==================== design 1
### config.mk
export PLATFORM = sky130hd
export DESIGN_NAME = fifo_wr_arbiter
export DESIGN_NICKNAME = d
export VERILOG_FILES = /design/src/rtl/fifo_arb_pkg.sv /design/src/rtl/fifo_wr_arbiter_rr_pick.sv /design/src/rtl/fifo_wr_arbiter.sv
export SDC_FILE = /design/constraint.sdc
export NUM_CORES = 1
export LEC_CHECK = 0
export ABC_CLOCK_PERIOD_IN_PS = 2300
export CAP_MARGIN = 20
export CORE_MARGIN = 2
export CORE_UTILIZATION = 33
export DETAILED_ROUTE_END_ITERATION = 10
export PLACE_DENSITY = 0.75
export RECOVER_POWER = 25
export SLEW_MARGIN = 20
export SYNTH_ARGS = -nofsm -noshare
export SYNTH_HDL_FRONTEND = slang
export SYNTH_SLANG_ARGS = --single-unit
export TNS_END_PERCENT = 1
### constraint.sdc
create_clock -name clk -period 2.3 [get_ports clk]
set_input_delay 0.69 -clock clk [delete_from_list [all_inputs] [get_ports clk]]
set_output_delay 0.69 -clock clk [all_outputs]
set_load 0.05 [all_outputs]
### src/rtl/fifo_arb_pkg.sv
// Shared types and defaults for the FIFO write arbiter and its round-robin picker.
package fifo_arb_pkg;

  localparam int NUM_REQ_DEF    = 4;
  localparam int FIFO_WIDTH_DEF = 16;

  // Arbiter sequencing states; one write walks IDLE -> ISSUE -> WAIT_ACK -> DONE,
  // detouring through RETRY whenever the FIFO does not confirm the word.
  typedef enum logic [2:0] {
    IDLE     = 3'd0,
    ISSUE    = 3'd1,
    WAIT_ACK = 3'd2,
    DONE     = 3'd3,
    RETRY    = 3'd4
  } arb_state_e;

  // Saturating increments: statistics stick at all-ones instead of wrapping.
  function automatic logic [15:0] sat_inc16(input logic [15:0] v);
    return (v == 16'hFFFF) ? v : v + 16'd1;
  endfunction

  function automatic logic [7:0] sat_inc8(input logic [7:0] v);
    return (v == 8'hFF) ? v : v + 8'd1;
  endfunction

endpackage

### src/rtl/fifo_wr_arbiter_rr_pick.sv
// Combinational round-robin picker: returns the first set request found when
// scanning ptr+1, ptr+2, ... modulo NUM_REQ, so index ptr has lowest priority.
module rr_pick #(
  parameter int NUM_REQ = 4
) (
  input  logic [NUM_REQ-1:0]         req,
  input  logic [$clog2(NUM_REQ)-1:0] ptr,
  output logic                       any,
  output logic [$clog2(NUM_REQ)-1:0] idx
);

  localparam int IDW = $clog2(NUM_REQ);

  logic [IDW-1:0] cand;

  // Walk candidates from farthest to nearest so the nearest valid one wins last.
  always_comb begin
    any  = 1'b0;
    idx  = '0;
    cand = '0;
    for (int k = NUM_REQ; k >= 1; k--) begin
      cand = IDW'((int'(ptr) + k) % NUM_REQ);
      if (req[cand]) begin
        any = 1'b1;
        idx = cand;
      end
    end
  end

endmodule

### src/rtl/fifo_wr_arbiter.sv
// Round-robin write arbiter sharing one synchronous FIFO write port between
// NUM_REQ requesters. Each write is confirmed through the FIFO's registered
// wr_ack/overflow before the requester is released; rejected words are retried
// from a local copy without giving up the grant.
//
// Handshake: a requester raises req_valid[i] with req_data slice i and holds both
// until it sees a one-cycle req_ready[i] pulse; that pulse means the word is in
// the FIFO. Keeping req_valid high after the pulse presents a new word.
module fifo_wr_arbiter
  import fifo_arb_pkg::*;
#(
  parameter int NUM_REQ    = NUM_REQ_DEF,
  parameter int FIFO_WIDTH = FIFO_WIDTH_DEF
) (
  input  logic                          clk,
  input  logic                          rst,
  input  logic [NUM_REQ-1:0]            req_valid,
  input  logic [NUM_REQ*FIFO_WIDTH-1:0] req_data,
  output logic [NUM_REQ-1:0]            req_ready,
  output logic                          fifo_wr_en,
  output logic [FIFO_WIDTH-1:0]         fifo_data_in,
  input  logic                          fifo_full,
  input  logic                          fifo_wr_ack,
  input  logic                          fifo_overflow,
  output logic [$clog2(NUM_REQ)-1:0]    grant_id,
  output logic                          busy,
  output logic [15:0]                   wr_count,
  output logic [7:0]                    retry_count
);

  localparam int IDW = $clog2(NUM_REQ);

  arb_state_e              state_q, state_d;
  logic [IDW-1:0]          rr_ptr_q, rr_ptr_d;
  logic [IDW-1:0]          grant_q, grant_d;
  logic [FIFO_WIDTH-1:0]   data_q, data_d;
  logic                    wr_en_q, wr_en_d;
  logic [NUM_REQ-1:0]      ready_q, ready_d;
  logic                    busy_q, busy_d;
  logic [15:0]             wr_cnt_q, wr_cnt_d;
  logic [7:0]              retry_q, retry_d;

  logic                    pick_any;
  logic [IDW-1:0]          pick_idx;
  logic [FIFO_WIDTH-1:0]   req_word [NUM_REQ];

  // Unpack the flat data bus so the winner's word can be selected by index.
  for (genvar i = 0; i < NUM_REQ; i++) begin : g_unpack
    assign req_word[i] = req_data[i*FIFO_WIDTH +: FIFO_WIDTH];
  end

  rr_pick #(
    .NUM_REQ (NUM_REQ)
  ) u_rr_pick (
    .req (req_valid),
    .ptr (rr_ptr_q),
    .any (pick_any),
    .idx (pick_idx)
  );

  // Next-state and next-output logic; every output is produced from a register.
  always_comb begin
    state_d  = state_q;
    rr_ptr_d = rr_ptr_q;
    grant_d  = grant_q;
    data_d   = data_q;
    wr_en_d  = 1'b0;
    ready_d  = '0;
    wr_cnt_d = wr_cnt_q;
    retry_d  = retry_q;
    case (state_q)
      IDLE: begin
        // A full FIFO blocks new grants; the word would only be rejected.
        if (pick_any && !fifo_full) begin
          grant_d = pick_idx;
          data_d  = req_word[pick_idx];
          wr_en_d = 1'b1;
          state_d = ISSUE;
        end
      end
      ISSUE: begin
        state_d = WAIT_ACK;
      end
      WAIT_ACK: begin
        // An overflow flag means the word was dropped even if ack were also set.
        if (fifo_wr_ack && !fifo_overflow) begin
          ready_d[grant_q] = 1'b1;
          rr_ptr_d         = grant_q;
          wr_cnt_d         = sat_inc16(wr_cnt_q);
          state_d          = DONE;
        end else begin
          retry_d = sat_inc8(retry_q);
          state_d = RETRY;
        end
      end
      DONE: begin
        state_d = IDLE;
      end
      RETRY: begin
        // Grant, data and rr_ptr stay put so the requester keeps its slot.
        if (!fifo_full) begin
          wr_en_d = 1'b1;
          state_d = ISSUE;
        end
      end
      default: begin
        state_d = IDLE;
      end
    endcase
    busy_d = (state_d != IDLE);
  end

  // State and output registers; reset aborts any transfer in flight.
  always_ff @(posedge clk or posedge rst) begin
    if (rst) begin
      state_q  <= IDLE;
      rr_ptr_q <= IDW'(NUM_REQ - 1);
      grant_q  <= '0;
      data_q   <= '0;
      wr_en_q  <= 1'b0;
      ready_q  <= '0;
      busy_q   <= 1'b0;
      wr_cnt_q <= '0;
      retry_q  <= '0;
    end else begin
      state_q  <= state_d;
      rr_ptr_q <= rr_ptr_d;
      grant_q  <= grant_d;
      data_q   <= data_d;
      wr_en_q  <= wr_en_d;
      ready_q  <= ready_d;
      busy_q   <= busy_d;
      wr_cnt_q <= wr_cnt_d;
      retry_q  <= retry_d;
    end
  end

  assign req_ready    = ready_q;
  assign fifo_wr_en   = wr_en_q;
  assign fifo_data_in = data_q;
  assign grant_id     = grant_q;
  assign busy         = busy_q;
  assign wr_count     = wr_cnt_q;
  assign retry_count  = retry_q;

endmodule
==================== design 2
$ cat config.mk
export PLATFORM = sky130hd
export DESIGN_NAME = hazard_stall_controller
export DESIGN_NICKNAME = d
export VERILOG_FILES = /design/src/rtl/hazard_stall_controller.sv
export SDC_FILE = /design/constraint.sdc
export NUM_CORES = 1
export LEC_CHECK = 0
export ABC_AREA = 1
export CORE_UTILIZATION = 33
export DETAILED_ROUTE_END_ITERATION = 10
export GPL_TIMING_DRIVEN = 0
export HOLD_SLACK_MARGIN = 0.06
export PLACE_DENSITY = 0.78
export SLEW_MARGIN = 5
export SYNTH_ARGS = -nofsm -noshare
export SYNTH_HDL_FRONTEND = slang
export SYNTH_SLANG_ARGS = --single-unit
$ cat constraint.sdc
create_clock -name clk -period 1.21 [get_ports clk]
set_input_delay 0.242 -clock clk [delete_from_list [all_inputs] [get_ports clk]]
set_output_delay 0.242 -clock clk [all_outputs]
set_load 0.01 [all_outputs]
$ cat src/rtl/hazard_stall_controller.sv
// hazard_stall_controller
// Stall and flush sequencer for the 5-stage pipeline. It catches the hazards
// that the forwarding unit cannot cover (load-use, decode-resolved operands
// still coming from a load) and taken-branch redirects. It then drives the
// PC/IF-ID write enables, the ID/EX bubble and the IF/ID flush.
// Optional feature macro: HAZARD_STALL_COUNT_EN adds the stall_count and
// flush_count event counters.
module hazard_stall_controller #(
  parameter int         BR_FLUSH_CYCLES = 1,
  parameter logic [4:0] ZERO_REG        = 5'b11111
) (
  input  logic        clk,
  input  logic        reset,
  input  logic [4:0]  if_idRn,
  input  logic [4:0]  if_idRm,
  input  logic [4:0]  if_idRd,
  input  logic        dec_usesRm,
  input  logic        dec_rdsrc,
  input  logic        dec_early,
  input  logic        br_taken,
  input  logic [4:0]  exRd,
  input  logic        exMemRead,
  input  logic [4:0]  memRd,
  input  logic        memMemRead,
`ifdef HAZARD_STALL_COUNT_EN
  output logic [31:0] stall_count,
  output logic [31:0] flush_count,
`endif
  output logic        pc_write,
  output logic        if_id_write,
  output logic        id_ex_bubble,
  output logic        if_id_flush,
  output logic        stalled
);

  typedef enum logic [1:0] {
    RUN    = 2'd0,
    STALL2 = 2'd1,
    STALL1 = 2'd2,
    FLUSH  = 2'd3
  } state_e;

  // Counter value loaded on a taken branch; the RUN cycle itself is the first flush slot
  localparam logic [1:0] FLUSH_INIT = 2'(BR_FLUSH_CYCLES - 1);

  state_e     state_q, state_d;
  logic [1:0] fcnt_q, fcnt_d;
  logic       ex_hit, mem_hit;

  // Hazard detection; the zero register never carries a real dependency
  always_comb begin
    ex_hit  = exMemRead && (exRd != ZERO_REG) &&
              ((exRd == if_idRn) ||
               (dec_usesRm && (exRd == if_idRm)) ||
               (dec_rdsrc && (exRd == if_idRd)));
    mem_hit = memMemRead && (memRd != ZERO_REG) && dec_early && (memRd == if_idRd);
  end

  // State and flush counter registers
  always_ff @(posedge clk or negedge reset) begin
    if (!reset) begin
      state_q <= RUN;
      fcnt_q  <= 2'd0;
    end else begin
      state_q <= state_d;
      fcnt_q  <= fcnt_d;
    end
  end

  // Next-state logic; hazards outrank a taken branch since the branch re-resolves later
  always_comb begin
    state_d = state_q;
    fcnt_d  = fcnt_q;
    case (state_q)
      RUN: begin
        if (ex_hit && dec_early) begin
          state_d = STALL1;
        end else if (ex_hit || mem_hit) begin
          state_d = RUN;
        end else if (br_taken && (BR_FLUSH_CYCLES > 1)) begin
          state_d = FLUSH;
          fcnt_d  = FLUSH_INIT;
        end
      end
      STALL1: state_d = RUN;
      STALL2: state_d = STALL1;
      FLUSH: begin
        fcnt_d = fcnt_q - 2'd1;
        if (fcnt_q <= 2'd1) begin
          state_d = RUN;
          fcnt_d  = 2'd0;
        end
      end
      default: begin
        state_d = RUN;
        fcnt_d  = 2'd0;
      end
    endcase
  end

  // Output logic: Mealy in RUN, Moore elsewhere, forced to pass-through while in reset
  always_comb begin
    pc_write     = 1'b1;
    if_id_write  = 1'b1;
    id_ex_bubble = 1'b0;
    if_id_flush  = 1'b0;
    stalled      = 1'b0;
    if (reset) begin
      stalled = (state_q != RUN);
      case (state_q)
        RUN: begin
          if (ex_hit || mem_hit) begin
            pc_write     = 1'b0;
            if_id_write  = 1'b0;
            id_ex_bubble = 1'b1;
          end else if (br_taken) begin
            if_id_flush = 1'b1;
          end
        end
        STALL1, STALL2: begin
          pc_write     = 1'b0;
          if_id_write  = 1'b0;
          id_ex_bubble = 1'b1;
        end
        FLUSH: begin
          if_id_flush = 1'b1;
        end
        default: begin
          pc_write = 1'b1;
        end
      endcase
    end
  end

`ifdef HAZARD_STALL_COUNT_EN
  logic [31:0] stall_count_q, stall_count_d;
  logic [31:0] flush_count_q, flush_count_d;

  // Saturating event counters for bubbles and flushes
  always_comb begin
    stall_count_d = stall_count_q;
    flush_count_d = flush_count_q;
    if (id_ex_bubble && (stall_count_q != 32'hFFFFFFFF)) begin
      stall_count_d = stall_count_q + 32'd1;
    end
    if (if_id_flush && (flush_count_q != 32'hFFFFFFFF)) begin
      flush_count_d = flush_count_q + 32'd1;
    end
  end

  // Counter registers
  always_ff @(posedge clk or negedge reset) begin
    if (!reset) begin
      stall_count_q <= 32'd0;
      flush_count_q <= 32'd0;
    end else begin
      stall_count_q <= stall_count_d;
      flush_count_q <= flush_count_d;
    end
  end

  assign stall_count = stall_count_q;
  assign flush_count = flush_count_q;
`endif

endmodule

design_2/drive_strength.png
The bar under the picture is 10 um long.
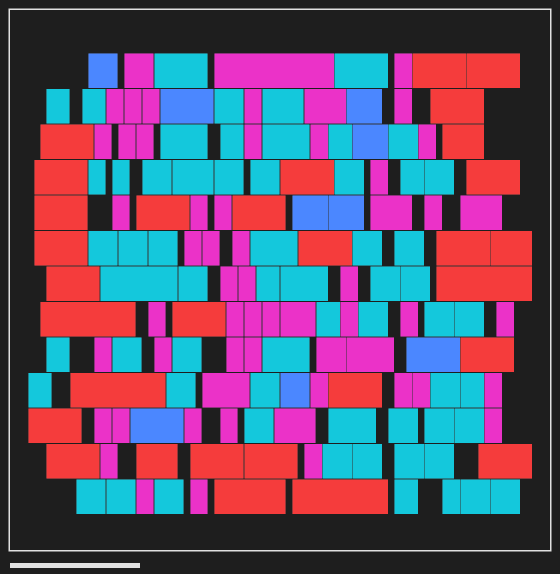
magenta -> drive 1 or less  # cells 57
blue -> drive 3 to 4  # cells 9
red -> drive 6 and up  # cells 30
cyan -> drive 2  # cells 61
Setup WS post-layout: -0.254 ns
Layout area overhead: 124%
Design Area, Final: 1150 sq um

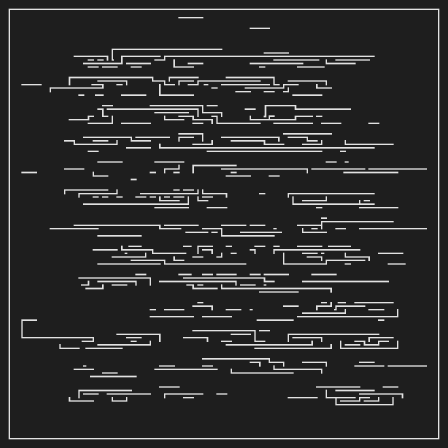
design_2/met1.png
nets with wire on the layer = 165
wire length on this layer = 865 um
longest straight run = 20.7 um
share of all routed wire = 38%
main direction = horizontal
met1 Use GR: 26.9%
total wire length: 2.25 mm

==> changes_impl.md, design 2 <==
### Changed

* Outcome: complete, but fails checks
* Failing checks: negative setup slack
* Met3 Track Usage GR at 0%
* Internal reg-to-reg setup slack at 0.66 ns
* Setup WS post-layout at -0.254 ns
* Crit path cell chain: buf_12 -> nand2_2 -> nand2_2 -> nor2_4 -> nand3_2 -> nand3_2 -> nand2_2 -> nand2_2 -> nand2_2 -> buf_6 -> buf_6
* Register share of total power at 8.4%
* Xor+xnor area frac at 3.42%
* Leak pwr at 0.647 nW
* Vias in the first global route at 611
* Inverters at 25
* Cell count after synthesis at 112
* # setup viols final at 5
* VDD IR max at 0.209 mV
* WHS at 0.150 ns
* Flop count at 1
* Finished Core Util at 84.1%
* Cells after DPL at 164
* Syn nets at 145
* Delay-heaviest family, CP: simple AND/OR/NAND/NOR gates
* Placed instance area at 910 sq um
* Port Buf Inserts at 37
* Die span in y at 41.4 um
* Residual DRC at 0
* Area share, top type at 38.9%
* CP Class: in2out
* Clock transition at the registers of the reported paths at 0 ns
* Logic pwr share at 91.6%
* CP max-delay cell: buf_12
* Multiplexer share at 0%
* Final Hold Violating Endpoints at 0
* EDFF count, synth at 0
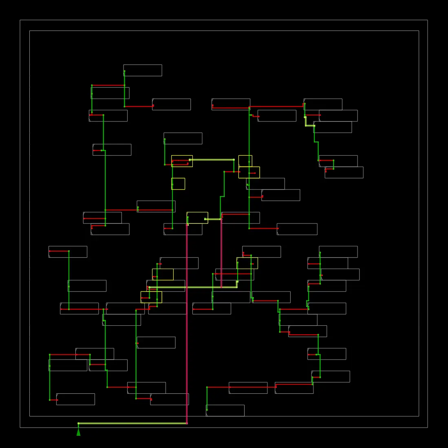
design_1/final_clocks.png
TritonCTS Buffers: 5
clk sinks: 53
Clk Latency, worst-skew pair: 0.31 ns
clock buffers: 6
P_clk: 0.572 mW

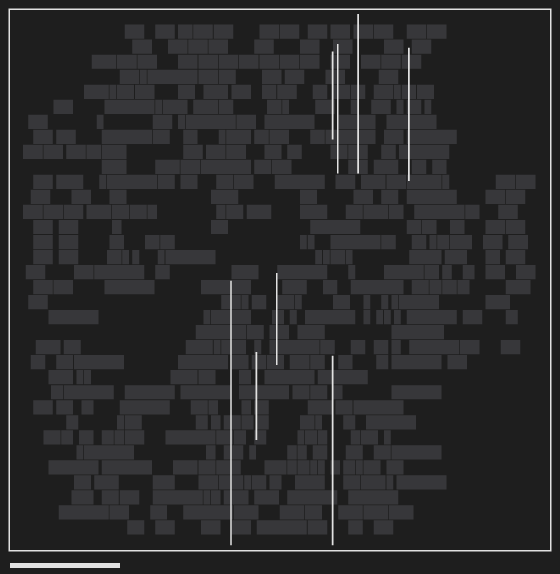
design_1/met4.png
The bar under the picture is 20 um long.
main direction = vertical
wire length on this layer = 205 um
nets with wire on the layer = 8
share of all routed wire = 2.4%
total wire length: 8.60 mm
vias: 2728

==> changes_impl.md, design 1 <==
### Changed

* Hold Path Depth at 2
* Worst Reg-to-Reg Cells at 4
* DR WL/cell at 16.5 um
* Min Tclk post-route at 2.25 ns
* Register share of total power at 30.7%
* Yosys cell count at 278
* Fraction of layout cells with a size suffix above 1 at 16.9%
* Hold_sp: rr_ptr_q[0]
* Logic area at 1530 sq um
* Finished Core Util at 52.6%
* Combinational Power at 2.80 mW
* DRT Pass-1 Iters at 4
* Clock tree from TritonCTS: built
* Worst slew pin tran at 0.577 ns
* Outcome: finished, final reports clean
* WL met3 at 466 um
* VDD IR max at 0.629 mV
* Clock buffer depth at 2
* Crit end category: register
* Met1 Wirelength at 3.67 mm

==> notes/layouts.md <==
Pictures saved along the way, in no particular order.

Met2 routing.
(a)
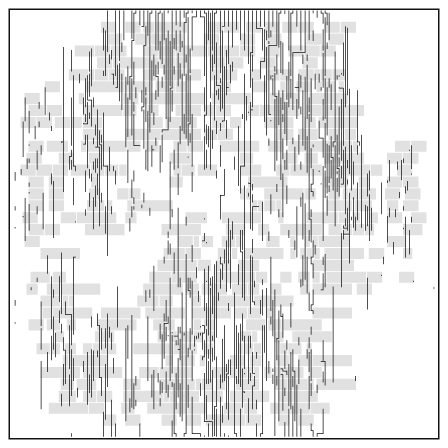
(b)
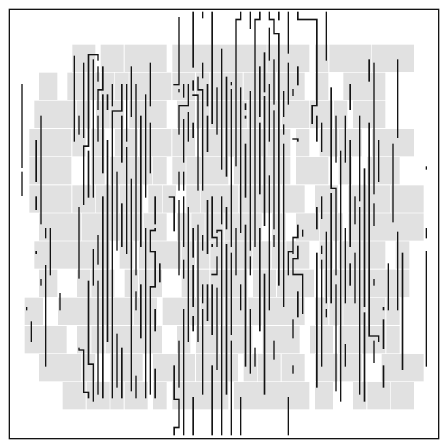
(a) is design 1.
(b) is design 2.


==================== design 3
design_3/metal_stack.png
Only two layers are drawn.
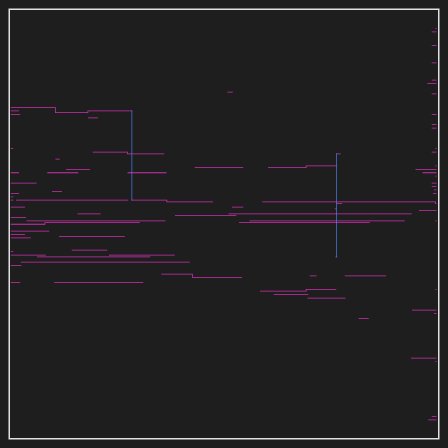

**config.mk**
```make
export PLATFORM = sky130hd
export DESIGN_NAME = uart_mmio_ctrl
export DESIGN_NICKNAME = d
export VERILOG_FILES = /design/src/rtl/uart_mmio_ctrl.sv
export SDC_FILE = /design/constraint.sdc
export NUM_CORES = 1
export LEC_CHECK = 0
export CAP_MARGIN = 20
export CORE_MARGIN = 2
export CORE_UTILIZATION = 30
export CTS_CLUSTER_SIZE = 12
export DETAILED_ROUTE_END_ITERATION = 8
export GPL_ROUTABILITY_DRIVEN = 0
export HOLD_SLACK_MARGIN = 0.06
export PLACE_DENSITY = 0.57
export SLEW_MARGIN = 10
export SYNTH_ARGS = -nofsm -noshare
export SYNTH_HDL_FRONTEND = slang
export SYNTH_SLANG_ARGS = --single-unit
```
**constraint.sdc**
```tcl
create_clock -name i_clk -period 7.2 [get_ports i_clk]
set_clock_uncertainty 0.2 [all_clocks]
set_input_delay 1.44 -clock i_clk [delete_from_list [all_inputs] [get_ports i_clk]]
set_output_delay 1.44 -clock i_clk [all_outputs]
set_load 0.01 [all_outputs]
```
**src/rtl/uart_mmio_ctrl.sv**
```systemverilog
// uart_mmio_ctrl: memory-mapped front end for the RV32I UART core.
// It buffers TX bytes in a FIFO, drives the core's start-of-transmit handshake
// one byte at a time, and captures each received byte on the RXNE rising edge
// into an RX FIFO.
// Ports:
//   i_clk, i_rst          clock, synchronous active-low reset
//   i_addr/i_we/i_re      bus access: 0 CTRL, 1 STATUS, 2 TXDATA, 3 RXDATA
//   i_wdata, o_rdata      bus write data, registered read data
//   o_irq                 level interrupt (RX not empty / TX drained)
//   o_en/o_br/o_clk_dec   core configuration from CTRL
//   o_str_tx, o_data_tx   transmit request and byte to the core
//   i_busy_tx             core TX busy
//   i_rxne, i_data_rx     core byte-received flag and byte
module uart_mmio_ctrl #(
  parameter int unsigned TX_DEPTH = 8,
  parameter int unsigned RX_DEPTH = 8
) (
  input  logic        i_clk,
  input  logic        i_rst,
  input  logic [1:0]  i_addr,
  input  logic        i_we,
  input  logic        i_re,
  input  logic [31:0] i_wdata,
  output logic [31:0] o_rdata,
  output logic        o_irq,
  output logic        o_en,
  output logic [3:0]  o_br,
  output logic [7:0]  o_clk_dec,
  output logic        o_str_tx,
  output logic [7:0]  o_data_tx,
  input  logic        i_busy_tx,
  input  logic        i_rxne,
  input  logic [7:0]  i_data_rx
);

  localparam int unsigned TAW = $clog2(TX_DEPTH);
  localparam int unsigned TCW = TAW + 1;
  localparam int unsigned RAW = $clog2(RX_DEPTH);
  localparam int unsigned RCW = RAW + 1;
  localparam logic [TCW-1:0] TxFullCnt = TCW'(TX_DEPTH);
  localparam logic [RCW-1:0] RxFullCnt = RCW'(RX_DEPTH);
  // Bit 1 of CTRL is unimplemented and reads 0.
  localparam logic [15:0] CtrlMask = 16'hFFFD;

  typedef enum logic [1:0] {TIdle, TReq, TWait, TRel} tx_state_e;

  tx_state_e      state_q, state_d;
  logic           str_q, str_d;
  logic [7:0]     data_tx_q, data_tx_d;
  logic [31:0]    rdata_q, rdata_d, rd_mux;
  logic [15:0]    ctrl_q, ctrl_d;
  logic           rxovr_q, rxovr_d, txdrop_q, txdrop_d;
  logic           rxne_q;

  logic [7:0]     tx_mem_q [TX_DEPTH];
  logic [TAW-1:0] tx_wp_q, tx_rp_q;
  logic [TCW-1:0] tx_cnt_q;
  logic [7:0]     rx_mem_q [RX_DEPTH];
  logic [RAW-1:0] rx_wp_q, rx_rp_q;
  logic [RCW-1:0] rx_cnt_q;

  logic wr_ctrl, wr_stat, wr_tx, rd_rx, flush;
  logic tx_full, tx_empty, tx_push, tx_pop, tx_drop;
  logic rx_full, rx_empty, rx_edge, rx_push, rx_pop, rx_drop;
  logic tbusy;
  logic [31:0] status;
  logic unused_wdata;

  assign unused_wdata = ^i_wdata[31:16];

  assign wr_ctrl = i_we && (i_addr == 2'd0);
  assign wr_stat = i_we && (i_addr == 2'd1);
  assign wr_tx   = i_we && (i_addr == 2'd2);
  assign rd_rx   = i_re && (i_addr == 2'd3);
  assign flush   = wr_ctrl && !i_wdata[0];

  // Full/empty use start-of-cycle counts, so a same-cycle pop never rescues a push.
  assign tx_full  = (tx_cnt_q == TxFullCnt);
  assign tx_empty = (tx_cnt_q == '0);
  assign tx_push  = wr_tx && !tx_full;
  assign tx_drop  = wr_tx && tx_full;

  assign rx_full  = (rx_cnt_q == RxFullCnt);
  assign rx_empty = (rx_cnt_q == '0);
  assign rx_edge  = i_rxne && !rxne_q;
  assign rx_push  = rx_edge && !rx_full;
  assign rx_drop  = rx_edge && rx_full;
  assign rx_pop   = rd_rx && !rx_empty;

  assign tbusy  = (state_q != TIdle) || i_busy_tx;
  assign status = {16'h0, 4'(rx_cnt_q), 4'(tx_cnt_q), 2'b00, txdrop_q, rxovr_q,
                   tx_empty, tx_full, !rx_empty, tbusy};

  // TX handshake FSM
  always_comb begin
    state_d   = state_q;
    str_d     = str_q;
    data_tx_d = data_tx_q;
    tx_pop    = 1'b0;
    case (state_q)
      TIdle: begin
        if (ctrl_q[0] && !tx_empty) begin
          tx_pop    = 1'b1;
          data_tx_d = tx_mem_q[tx_rp_q];
          str_d     = 1'b1;
          state_d   = TReq;
        end
      end
      TReq:  if (i_busy_tx) state_d = TWait;
      TWait: begin
        if (!i_busy_tx) begin
          str_d   = 1'b0;
          state_d = TRel;
        end
      end
      TRel:    state_d = TIdle;
      default: state_d = TIdle;
    endcase
    if (flush) begin
      state_d = TIdle;
      str_d   = 1'b0;
    end
  end

  always_comb begin
    rd_mux = '0;
    case (i_addr)
      2'd0: rd_mux = {16'h0, ctrl_q};
      2'd1: rd_mux = status;
      2'd2: rd_mux = '0;
      2'd3: if (!rx_empty) rd_mux = {24'h0, rx_mem_q[rx_rp_q]};
      default: rd_mux = '0;
    endcase
  end

  always_comb begin
    ctrl_d   = wr_ctrl ? (i_wdata[15:0] & CtrlMask) : ctrl_q;
    rdata_d  = i_re ? rd_mux : rdata_q;
    // A new drop event wins over a same-cycle write-1-to-clear.
    rxovr_d  = rx_drop ? 1'b1 : ((wr_stat && i_wdata[4]) ? 1'b0 : rxovr_q);
    txdrop_d = tx_drop ? 1'b1 : ((wr_stat && i_wdata[5]) ? 1'b0 : txdrop_q);
  end

  always_ff @(posedge i_clk) begin
    if (!i_rst) begin
      state_q   <= TIdle;
      str_q     <= 1'b0;
      data_tx_q <= '0;
      rdata_q   <= '0;
      ctrl_q    <= '0;
      rxovr_q   <= 1'b0;
      txdrop_q  <= 1'b0;
      rxne_q    <= 1'b0;
    end else begin
      state_q   <= state_d;
      str_q     <= str_d;
      data_tx_q <= data_tx_d;
      rdata_q   <= rdata_d;
      ctrl_q    <= ctrl_d;
      rxovr_q   <= rxovr_d;
      txdrop_q  <= txdrop_d;
      rxne_q    <= flush ? 1'b0 : i_rxne;
    end
  end

  // FIFO pointers and counts; flush has priority over any same-cycle push/pop.
  always_ff @(posedge i_clk) begin
    if (!i_rst || flush) begin
      tx_wp_q  <= '0;
      tx_rp_q  <= '0;
      tx_cnt_q <= '0;
      rx_wp_q  <= '0;
      rx_rp_q  <= '0;
      rx_cnt_q <= '0;
    end else begin
      if (tx_push) tx_wp_q <= tx_wp_q + 1'b1;
      if (tx_pop)  tx_rp_q <= tx_rp_q + 1'b1;
      tx_cnt_q <= tx_cnt_q + TCW'(tx_push) - TCW'(tx_pop);
      if (rx_push) rx_wp_q <= rx_wp_q + 1'b1;
      if (rx_pop)  rx_rp_q <= rx_rp_q + 1'b1;
      rx_cnt_q <= rx_cnt_q + RCW'(rx_push) - RCW'(rx_pop);
    end
  end

  always_ff @(posedge i_clk) begin
    if (tx_push) tx_mem_q[tx_wp_q] <= i_wdata[7:0];
    if (rx_push) rx_mem_q[rx_wp_q] <= i_data_rx;
  end

  assign o_rdata   = rdata_q;
  assign o_irq     = (ctrl_q[2] && !rx_empty) || (ctrl_q[3] && tx_empty && (state_q == TIdle));
  assign o_en      = ctrl_q[0];
  assign o_br      = ctrl_q[7:4];
  assign o_clk_dec = ctrl_q[15:8];
  assign o_str_tx  = str_q;
  assign o_data_tx = data_tx_q;

endmodule
```
==================== design 4
File: config.mk
export PLATFORM = sky130hd
export DESIGN_NAME = dload_align_flat
export DESIGN_NICKNAME = d
export VERILOG_FILES = /design/src/rtl/dload_align_pkg.sv /design/src/rtl/dload_align_if.sv /design/src/rtl/dload_align_extract.sv /design/src/rtl/dload_align.sv /design/src/flat_wrapper.sv
export SDC_FILE = /design/constraint.sdc
export NUM_CORES = 1
export LEC_CHECK = 0
export ABC_AREA = 1
export CORE_MARGIN = 4
export CORE_UTILIZATION = 45
export CTS_CLUSTER_DIAMETER = 80
export DETAILED_ROUTE_END_ITERATION = 10
export GPL_TIMING_DRIVEN = 0
export PLACE_DENSITY_LB_ADDON = 0.25
export REMOVE_ABC_BUFFERS = 1
export SYNTH_ARGS = -nofsm -noshare
export SYNTH_HDL_FRONTEND = slang
export SYNTH_SLANG_ARGS = --single-unit
export TNS_END_PERCENT = 50
File: constraint.sdc
create_clock -name i_sysclk -period 1.9 [get_ports i_sysclk]
set_input_delay 0.38 -clock i_sysclk [delete_from_list [all_inputs] [get_ports i_sysclk]]
set_output_delay 0.38 -clock i_sysclk [all_outputs]
set_load 0.03 [all_outputs]
File: src/rtl/dload_align_pkg.sv
// Shared symbols for the load-align block: access-width one-hot bit positions,
// captured-width reset value and FSM state encodings.
package dload_align_pkg;

    localparam int RALU_WWIDTH = 3;
    localparam int RALU_NONE   = 0;
    localparam int RALU_BYTE   = 1;
    localparam int RALU_HALF   = 2;
    localparam int RALU_WORD   = 3;

    typedef logic [RALU_WWIDTH:0] width_t;

    localparam width_t RALU_WIDTH_INIT = width_t'(1 << RALU_NONE);

    typedef enum logic [1:0] {
        ST_IDLE = 2'd0,
        ST_WAIT = 2'd1,
        ST_DONE = 2'd2
    } dl_state_e;

    // A width with the NONE bit set, or with no size bit at all, is not a memory access.
    function automatic logic is_mem_width(input width_t w);
        return ~w[RALU_NONE] & (w[RALU_BYTE] | w[RALU_HALF] | w[RALU_WORD]);
    endfunction

endpackage

File: src/rtl/dload_align_if.sv
// E/M-stage load handshake between the pipeline/memory side and dload_align.
interface dload_align_if;
    import dload_align_pkg::*;

    logic        clmi_rhold;
    logic        dread_e;
    width_t      width_e_p;
    logic        signed_e;
    logic [1:0]  daddr_e;
    logic        dadalerr_e;
    logic [31:0] ddata_m;
    logic        dvalid_m;
    logic        dstall_m;
    logic [31:0] ldata_m_r;
    logic        ldvalid_m_r;
    logic        ldexc_m_r;

    modport slave (
        input  clmi_rhold, dread_e, width_e_p, signed_e, daddr_e, dadalerr_e,
        input  ddata_m, dvalid_m,
        output dstall_m, ldata_m_r, ldvalid_m_r, ldexc_m_r
    );

    modport master (
        output clmi_rhold, dread_e, width_e_p, signed_e, daddr_e, dadalerr_e,
        output ddata_m, dvalid_m,
        input  dstall_m, ldata_m_r, ldvalid_m_r, ldexc_m_r
    );

endinterface

File: src/rtl/dload_align_extract.sv
// Big-endian lane select and sign/zero extension of a memory read word; purely combinational.
module dload_extract
    import dload_align_pkg::*;
(
    input  width_t      i_width,
    input  logic [1:0]  i_off,
    input  logic        i_signed,
    input  logic [31:0] i_data,
    output logic [31:0] o_data
);

    logic [7:0]  w_byte;
    logic [15:0] w_half;

    always_comb begin
        w_byte = i_data[31:24];
        unique case (i_off)
            2'd0: w_byte = i_data[31:24];
            2'd1: w_byte = i_data[23:16];
            2'd2: w_byte = i_data[15:8];
            2'd3: w_byte = i_data[7:0];
            default: w_byte = i_data[31:24];
        endcase
        w_half = i_off[1] ? i_data[15:0] : i_data[31:16];

        o_data = '0;
        if (i_width[RALU_NONE])
            o_data = '0;
        else if (i_width[RALU_WORD])
            o_data = i_data;
        else if (i_width[RALU_HALF])
            o_data = {{16{i_signed & w_half[15]}}, w_half};
        else if (i_width[RALU_BYTE])
            o_data = {{24{i_signed & w_byte[7]}}, w_byte};
    end

endmodule

File: src/rtl/dload_align.sv
// M-stage load alignment: tracks one outstanding load, stalls until memory data
// arrives, then registers the aligned/extended result until the next advance.
module dload_align
    import dload_align_pkg::*;
(
    input  logic         i_sysclk,
    input  logic         i_reset_d1_r_n,
    dload_align_if.slave bus
);

    dl_state_e   r_state;
    dl_state_e   w_next;
    width_t      r_width;
    logic [1:0]  r_off;
    logic        r_signed;
    logic [31:0] r_ldata;
    logic        r_ldvalid;
    logic        r_ldexc;

    logic        w_adv;
    logic        w_e_open;
    logic        w_accept;
    logic        w_exc;
    logic [31:0] w_ext;

    // E-stage inputs are only looked at while no load is waiting on memory.
    assign w_adv    = ~bus.clmi_rhold;
    assign w_e_open = (r_state != ST_WAIT);
    assign w_accept = w_adv & w_e_open & bus.dread_e & ~bus.dadalerr_e & is_mem_width(bus.width_e_p);
    assign w_exc    = w_e_open & bus.dread_e & bus.dadalerr_e;

    always_ff @(posedge i_sysclk or negedge i_reset_d1_r_n) begin
        if (!i_reset_d1_r_n) r_state <= ST_IDLE;
        else                 r_state <= w_next;
    end

    always_comb begin
        w_next = r_state;
        unique case (r_state)
            ST_IDLE: if (w_accept) w_next = ST_WAIT;
            ST_WAIT: if (bus.dvalid_m) w_next = ST_DONE;
            ST_DONE: begin
                if (w_accept)   w_next = ST_WAIT;
                else if (w_adv) w_next = ST_IDLE;
            end
            default: w_next = ST_IDLE;
        endcase
    end

    always_ff @(posedge i_sysclk or negedge i_reset_d1_r_n) begin
        if (!i_reset_d1_r_n) begin
            r_width  <= RALU_WIDTH_INIT;
            r_off    <= '0;
            r_signed <= 1'b0;
        end else if (w_accept) begin
            r_width  <= bus.width_e_p;
            r_off    <= bus.daddr_e;
            r_signed <= bus.signed_e;
        end
    end

    dload_extract u_extract (
        .i_width  (r_width),
        .i_off    (r_off),
        .i_signed (r_signed),
        .i_data   (bus.ddata_m),
        .o_data   (w_ext)
    );

    always_ff @(posedge i_sysclk or negedge i_reset_d1_r_n) begin
        if (!i_reset_d1_r_n) begin
            r_ldata   <= '0;
            r_ldvalid <= 1'b0;
            r_ldexc   <= 1'b0;
        end else begin
            if (r_state == ST_WAIT && bus.dvalid_m) begin
                r_ldata   <= w_ext;
                r_ldvalid <= 1'b1;
            end else if (r_state == ST_DONE && w_adv) begin
                r_ldvalid <= 1'b0;
            end
            if (w_adv) r_ldexc <= w_exc;
        end
    end

    assign bus.dstall_m    = (r_state == ST_WAIT);
    assign bus.ldata_m_r   = r_ldata;
    assign bus.ldvalid_m_r = r_ldvalid;
    assign bus.ldexc_m_r   = r_ldexc;

endmodule

File: src/flat_wrapper.sv
// flat-port wrapper written by rule: the top's interface ports become plain ports
module dload_align_flat import dload_align_pkg::*;
  (i_sysclk, i_reset_d1_r_n, bus_clmi_rhold, bus_dread_e, bus_width_e_p, bus_signed_e, bus_daddr_e, bus_dadalerr_e, bus_ddata_m, bus_dvalid_m, bus_dstall_m, bus_ldata_m_r, bus_ldvalid_m_r, bus_ldexc_m_r);
  dload_align_if bus_i ();
  input  logic i_sysclk;
  input  logic i_reset_d1_r_n;
  input wire logic [$bits(bus_i.clmi_rhold)-1:0] bus_clmi_rhold;
  input wire logic [$bits(bus_i.dread_e)-1:0] bus_dread_e;
  input wire logic [$bits(bus_i.width_e_p)-1:0] bus_width_e_p;
  input wire logic [$bits(bus_i.signed_e)-1:0] bus_signed_e;
  input wire logic [$bits(bus_i.daddr_e)-1:0] bus_daddr_e;
  input wire logic [$bits(bus_i.dadalerr_e)-1:0] bus_dadalerr_e;
  input wire logic [$bits(bus_i.ddata_m)-1:0] bus_ddata_m;
  input wire logic [$bits(bus_i.dvalid_m)-1:0] bus_dvalid_m;
  output wire logic [$bits(bus_i.dstall_m)-1:0] bus_dstall_m;
  output wire logic [$bits(bus_i.ldata_m_r)-1:0] bus_ldata_m_r;
  output wire logic [$bits(bus_i.ldvalid_m_r)-1:0] bus_ldvalid_m_r;
  output wire logic [$bits(bus_i.ldexc_m_r)-1:0] bus_ldexc_m_r;
  assign bus_i.clmi_rhold = bus_clmi_rhold;
  assign bus_i.dread_e = bus_dread_e;
  assign bus_i.width_e_p = bus_width_e_p;
  assign bus_i.signed_e = bus_signed_e;
  assign bus_i.daddr_e = bus_daddr_e;
  assign bus_i.dadalerr_e = bus_dadalerr_e;
  assign bus_i.ddata_m = bus_ddata_m;
  assign bus_i.dvalid_m = bus_dvalid_m;
  assign bus_dstall_m = bus_i.dstall_m;
  assign bus_ldata_m_r = bus_i.ldata_m_r;
  assign bus_ldvalid_m_r = bus_i.ldvalid_m_r;
  assign bus_ldexc_m_r = bus_i.ldexc_m_r;
  dload_align u_core (.i_sysclk(i_sysclk), .i_reset_d1_r_n(i_reset_d1_r_n), .bus(bus_i));
endmodule
design_3/met2.png
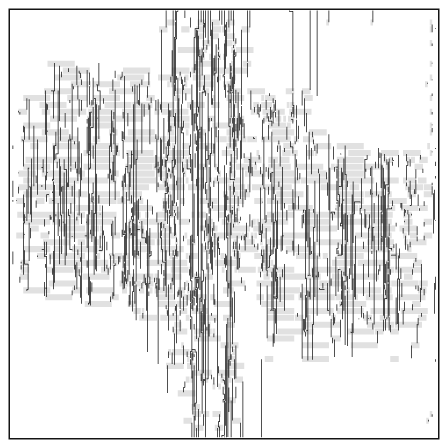
nets with wire on the layer = 594
longest straight run = 72.1 um
total wire length: 18.1 mm
met2 GRT Util: 22.0%
vias: 4847

## Picture notes: design_3/metal_stack.png
magenta -> met3  # wire length 1130 um
blue -> met4  # wire length 76.2 um
gr usage total: 12.9%
DR WL/cell: 17.4 um

==> changes_impl.md, design 3 <==
### Changed

* Outcome: finished, final reports clean
* Dominant kind of combinational cell: multiplexers
* Largest net degree at the start of global routing at 31
* Port Buf Inserts at 70
* Seq area share at 53.7%
* WHS Endpoint: ctrl_q[10]
* Hold Crit Class: reg2reg
* Psw at 0.699 mW
* Setup TNS at 0 ns
* Adder Area Share at 3.38%
* Worst Reg-to-Reg Cells at 10
* Max_cap viols at 0
* P_int at 1.87 mW
* Met3 Track Usage GR at 3.03%
* Clk sinks at 196
* Worst r2r src: rx_cnt_q[3]
* P_seq at 1.29 mW
* Crit path cell chain: inv_1 -> ha_1 -> nor3b_1 -> a32o_1 -> clkdlybuf4s50_1
* Worst setup path endpoint: o_irq
* Layout area overhead at 17.9%
* Cell count after synthesis at 629
* Combinational share of cell area at 27.1%
* Die span in y at 170 um
* WL met3 at 1.13 mm
* TritonCTS Buffers at 17
* Design Area, Final at 9690 sq um
* RSZ-0062 raised after global routing: false
* I/O Pins at 103
* Cell type with the largest total area: edfxtp_1
* Met1 Wirelength at 7.75 mm
* Wire length of the first global-routing pass at 27.3 mm
* WHS at 0.281 ns
* Biggest consumer: sequential cells
* Overall Power at 2.57 mW
* Fraction of registers with async set/reset at 0%
* Top cells excl fill/tap: 128 x edfxtp_1, 70 x clkdlybuf4s50_1, 68 x dfxtp_1, 54 x a21oi_1, 52 x nand2_1
* CP Class: reg2out
* WP data required at 5.56 ns
* Placed instance area at 9110 sq um
* Power Density at 265 nW/um^2
* Max_slew headroom at 27.8%
* Post-CTS setup buffers at 0
* CTS Hold Buffers Added at 0
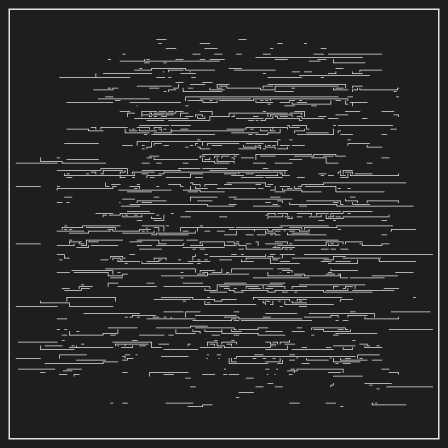
design_4/met1.png
main direction = horizontal
nets with wire on the layer = 393
share of all routed wire = 43%
longest straight run = 29.4 um
met1 Use GR: 28.5%
total wire length: 6.59 mm
vias: 2402

==> changes_impl.md, design 4 <==
### Changed

* Wire length of the first global-routing pass at 10.9 mm
* Setup TNS at 0 ns
* Outcome: finished, final reports clean
* Vias in the first global route at 2292
* P_clk at 0.850 mW
* Initial DRC Count at 217
* Worst Reg-to-Reg Cells at 4
* Post-DR vias/cell at 5.00
* Dominant kind of combinational cell: simple AND/OR/NAND/NOR gates
* # H-tree levels at 2
* Worst slew pin tran at 0.594 ns
* Layout area overhead at 40.2%
* Max_cap viols at 0
* Register share of total power at 33.0%
* Clock Network Area Fraction at 3.91%
* Logic pwr share at 48.7%
* Horiz. Die Dim at 81.3 um
* Cell count after synthesis at 335
* CP Class: reg2out
* TritonCTS Buffers at 5

==> notes/layouts.md <==
Pictures saved along the way, in no particular order.

Cells by drive strength.
Plate I
The bar under the picture is 20 um long.
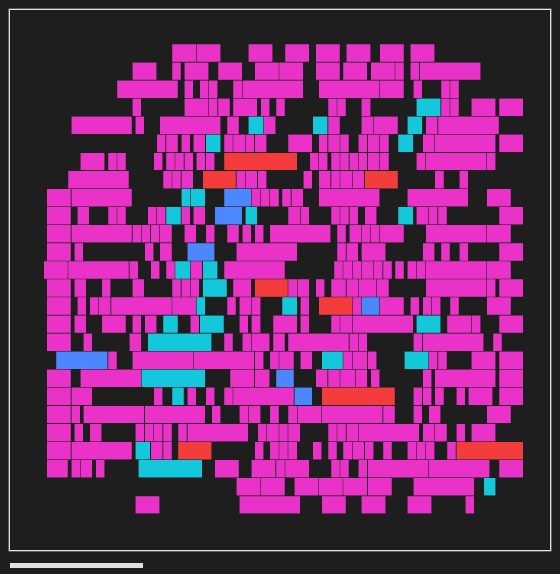
Plate II
The bar under the picture is 50 um long.
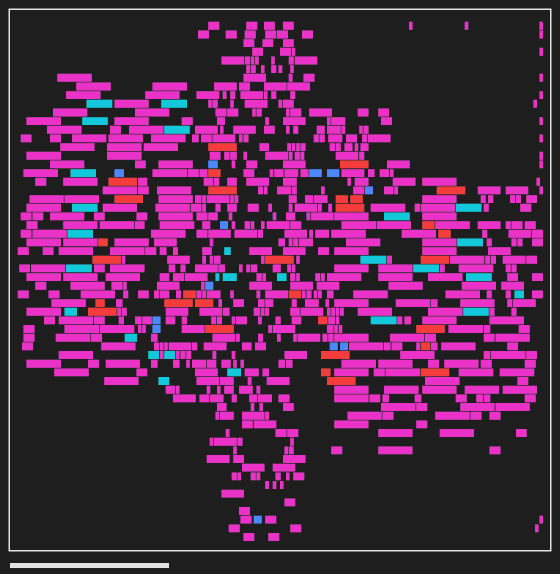
The one with the most cells is Plate II.
The one with the largest die is Plate II.
Plate I -> design 4
Plate II -> design 3


==================== design 5
design_5/metal_stack.png
Only two layers are drawn.
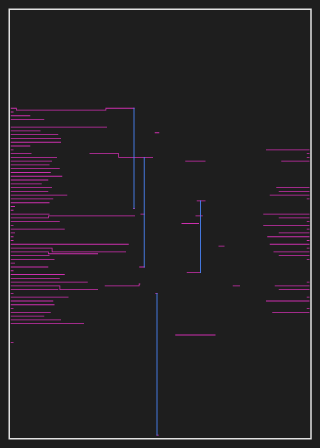

==> src/rtl/pc_fetch_unit_if.sv <==
// Fetch-unit bus bundle: instruction-memory read port, decoded-instruction and next-PC select.
// Latency: n/a (wires only); the fetch unit takes the master side.
// Backpressure: imem_ack stalls fetch; sel_valid releases decode.
interface pc_fetch_unit_if #(
   parameter int AW = 16
);
   logic          imem_req;
   logic [AW-1:0] imem_addr;
   logic          imem_ack;
   logic [31:0]   imem_rdata;
   logic [31:0]   instr;
   logic [5:0]    opcode;
   logic          instr_valid;
   logic          sel_valid;
   logic [2:0]    pc_sel;
   logic [AW-1:0] jmp_target;
   logic [15:0]   br_offset;
   logic [AW-1:0] reg_target;
   logic [AW-1:0] pc;
   logic          halted;

   modport master (
      output imem_req, imem_addr, instr, opcode, instr_valid, pc, halted,
      input  imem_ack, imem_rdata, sel_valid, pc_sel, jmp_target, br_offset, reg_target
   );

   modport slave (
      input  imem_req, imem_addr, instr, opcode, instr_valid, pc, halted,
      output imem_ack, imem_rdata, sel_valid, pc_sel, jmp_target, br_offset, reg_target
   );
endinterface

==> src/rtl/pc_fetch_unit.sv <==
// Program-counter fetch unit: FETCH/DECODE/HALT sequencer driving instruction-memory reads.
// Latency: 2 cycles minimum per instruction (ack in first FETCH cycle, select in first DECODE cycle).
// Backpressure: waits indefinitely in FETCH for imem_ack and in DECODE for sel_valid.
// Optional: define PC_FETCH_RETIRE_CNT_EN to add the 32-bit retired_cnt output.
module pc_fetch_unit #(
   parameter int            AW       = 16,
   parameter logic [AW-1:0] RESET_PC = '0
) (
   input  logic           clk,
   input  logic           rst_n,
`ifdef PC_FETCH_RETIRE_CNT_EN
   output logic [31:0]    retired_cnt,
`endif
   pc_fetch_unit_if.master bus
);

   typedef enum logic [1:0] {FETCH, DECODE, HALT} state_t;

   state_t        state;
   logic [AW-1:0] pc_q;
   logic [31:0]   instr_q;
   logic          req_q;
   logic          valid_q;
   logic          halted_q;
   logic [AW-1:0] br_ext;
   logic [AW-1:0] next_pc;

   assign bus.imem_req    = req_q;
   assign bus.imem_addr   = pc_q;
   assign bus.instr       = instr_q;
   assign bus.opcode      = instr_q[31:26];
   assign bus.instr_valid = valid_q;
   assign bus.pc          = pc_q;
   assign bus.halted      = halted_q;

   // Next-PC mux; unused select codes 5-7 fall back to sequential.
   always_comb begin
      br_ext  = AW'($signed(bus.br_offset));
      next_pc = pc_q + AW'(1);
      case (bus.pc_sel)
         3'd0:    next_pc = bus.jmp_target;
         3'd1:    next_pc = pc_q + br_ext;
         3'd2:    next_pc = bus.reg_target;
         3'd4:    next_pc = pc_q;
         default: next_pc = pc_q + AW'(1);
      endcase
   end

   // Sequencer FSM with registered request/valid/halted outputs.
   // imem_req rises one edge after reset release and is only honoured while high,
   // so an ack seen before the first request is not mistaken for read data.
   always_ff @(posedge clk or negedge rst_n) begin
      if (!rst_n) begin
         state    <= FETCH;
         pc_q     <= RESET_PC;
         instr_q  <= '0;
         req_q    <= 1'b0;
         valid_q  <= 1'b0;
         halted_q <= 1'b0;
      end else begin
         case (state)
            FETCH: begin
               if (req_q && bus.imem_ack) begin
                  instr_q <= bus.imem_rdata;
                  req_q   <= 1'b0;
                  valid_q <= 1'b1;
                  state   <= DECODE;
               end else begin
                  req_q <= 1'b1;
               end
            end
            DECODE: begin
               if (bus.sel_valid) begin
                  pc_q    <= next_pc;
                  valid_q <= 1'b0;
                  if (bus.pc_sel == 3'd4) begin
                     halted_q <= 1'b1;
                     state    <= HALT;
                  end else begin
                     req_q <= 1'b1;
                     state <= FETCH;
                  end
               end
            end
            default: begin
               req_q    <= 1'b0;
               valid_q  <= 1'b0;
               halted_q <= 1'b1;
            end
         endcase
      end
   end

`ifdef PC_FETCH_RETIRE_CNT_EN
   // Count every resolved instruction, including the one that halts.
   always_ff @(posedge clk or negedge rst_n) begin
      if (!rst_n) begin
         retired_cnt <= '0;
      end else if (state == DECODE && bus.sel_valid) begin
         retired_cnt <= retired_cnt + 32'd1;
      end
   end
`endif

endmodule

==> src/flat_wrapper.sv <==
// flat-port wrapper written by rule: the top's interface ports become plain ports
module pc_fetch_unit_flat 
#(
   parameter int            AW       = 16,
   parameter logic [AW-1:0] RESET_PC = '0
)
  (clk, rst_n, bus_imem_req, bus_imem_addr, bus_instr, bus_opcode, bus_instr_valid, bus_pc, bus_halted, bus_imem_ack, bus_imem_rdata, bus_sel_valid, bus_pc_sel, bus_jmp_target, bus_br_offset, bus_reg_target);
  pc_fetch_unit_if #(.AW(AW)) bus_i ();
  input  logic clk;
  input  logic rst_n;
  output wire logic [$bits(bus_i.imem_req)-1:0] bus_imem_req;
  output wire logic [$bits(bus_i.imem_addr)-1:0] bus_imem_addr;
  output wire logic [$bits(bus_i.instr)-1:0] bus_instr;
  output wire logic [$bits(bus_i.opcode)-1:0] bus_opcode;
  output wire logic [$bits(bus_i.instr_valid)-1:0] bus_instr_valid;
  output wire logic [$bits(bus_i.pc)-1:0] bus_pc;
  output wire logic [$bits(bus_i.halted)-1:0] bus_halted;
  input wire logic [$bits(bus_i.imem_ack)-1:0] bus_imem_ack;
  input wire logic [$bits(bus_i.imem_rdata)-1:0] bus_imem_rdata;
  input wire logic [$bits(bus_i.sel_valid)-1:0] bus_sel_valid;
  input wire logic [$bits(bus_i.pc_sel)-1:0] bus_pc_sel;
  input wire logic [$bits(bus_i.jmp_target)-1:0] bus_jmp_target;
  input wire logic [$bits(bus_i.br_offset)-1:0] bus_br_offset;
  input wire logic [$bits(bus_i.reg_target)-1:0] bus_reg_target;
  assign bus_imem_req = bus_i.imem_req;
  assign bus_imem_addr = bus_i.imem_addr;
  assign bus_instr = bus_i.instr;
  assign bus_opcode = bus_i.opcode;
  assign bus_instr_valid = bus_i.instr_valid;
  assign bus_pc = bus_i.pc;
  assign bus_halted = bus_i.halted;
  assign bus_i.imem_ack = bus_imem_ack;
  assign bus_i.imem_rdata = bus_imem_rdata;
  assign bus_i.sel_valid = bus_sel_valid;
  assign bus_i.pc_sel = bus_pc_sel;
  assign bus_i.jmp_target = bus_jmp_target;
  assign bus_i.br_offset = bus_br_offset;
  assign bus_i.reg_target = bus_reg_target;
  pc_fetch_unit #(.AW(AW), .RESET_PC(RESET_PC)) u_core (.clk(clk), .rst_n(rst_n), .bus(bus_i));
endmodule
==> config.mk <==
export PLATFORM = sky130hd
export DESIGN_NAME = pc_fetch_unit_flat
export DESIGN_NICKNAME = d
export VERILOG_FILES = /design/src/rtl/pc_fetch_unit_if.sv /design/src/rtl/pc_fetch_unit.sv /design/src/flat_wrapper.sv
export SDC_FILE = /design/constraint.sdc
export NUM_CORES = 1
export LEC_CHECK = 0
export CAP_MARGIN = 30
export CORE_AREA = 10 10 98 144
export CTS_CLUSTER_SIZE = 24
export DETAILED_ROUTE_END_ITERATION = 10
export DIE_AREA = 0 0 108 154
export GPL_TIMING_DRIVEN = 0
export SETUP_SLACK_MARGIN = 0.15
export SLEW_MARGIN = 10
export SYNTH_ARGS = -nofsm -noshare
export SYNTH_HDL_FRONTEND = slang
export SYNTH_SLANG_ARGS = --single-unit
==> constraint.sdc <==
create_clock -name clk -period 4.2 [get_ports clk]
set_input_delay 0.84 -clock clk [delete_from_list [all_inputs] [get_ports clk]]
set_output_delay 0.84 -clock clk [all_outputs]
set_load 0.1 [all_outputs]
==================== design 6
$ cat src/rtl/ps2_keyboard_rx.sv
// PS/2 keyboard receiver: synchronises the raw PS/2 lines, deframes
// 11-bit frames (start, 8 data LSB first, odd parity, stop), strips the
// E0/F0 scan-code set 2 prefixes and strobes out one key event per make
// or break code. Frame faults and mid-frame stalls raise FrameError.
module ps2_keyboard_rx #(
    parameter int TIMEOUT_CYCLES = 50000
) (
    input  logic       Clk,
    input  logic       Reset_n,
    input  logic       PS2_CLK,
    input  logic       PS2_DAT,
    output logic [7:0] Keycode,
    output logic       Extended,
    output logic       Released,
    output logic       KeyValid,
    output logic       FrameError
);

    localparam int TW = $clog2(TIMEOUT_CYCLES + 1);
    localparam logic [TW-1:0] TMAX = TW'(TIMEOUT_CYCLES);

    localparam logic [1:0] IDLE   = 2'd0;
    localparam logic [1:0] DATA   = 2'd1;
    localparam logic [1:0] PARITY = 2'd2;
    localparam logic [1:0] STOP   = 2'd3;

    logic          clk_s1, clk_s2, clk_prev;
    logic          dat_s1, dat_s2;
    logic [1:0]    state;
    logic [7:0]    shreg;
    logic [2:0]    bitcnt;
    logic          par_bit;
    logic [TW-1:0] tcnt;
    logic          brk_pend, ext_pend;

    logic fall, dat, frame_ok, discard;

    assign fall     = clk_prev & ~clk_s2;
    assign dat      = dat_s2;
    // Stop bit must be 1 and data+parity must have odd weight.
    assign frame_ok = dat & (^shreg ^ par_bit);
    assign discard  = (shreg == 8'h00) || (shreg == 8'hAA) || (shreg == 8'hEE) ||
                      (shreg == 8'hFA) || (shreg == 8'hFE) || (shreg == 8'hFF);

    // Two-flop synchronisers plus a delayed copy of the clock for edge detection.
    always_ff @(posedge Clk or negedge Reset_n) begin
        if (!Reset_n) begin
            clk_s1   <= 1'b1;
            clk_s2   <= 1'b1;
            clk_prev <= 1'b1;
            dat_s1   <= 1'b1;
            dat_s2   <= 1'b1;
        end else begin
            clk_s1   <= PS2_CLK;
            clk_s2   <= clk_s1;
            clk_prev <= clk_s2;
            dat_s1   <= PS2_DAT;
            dat_s2   <= dat_s1;
        end
    end

    // Frame FSM, timeout watchdog, prefix tracking and registered key outputs.
    always_ff @(posedge Clk or negedge Reset_n) begin
        if (!Reset_n) begin
            state      <= IDLE;
            shreg      <= '0;
            bitcnt     <= '0;
            par_bit    <= 1'b0;
            tcnt       <= '0;
            brk_pend   <= 1'b0;
            ext_pend   <= 1'b0;
            Keycode    <= '0;
            Extended   <= 1'b0;
            Released   <= 1'b0;
            KeyValid   <= 1'b0;
            FrameError <= 1'b0;
        end else begin
            KeyValid   <= 1'b0;
            FrameError <= 1'b0;
            if (state != IDLE && tcnt == TMAX) begin
                // Stalled mid-frame: abandon it and forget any prefixes.
                state      <= IDLE;
                tcnt       <= '0;
                FrameError <= 1'b1;
                brk_pend   <= 1'b0;
                ext_pend   <= 1'b0;
            end else begin
                if (fall || state == IDLE)
                    tcnt <= '0;
                else if (tcnt != TMAX)
                    tcnt <= tcnt + TW'(1);

                if (fall) begin
                    case (state)
                        IDLE: begin
                            if (!dat) begin
                                state  <= DATA;
                                bitcnt <= '0;
                            end else begin
                                FrameError <= 1'b1;
                            end
                        end
                        DATA: begin
                            shreg  <= {dat, shreg[7:1]};
                            bitcnt <= bitcnt + 3'd1;
                            if (bitcnt == 3'd7)
                                state <= PARITY;
                        end
                        PARITY: begin
                            par_bit <= dat;
                            state   <= STOP;
                        end
                        default: begin
                            state <= IDLE;
                            if (!frame_ok) begin
                                FrameError <= 1'b1;
                                brk_pend   <= 1'b0;
                                ext_pend   <= 1'b0;
                            end else if (shreg == 8'hF0) begin
                                brk_pend <= 1'b1;
                            end else if (shreg == 8'hE0) begin
                                ext_pend <= 1'b1;
                            end else if (discard) begin
                                brk_pend <= 1'b0;
                                ext_pend <= 1'b0;
                            end else begin
                                Keycode  <= shreg;
                                Released <= brk_pend;
                                Extended <= ext_pend;
                                KeyValid <= 1'b1;
                                brk_pend <= 1'b0;
                                ext_pend <= 1'b0;
                            end
                        end
                    endcase
                end
            end
        end
    end

endmodule

$ cat config.mk
export PLATFORM = sky130hd
export DESIGN_NAME = ps2_keyboard_rx
export DESIGN_NICKNAME = d
export VERILOG_FILES = /design/src/rtl/ps2_keyboard_rx.sv
export SDC_FILE = /design/constraint.sdc
export NUM_CORES = 1
export LEC_CHECK = 0
export CORE_UTILIZATION = 31
export DETAILED_ROUTE_END_ITERATION = 6
export MAX_ROUTING_LAYER = met4
export SYNTH_ARGS = -nofsm -noshare
export SYNTH_HDL_FRONTEND = slang
export SYNTH_SLANG_ARGS = --single-unit
export TNS_END_PERCENT = 5
$ cat constraint.sdc
create_clock -name Clk -period 2.2 [get_ports Clk]
set_input_delay 0.22 -clock Clk [delete_from_list [all_inputs] [get_ports Clk]]
set_output_delay 0.22 -clock Clk [all_outputs]
set_load 0.005 [all_outputs]
==================== design 7
`config.mk`:
```
export PLATFORM = sky130hd
export DESIGN_NAME = jt900h_memwait_flat
export DESIGN_NICKNAME = d
export VERILOG_FILES = /design/src/rtl/jt900h_pkg.sv /design/src/rtl/jt900h_memwait_if.sv /design/src/rtl/jt900h_memwait_line.sv /design/src/rtl/jt900h_memwait.sv /design/src/flat_wrapper.sv
export SDC_FILE = /design/constraint.sdc
export NUM_CORES = 1
export LEC_CHECK = 0
export CAP_MARGIN = 20
export CELL_PAD_IN_SITES_DETAIL_PLACEMENT = 1
export CELL_PAD_IN_SITES_GLOBAL_PLACEMENT = 1
export CORE_MARGIN = 2
export CORE_UTILIZATION = 33
export CTS_CLUSTER_SIZE = 14
export DETAILED_ROUTE_END_ITERATION = 7
export PLACE_DENSITY_LB_ADDON = 0.1
export SKIP_LAST_GASP = 1
export SLEW_MARGIN = 20
export SYNTH_ARGS = -nofsm -noshare
export SYNTH_HDL_FRONTEND = slang
export SYNTH_SLANG_ARGS = --single-unit
```
`constraint.sdc`:
```
create_clock -name clk -period 5 [get_ports clk]
set_input_delay 1.5 -clock clk [delete_from_list [all_inputs] [get_ports clk]]
set_output_delay 1.5 -clock clk [all_outputs]
set_load 0.005 [all_outputs]
```
`src/rtl/jt900h_pkg.sv`:
```
// Shared constants for the jt900h memory wait-state bridge.
package jt900h_pkg;

  // Default CPU byte-address width.
  localparam int AW_DEF = 24;

  // Bridge FSM encoding.
  localparam logic [1:0] ST_IDLE = 2'd0;
  localparam logic [1:0] ST_REQ  = 2'd1;
  localparam logic [1:0] ST_HOLD = 2'd2;

endpackage

```
`src/rtl/jt900h_memwait_if.sv`:
```
// CPU-side and memory-side bus bundle for jt900h_memwait.
//
// Memory handshake: mem_req is a level. While it is high, mem_we, mem_addr,
// mem_wdata and mem_wmask stay stable. The memory answers with mem_ok for one
// or more cycles; the first cycle with mem_req=1 and mem_ok=1 completes the
// transfer, and mem_rdata is sampled on that cycle for reads. A new request
// only rises after mem_ok has been seen low again.
interface jt900h_memwait_if
  import jt900h_pkg::*;
#(
  parameter int AW = AW_DEF
);
  logic          cen;
  logic          cpu_cen;
  logic [AW-1:0] cpu_addr;
  logic [1:0]    cpu_we;
  logic [15:0]   cpu_wdata;
  logic [15:0]   cpu_rdata;
  logic          mem_req;
  logic          mem_we;
  logic [AW-2:0] mem_addr;
  logic [15:0]   mem_wdata;
  logic [1:0]    mem_wmask;
  logic          mem_ok;
  logic [15:0]   mem_rdata;

  // Bridge side.
  modport master (
    input  cen, cpu_addr, cpu_we, cpu_wdata, mem_ok, mem_rdata,
    output cpu_cen, cpu_rdata, mem_req, mem_we, mem_addr, mem_wdata, mem_wmask
  );

  // CPU plus memory side.
  modport slave (
    output cen, cpu_addr, cpu_we, cpu_wdata, mem_ok, mem_rdata,
    input  cpu_cen, cpu_rdata, mem_req, mem_we, mem_addr, mem_wdata, mem_wmask
  );
endinterface

```
`src/rtl/jt900h_memwait_line.sv`:
```
// One-entry read line: valid/tag/data, hit compare and lane-masked
// write-through update.
module jt900h_memwait_line
  import jt900h_pkg::*;
#(
  parameter int AW = AW_DEF
) (
  input  logic          clk,
  input  logic          rst,
  input  logic [AW-2:0] cmp_addr,   // word address the CPU is presenting
  input  logic [AW-2:0] acc_addr,   // word address of the completing access
  input  logic          ld,         // read ack: refill the line
  input  logic [15:0]   ld_data,
  input  logic          wr,         // write ack: patch lanes on a tag match
  input  logic [15:0]   wr_data,
  input  logic [1:0]    wr_mask,
  output logic          hit,
  output logic          valid,
  output logic [15:0]   data
);

  logic          valid_q, valid_d;
  logic [AW-2:0] tag_q, tag_d;
  logic [15:0]   data_q, data_d;

  // Next line contents from a read refill or a write-through patch.
  always_comb begin
    valid_d = valid_q;
    tag_d   = tag_q;
    data_d  = data_q;
    if (ld) begin
      valid_d = 1'b1;
      tag_d   = acc_addr;
      data_d  = ld_data;
    end else if (wr && valid_q && (tag_q == acc_addr)) begin
      if (wr_mask[1]) data_d[15:8] = wr_data[15:8];
      if (wr_mask[0]) data_d[7:0]  = wr_data[7:0];
    end
  end

  // Line registers.
  always_ff @(posedge clk or posedge rst) begin
    if (rst) begin
      valid_q <= 1'b0;
      tag_q   <= '0;
      data_q  <= '0;
    end else begin
      valid_q <= valid_d;
      tag_q   <= tag_d;
      data_q  <= data_d;
    end
  end

  assign hit   = valid_q & (tag_q == cmp_addr);
  assign valid = valid_q;
  assign data  = data_q;

endmodule

```
`src/rtl/jt900h_memwait.sv`:
```
// Wait-state bridge between the jt900h RAM port and a req/ok memory.
// The CPU is frozen through cpu_cen until each access completes.
module jt900h_memwait
  import jt900h_pkg::*;
#(
  parameter int AW = AW_DEF
) (
  input  logic                  clk,
  input  logic                  rst,
  jt900h_memwait_if.master      bus,
  output logic [1:0]            dbg_state,
  output logic                  dbg_valid
);

  logic [1:0]    state_q, state_d;
  logic          mem_req_q, mem_req_d;
  logic          mem_we_q, mem_we_d;
  logic [AW-2:0] mem_addr_q, mem_addr_d;
  logic [15:0]   mem_wdata_q, mem_wdata_d;
  logic [1:0]    mem_wmask_q, mem_wmask_d;
  logic          wr_done_q, wr_done_d;

  logic          hit, line_valid, line_ld, line_wr;
  logic [15:0]   line_data;
  logic          wr_pend, rd_miss, stall, cpu_cen;
  logic          unused_addr0;

  // Byte address bit 0 has no meaning on a 16-bit word port.
  assign unused_addr0 = bus.cpu_addr[0];

  jt900h_memwait_line #(.AW(AW)) u_line (
    .clk      (clk),
    .rst      (rst),
    .cmp_addr (bus.cpu_addr[AW-1:1]),
    .acc_addr (mem_addr_q),
    .ld       (line_ld),
    .ld_data  (bus.mem_rdata),
    .wr       (line_wr),
    .wr_data  (mem_wdata_q),
    .wr_mask  (mem_wmask_q),
    .hit      (hit),
    .valid    (line_valid),
    .data     (line_data)
  );

  // A write stays pending until acked; wr_done keeps the same CPU write
  // from being issued twice while the CPU is still frozen on it.
  assign wr_pend = (bus.cpu_we != 2'b00) & ~wr_done_q;
  assign rd_miss = (bus.cpu_we == 2'b00) & ~hit;
  assign stall   = (state_q != ST_IDLE) | wr_pend | rd_miss;
  assign cpu_cen = bus.cen & ~stall & ~rst;

  // FSM next state, request launch and line update strobes.
  always_comb begin
    state_d     = state_q;
    mem_req_d   = mem_req_q;
    mem_we_d    = mem_we_q;
    mem_addr_d  = mem_addr_q;
    mem_wdata_d = mem_wdata_q;
    mem_wmask_d = mem_wmask_q;
    wr_done_d   = wr_done_q;
    line_ld     = 1'b0;
    line_wr     = 1'b0;
    if (cpu_cen) wr_done_d = 1'b0;
    case (state_q)
      ST_IDLE: begin
        if (wr_pend) begin
          state_d     = ST_REQ;
          mem_req_d   = 1'b1;
          mem_we_d    = 1'b1;
          mem_addr_d  = bus.cpu_addr[AW-1:1];
          mem_wdata_d = bus.cpu_wdata;
          mem_wmask_d = bus.cpu_we;
        end else if (rd_miss) begin
          state_d     = ST_REQ;
          mem_req_d   = 1'b1;
          mem_we_d    = 1'b0;
          mem_addr_d  = bus.cpu_addr[AW-1:1];
          mem_wmask_d = 2'b11;
        end
      end
      ST_REQ: begin
        if (bus.mem_ok) begin
          state_d   = ST_HOLD;
          mem_req_d = 1'b0;
          if (mem_we_q) begin
            line_wr   = 1'b1;
            wr_done_d = 1'b1;
          end else begin
            line_ld   = 1'b1;
          end
        end
      end
      ST_HOLD: begin
        // Wait out a long ack so the next request cannot merge with it.
        if (!bus.mem_ok) state_d = ST_IDLE;
      end
      default: state_d = ST_IDLE;
    endcase
  end

  // FSM and memory-side registers.
  always_ff @(posedge clk or posedge rst) begin
    if (rst) begin
      state_q     <= ST_IDLE;
      mem_req_q   <= 1'b0;
      mem_we_q    <= 1'b0;
      mem_addr_q  <= '0;
      mem_wdata_q <= '0;
      mem_wmask_q <= '0;
      wr_done_q   <= 1'b0;
    end else begin
      state_q     <= state_d;
      mem_req_q   <= mem_req_d;
      mem_we_q    <= mem_we_d;
      mem_addr_q  <= mem_addr_d;
      mem_wdata_q <= mem_wdata_d;
      mem_wmask_q <= mem_wmask_d;
      wr_done_q   <= wr_done_d;
    end
  end

  assign bus.cpu_cen   = cpu_cen;
  assign bus.cpu_rdata = line_data;
  assign bus.mem_req   = mem_req_q;
  assign bus.mem_we    = mem_we_q;
  assign bus.mem_addr  = mem_addr_q;
  assign bus.mem_wdata = mem_wdata_q;
  assign bus.mem_wmask = mem_wmask_q;
  assign dbg_state     = state_q;
  assign dbg_valid     = line_valid;

endmodule

```
`src/flat_wrapper.sv`:
```
// flat-port wrapper written by rule: the top's interface ports become plain ports
module jt900h_memwait_flat import jt900h_pkg::*;
#(
  parameter int AW = AW_DEF
)
  (clk, rst, dbg_state, dbg_valid, bus_cen, bus_cpu_addr, bus_cpu_we, bus_cpu_wdata, bus_mem_ok, bus_mem_rdata, bus_cpu_cen, bus_cpu_rdata, bus_mem_req, bus_mem_we, bus_mem_addr, bus_mem_wdata, bus_mem_wmask);
  jt900h_memwait_if #(.AW(AW)) bus_i ();
  input  logic clk;
  input  logic rst;
  output logic [1:0] dbg_state;
  output logic dbg_valid;
  input wire logic [$bits(bus_i.cen)-1:0] bus_cen;
  input wire logic [$bits(bus_i.cpu_addr)-1:0] bus_cpu_addr;
  input wire logic [$bits(bus_i.cpu_we)-1:0] bus_cpu_we;
  input wire logic [$bits(bus_i.cpu_wdata)-1:0] bus_cpu_wdata;
  input wire logic [$bits(bus_i.mem_ok)-1:0] bus_mem_ok;
  input wire logic [$bits(bus_i.mem_rdata)-1:0] bus_mem_rdata;
  output wire logic [$bits(bus_i.cpu_cen)-1:0] bus_cpu_cen;
  output wire logic [$bits(bus_i.cpu_rdata)-1:0] bus_cpu_rdata;
  output wire logic [$bits(bus_i.mem_req)-1:0] bus_mem_req;
  output wire logic [$bits(bus_i.mem_we)-1:0] bus_mem_we;
  output wire logic [$bits(bus_i.mem_addr)-1:0] bus_mem_addr;
  output wire logic [$bits(bus_i.mem_wdata)-1:0] bus_mem_wdata;
  output wire logic [$bits(bus_i.mem_wmask)-1:0] bus_mem_wmask;
  assign bus_i.cen = bus_cen;
  assign bus_i.cpu_addr = bus_cpu_addr;
  assign bus_i.cpu_we = bus_cpu_we;
  assign bus_i.cpu_wdata = bus_cpu_wdata;
  assign bus_i.mem_ok = bus_mem_ok;
  assign bus_i.mem_rdata = bus_mem_rdata;
  assign bus_cpu_cen = bus_i.cpu_cen;
  assign bus_cpu_rdata = bus_i.cpu_rdata;
  assign bus_mem_req = bus_i.mem_req;
  assign bus_mem_we = bus_i.mem_we;
  assign bus_mem_addr = bus_i.mem_addr;
  assign bus_mem_wdata = bus_i.mem_wdata;
  assign bus_mem_wmask = bus_i.mem_wmask;
  jt900h_memwait #(.AW(AW)) u_core (.clk(clk), .rst(rst), .bus(bus_i), .dbg_state(dbg_state), .dbg_valid(dbg_valid));
endmodule
```
==================== design 8
`src/rtl/multi_shift_unit.sv`:
```
// Multi-cycle shift/rotate unit: parallel load, then AMT one-bit steps in a
// latched mode, with a carry-out of the last bit shifted out and a done pulse.
module multi_shift_unit #(
  parameter int unsigned W  = 8,
  parameter int unsigned SW = 3
) (
  input  logic          CLK,
  input  logic          RES,
  input  logic [W-1:0]  InA,
  input  logic          PEN,
  input  logic          START,
  input  logic [2:0]    MODE,
  input  logic [SW-1:0] AMT,
  input  logic          InR,
  input  logic          InL,
  output logic [W-1:0]  Out,
  output logic          COUT,
  output logic          BUSY,
  output logic          DONE,
  output logic          ZF
);

  typedef enum logic [1:0] {
    IDLE  = 2'd0,
    SHIFT = 2'd1,
    FIN   = 2'd2
  } state_t;

  state_t        state_q, state_d;
  logic [W-1:0]  out_q, out_d;
  logic          cout_q, cout_d;
  logic [SW-1:0] cnt_q, cnt_d;
  logic [2:0]    mode_q, mode_d;

  logic [W-1:0]  step_out;
  logic          step_cout;

  // One 1-bit step of the latched mode applied to the current contents.
  always_comb begin
    step_out  = out_q;
    step_cout = cout_q;
    case (mode_q)
      3'b001: begin
        step_out  = {out_q[W-2:0], InR};
        step_cout = out_q[W-1];
      end
      3'b010: begin
        step_out  = {InL, out_q[W-1:1]};
        step_cout = out_q[0];
      end
      3'b011: begin
        step_out  = {out_q[W-1], out_q[W-1:1]};
        step_cout = out_q[0];
      end
      3'b100: begin
        step_out  = {out_q[W-2:0], out_q[W-1]};
        step_cout = out_q[W-1];
      end
      3'b101: begin
        step_out  = {out_q[0], out_q[W-1:1]};
        step_cout = out_q[0];
      end
      3'b110: begin
        step_out  = {out_q[W-2:0], 1'b0};
        step_cout = out_q[W-1];
      end
      3'b111: begin
        step_out  = {1'b0, out_q[W-1:1]};
        step_cout = out_q[0];
      end
      default: begin
        step_out  = out_q;
        step_cout = cout_q;
      end
    endcase
  end

  // Next-state and datapath update; load wins over start in IDLE.
  always_comb begin
    state_d = state_q;
    out_d   = out_q;
    cout_d  = cout_q;
    cnt_d   = cnt_q;
    mode_d  = mode_q;
    case (state_q)
      IDLE: begin
        if (PEN) begin
          out_d  = InA;
          cout_d = 1'b0;
        end else if (START) begin
          mode_d = MODE;
          if (AMT == '0) begin
            cout_d  = 1'b0;
            state_d = FIN;
          end else begin
            cnt_d   = AMT;
            state_d = SHIFT;
          end
        end
      end
      SHIFT: begin
        out_d  = step_out;
        cout_d = step_cout;
        cnt_d  = cnt_q - SW'(1);
        if (cnt_q == SW'(1)) begin
          state_d = FIN;
        end
      end
      FIN: begin
        state_d = IDLE;
      end
      default: begin
        state_d = IDLE;
      end
    endcase
  end

  always_ff @(posedge CLK) begin
    if (RES) begin
      state_q <= IDLE;
      out_q   <= '0;
      cout_q  <= 1'b0;
      cnt_q   <= '0;
      mode_q  <= 3'b000;
    end else begin
      state_q <= state_d;
      out_q   <= out_d;
      cout_q  <= cout_d;
      cnt_q   <= cnt_d;
      mode_q  <= mode_d;
    end
  end

  assign Out  = out_q;
  assign COUT = cout_q;
  assign BUSY = (state_q == SHIFT);
  assign DONE = (state_q == FIN);
  assign ZF   = (out_q == '0);

endmodule

```
`config.mk`:
```
export PLATFORM = sky130hd
export DESIGN_NAME = multi_shift_unit
export DESIGN_NICKNAME = d
export VERILOG_FILES = /design/src/rtl/multi_shift_unit.sv
export SDC_FILE = /design/constraint.sdc
export NUM_CORES = 1
export LEC_CHECK = 0
export CELL_PAD_IN_SITES_DETAIL_PLACEMENT = 1
export CELL_PAD_IN_SITES_GLOBAL_PLACEMENT = 1
export CORE_AREA = 3 3 68 70
export DETAILED_ROUTE_END_ITERATION = 8
export DIE_AREA = 0 0 71 73
export PLACE_DENSITY_LB_ADDON = 0.1
export SETUP_SLACK_MARGIN = 0.02
export SKIP_LAST_GASP = 1
export SLEW_MARGIN = 20
export SYNTH_ARGS = -nofsm -noshare
export SYNTH_HDL_FRONTEND = slang
export SYNTH_SLANG_ARGS = --single-unit
```
`constraint.sdc`:
```
create_clock -name CLK -period 1.56 [get_ports CLK]
set_input_delay 0.312 -clock CLK [delete_from_list [all_inputs] [get_ports CLK]]
set_output_delay 0.312 -clock CLK [all_outputs]
set_load 0.01 [all_outputs]
```
design_8/met2.png
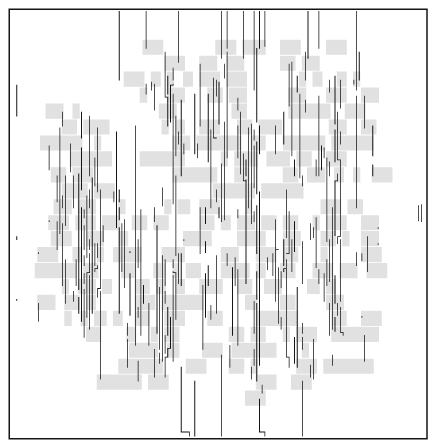
nets with wire on the layer = 174
longest straight run = 37.4 um
vias: 1075
met2 GRT Util: 23.7%

==> changes_impl.md, design 8 <==
### Changed

* CTS root buf: clkbuf_8
* Post-Layout Cell Count at 226
* Post-DR vias/cell at 4.76
* Clock Network Area Fraction at 2.77%
* Final worst path period share at 106%
* Register area at 352 sq um
* Xor+xnor area frac at 0.866%
* Flop count at 17
* WP data required at 1.25 ns
* Design Area, Final at 1670 sq um
* HPWL Detailed at 2.63 mm
* Largest net degree at the start of global routing at 19
* Failing checks: negative setup slack
* Outcome: complete, but fails checks
* Port Buf Inserts at 31
* Rows at 23
* Clk Latency, worst-skew pair at 0.25 ns
* Critical Path Source: Out[3]
* Biggest area cells: dfxtp_1 34%, mux2i_1 12%, nor2_1 7.1%, a22o_1 6.1%, a21oi_1 4.0%
* Worst Reg-to-Reg Cells at 6
* Dominant kind of combinational cell: AND-OR/OR-AND gates
* # setup viols final at 1
* Antenna violations before repair at 0
* Seq share, synth at 33.7%
* Clock buffer depth at 2
* Logic area at 657 sq um
* Layout non-clock buf frac at 31.8%
* Post-layout net count at 199
* Startpoint types: register
* Area share, top type at 33.7%
* Post-Synth Simple-Gate Area at 20.2%
* TritonCTS Buffers at 3
* Yosys aoi share at 22.5%
* Worst setup path endpoint: ZF
* Setup WS post-layout at -0.0906 ns
* Crit path largest cell delay at 0.54 ns
* Uppermost layer routed: met4
* Combinational share of cell area at 39.3%
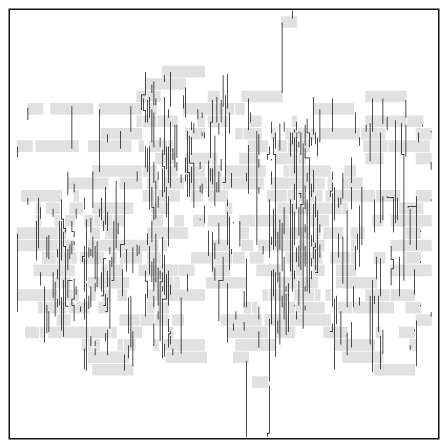
design_6/met2.png
longest straight run = 29.6 um
main direction = vertical
vias: 1735
total wire length: 4.80 mm
met2 GRT Util: 19.0%

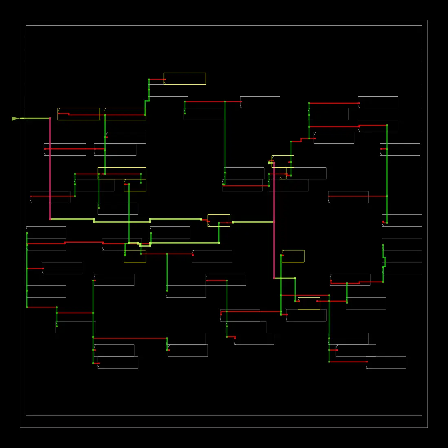
design_6/final_clocks.png
TritonCTS Buffers: 5
clk sinks: 49
Clk Latency, worst-skew pair: 0.30 ns
flop count: 49

==> changes_impl.md, design 6 <==
### Changed

* Outcome: finished, final reports clean
* Clock transition at the registers of the reported paths at 0.09 ns
* Yosys warns at 0
* Syn_area_per_cell at 11.1 sq um
* Fraction of layout cells with a size suffix above 1 at 19.9%
* # diodes at 0
* Gr usage total at 12.5%
* Largest net degree at the start of global routing at 38
* Crit end category: register
* GRT busiest layer: met2
* Core footprint at 8180 sq um
* Synth unique cells at 51
* Inverters at 16
* CTS root buf: clkbuf_8
* Worst Clk Skew at 0.0118 ns
* Mi-comb count at 161
* DRT Pass-1 Iters at 4
* Tool warnings at 39
* Horiz. Die Dim at 93.7 um
* Cell count after synthesis at 234
* Rows at 33
* Syn nets at 259
* Largest Register: tcnt
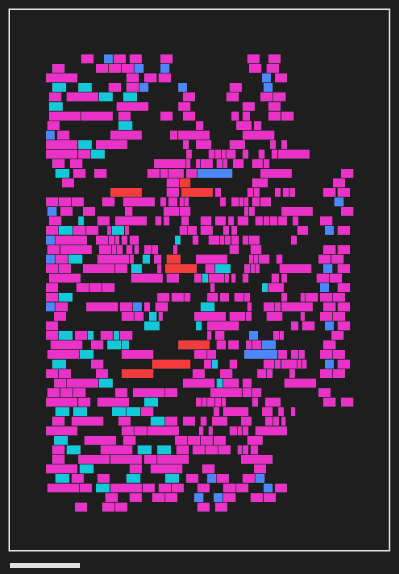
design_5/drive_strength.png
The bar under the picture is 20 um long.
blue -> drive 3 to 4  # cells 28
cyan -> drive 2  # cells 49
red -> drive 6 and up  # cells 8
magenta -> drive 1 or less  # cells 412
Setup WS post-layout: 0.448 ns
Layout area overhead: 57.4%
bufs w/o clock: 197
Design Area, Final: 5330 sq um

Notes on design_5/metal_stack.png above:
blue -> met4  # wire length 152 um
magenta -> met3  # wire length 1180 um
DR WL/cell: 17.6 um
vias: 3053
gr usage total: 13.5%
total wire length: 11.4 mm

==> changes_impl.md, design 5 <==
### Changed

* Finished Core Util at 46.5%
* Post-Layout Cell Count at 648
* Cell count after synthesis at 331
* RSZ-0062 raised after global routing: false
* WL met3 at 1.17 mm
* Uppermost layer routed: met4
* Met2 WL post-DR at 6.04 mm
* Fraction of registers with async set/reset at 100%
* Max Slew Vio Count at 0
* R2r endpoint: u_core.bus.imem_addr[8]
* Tool warnings at 26
* Post-CTS Resized at 0
* Fp_density at 29.5%
* Post-DR vias/cell at 4.71
* # fillers at 1085
* Worst slew pin tran at 1.02 ns
* Final worst path period share at 89.3%
* CTS root buf: clkbuf_16
* Flop count at 53
* HPWL Detailed at 9.29 mm
* Hold_sp: u_core.bus.halted
* Outcome: finished, final reports clean
* DIE AREA at 16600 sq um
* Cell type with the largest total area: dfrtp_1
* Inverters at 4
* CP max-delay cell: nor3b_2
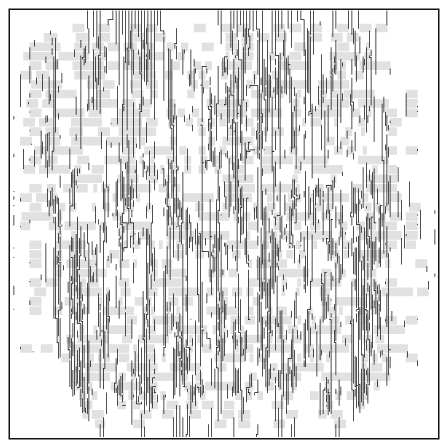
design_7/met2.png
longest straight run = 43.2 um
share of all routed wire = 46%
nets with wire on the layer = 602
vias: 4483
met2 GRT Util: 34.0%

==> changes_impl.md, design 7 <==
### Changed

* Outcome: finished, final reports clean
* WHS at 0.512 ns
* Clk Latency, worst-skew pair at 0.35 ns
* Clk sinks at 86
* Core footprint at 13900 sq um
* # H-tree levels at 3
* Top class by area: logic gates
* Crit end category: output port
* Horiz. Die Dim at 124 um
* Clock buffer depth at 2
* Tapcell Cnt at 180
* Final Hold Violating Endpoints at 0
* Clock transition at the registers of the reported paths at 0.06 ns
* Met2 WL post-DR at 7.48 mm
* WL met3 at 895 um
* WHS Endpoint: u_core.bus.mem_wdata[1]
* CP Depth at 7
* Worst Reg-to-Reg Cells at 6
* Delay-heaviest family, CP: buffers and inverters
* Initial DRC Count at 260
* Yosys Chip Area at 4710 sq um
* Hold_sp: u_core.bus.mem_wdata[1]
* Flop count at 86
* Post-CTS setup buffers at 0
* Top cell type by instance count after synthesis: dfrtp_1
* # setup viols final at 0
* Top FF cell, synth: dfrtp_1
* Uppermost layer routed: met4
* Design Area, Final at 6490 sq um
* Syn_area_per_cell at 9.08 sq um
* Multiplexer share at 4.25%

## Gallery

Routed metal, one color a layer.
Only two layers are drawn.
panel A
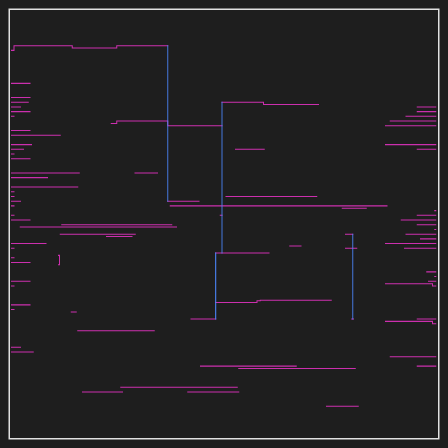
panel B
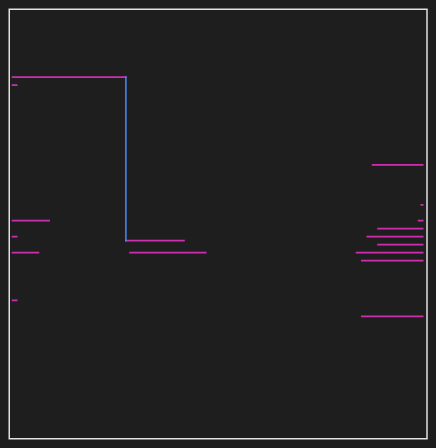
panel C
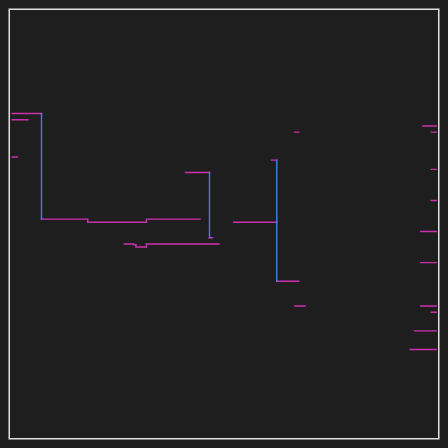
Panel B is design 8.
Panel A is design 7.
Panel C is design 6.
Of these, least wire: panel B
Of these, most wire: panel A

Key to panel C:
magenta -> met3  # wire length 122 um
blue -> met4  # wire length 63.9 um



==> gallery <==
The metal 1 layer.
image #1
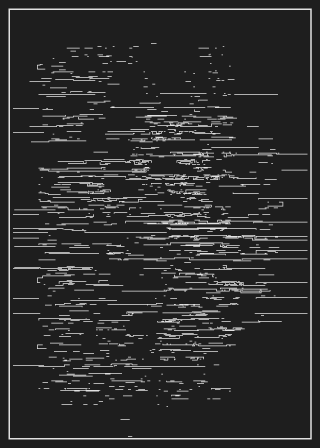
image #2
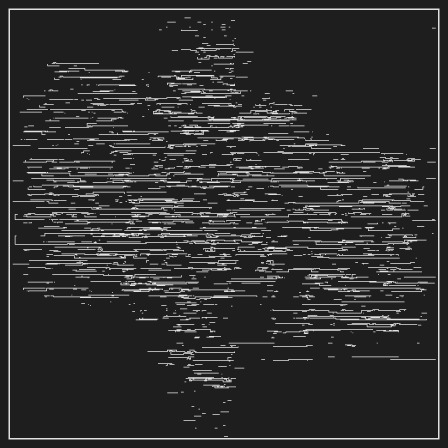
image #3
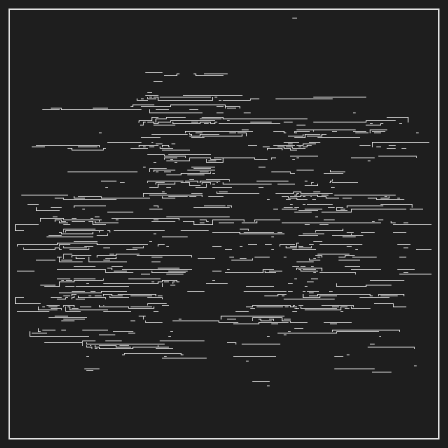
image #4
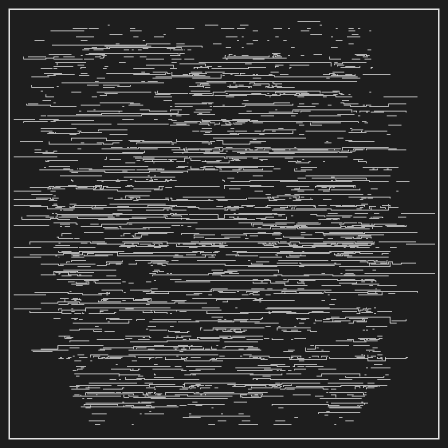
image #5
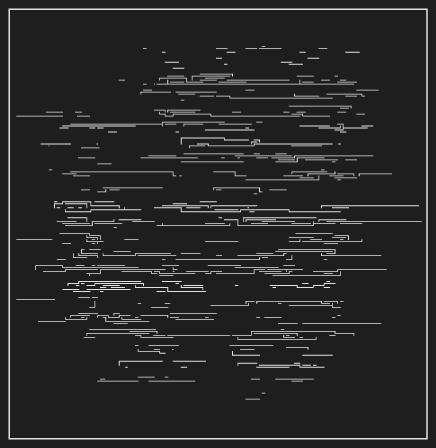
design 6 -> image #3
design 8 -> image #5
design 7 -> image #4
design 5 -> image #1
design 3 -> image #2


==> layout pictures side by side <==
Routed metal, one color a layer.
Only two layers are drawn.
shot_01.png
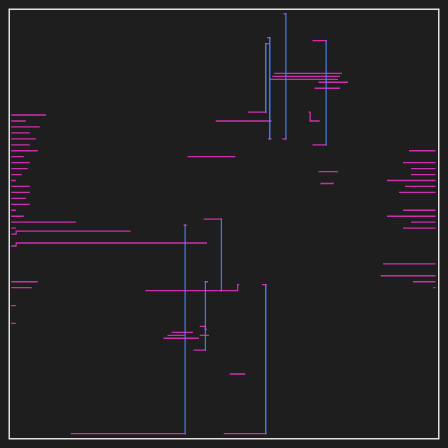
shot_02.png
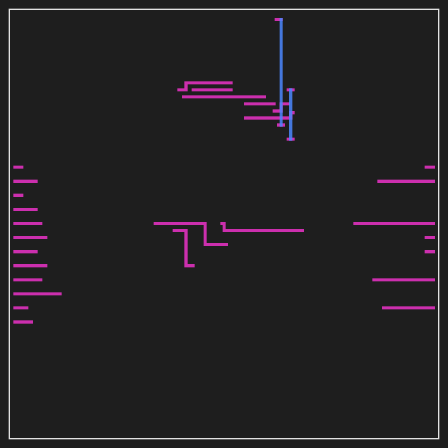
shot_03.png
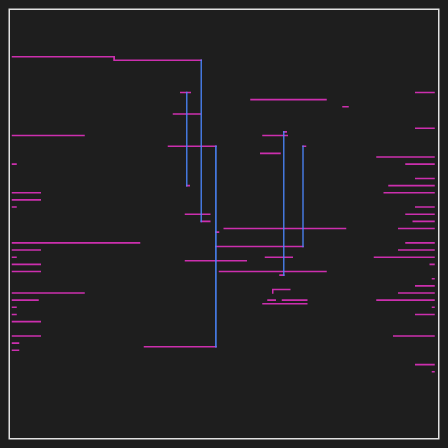
- most wire: shot_01.png
- least wire: shot_02.png
| from | picture |
|---|---|
| design 2 | shot_02.png |
| design 4 | shot_03.png |
| design 1 | shot_01.png |

Key to shot_01.png:
magenta -> met3  # wire length 466 um
blue -> met4  # wire length 205 um

No activity file was given, so power comes from the tool's default toggle rates.
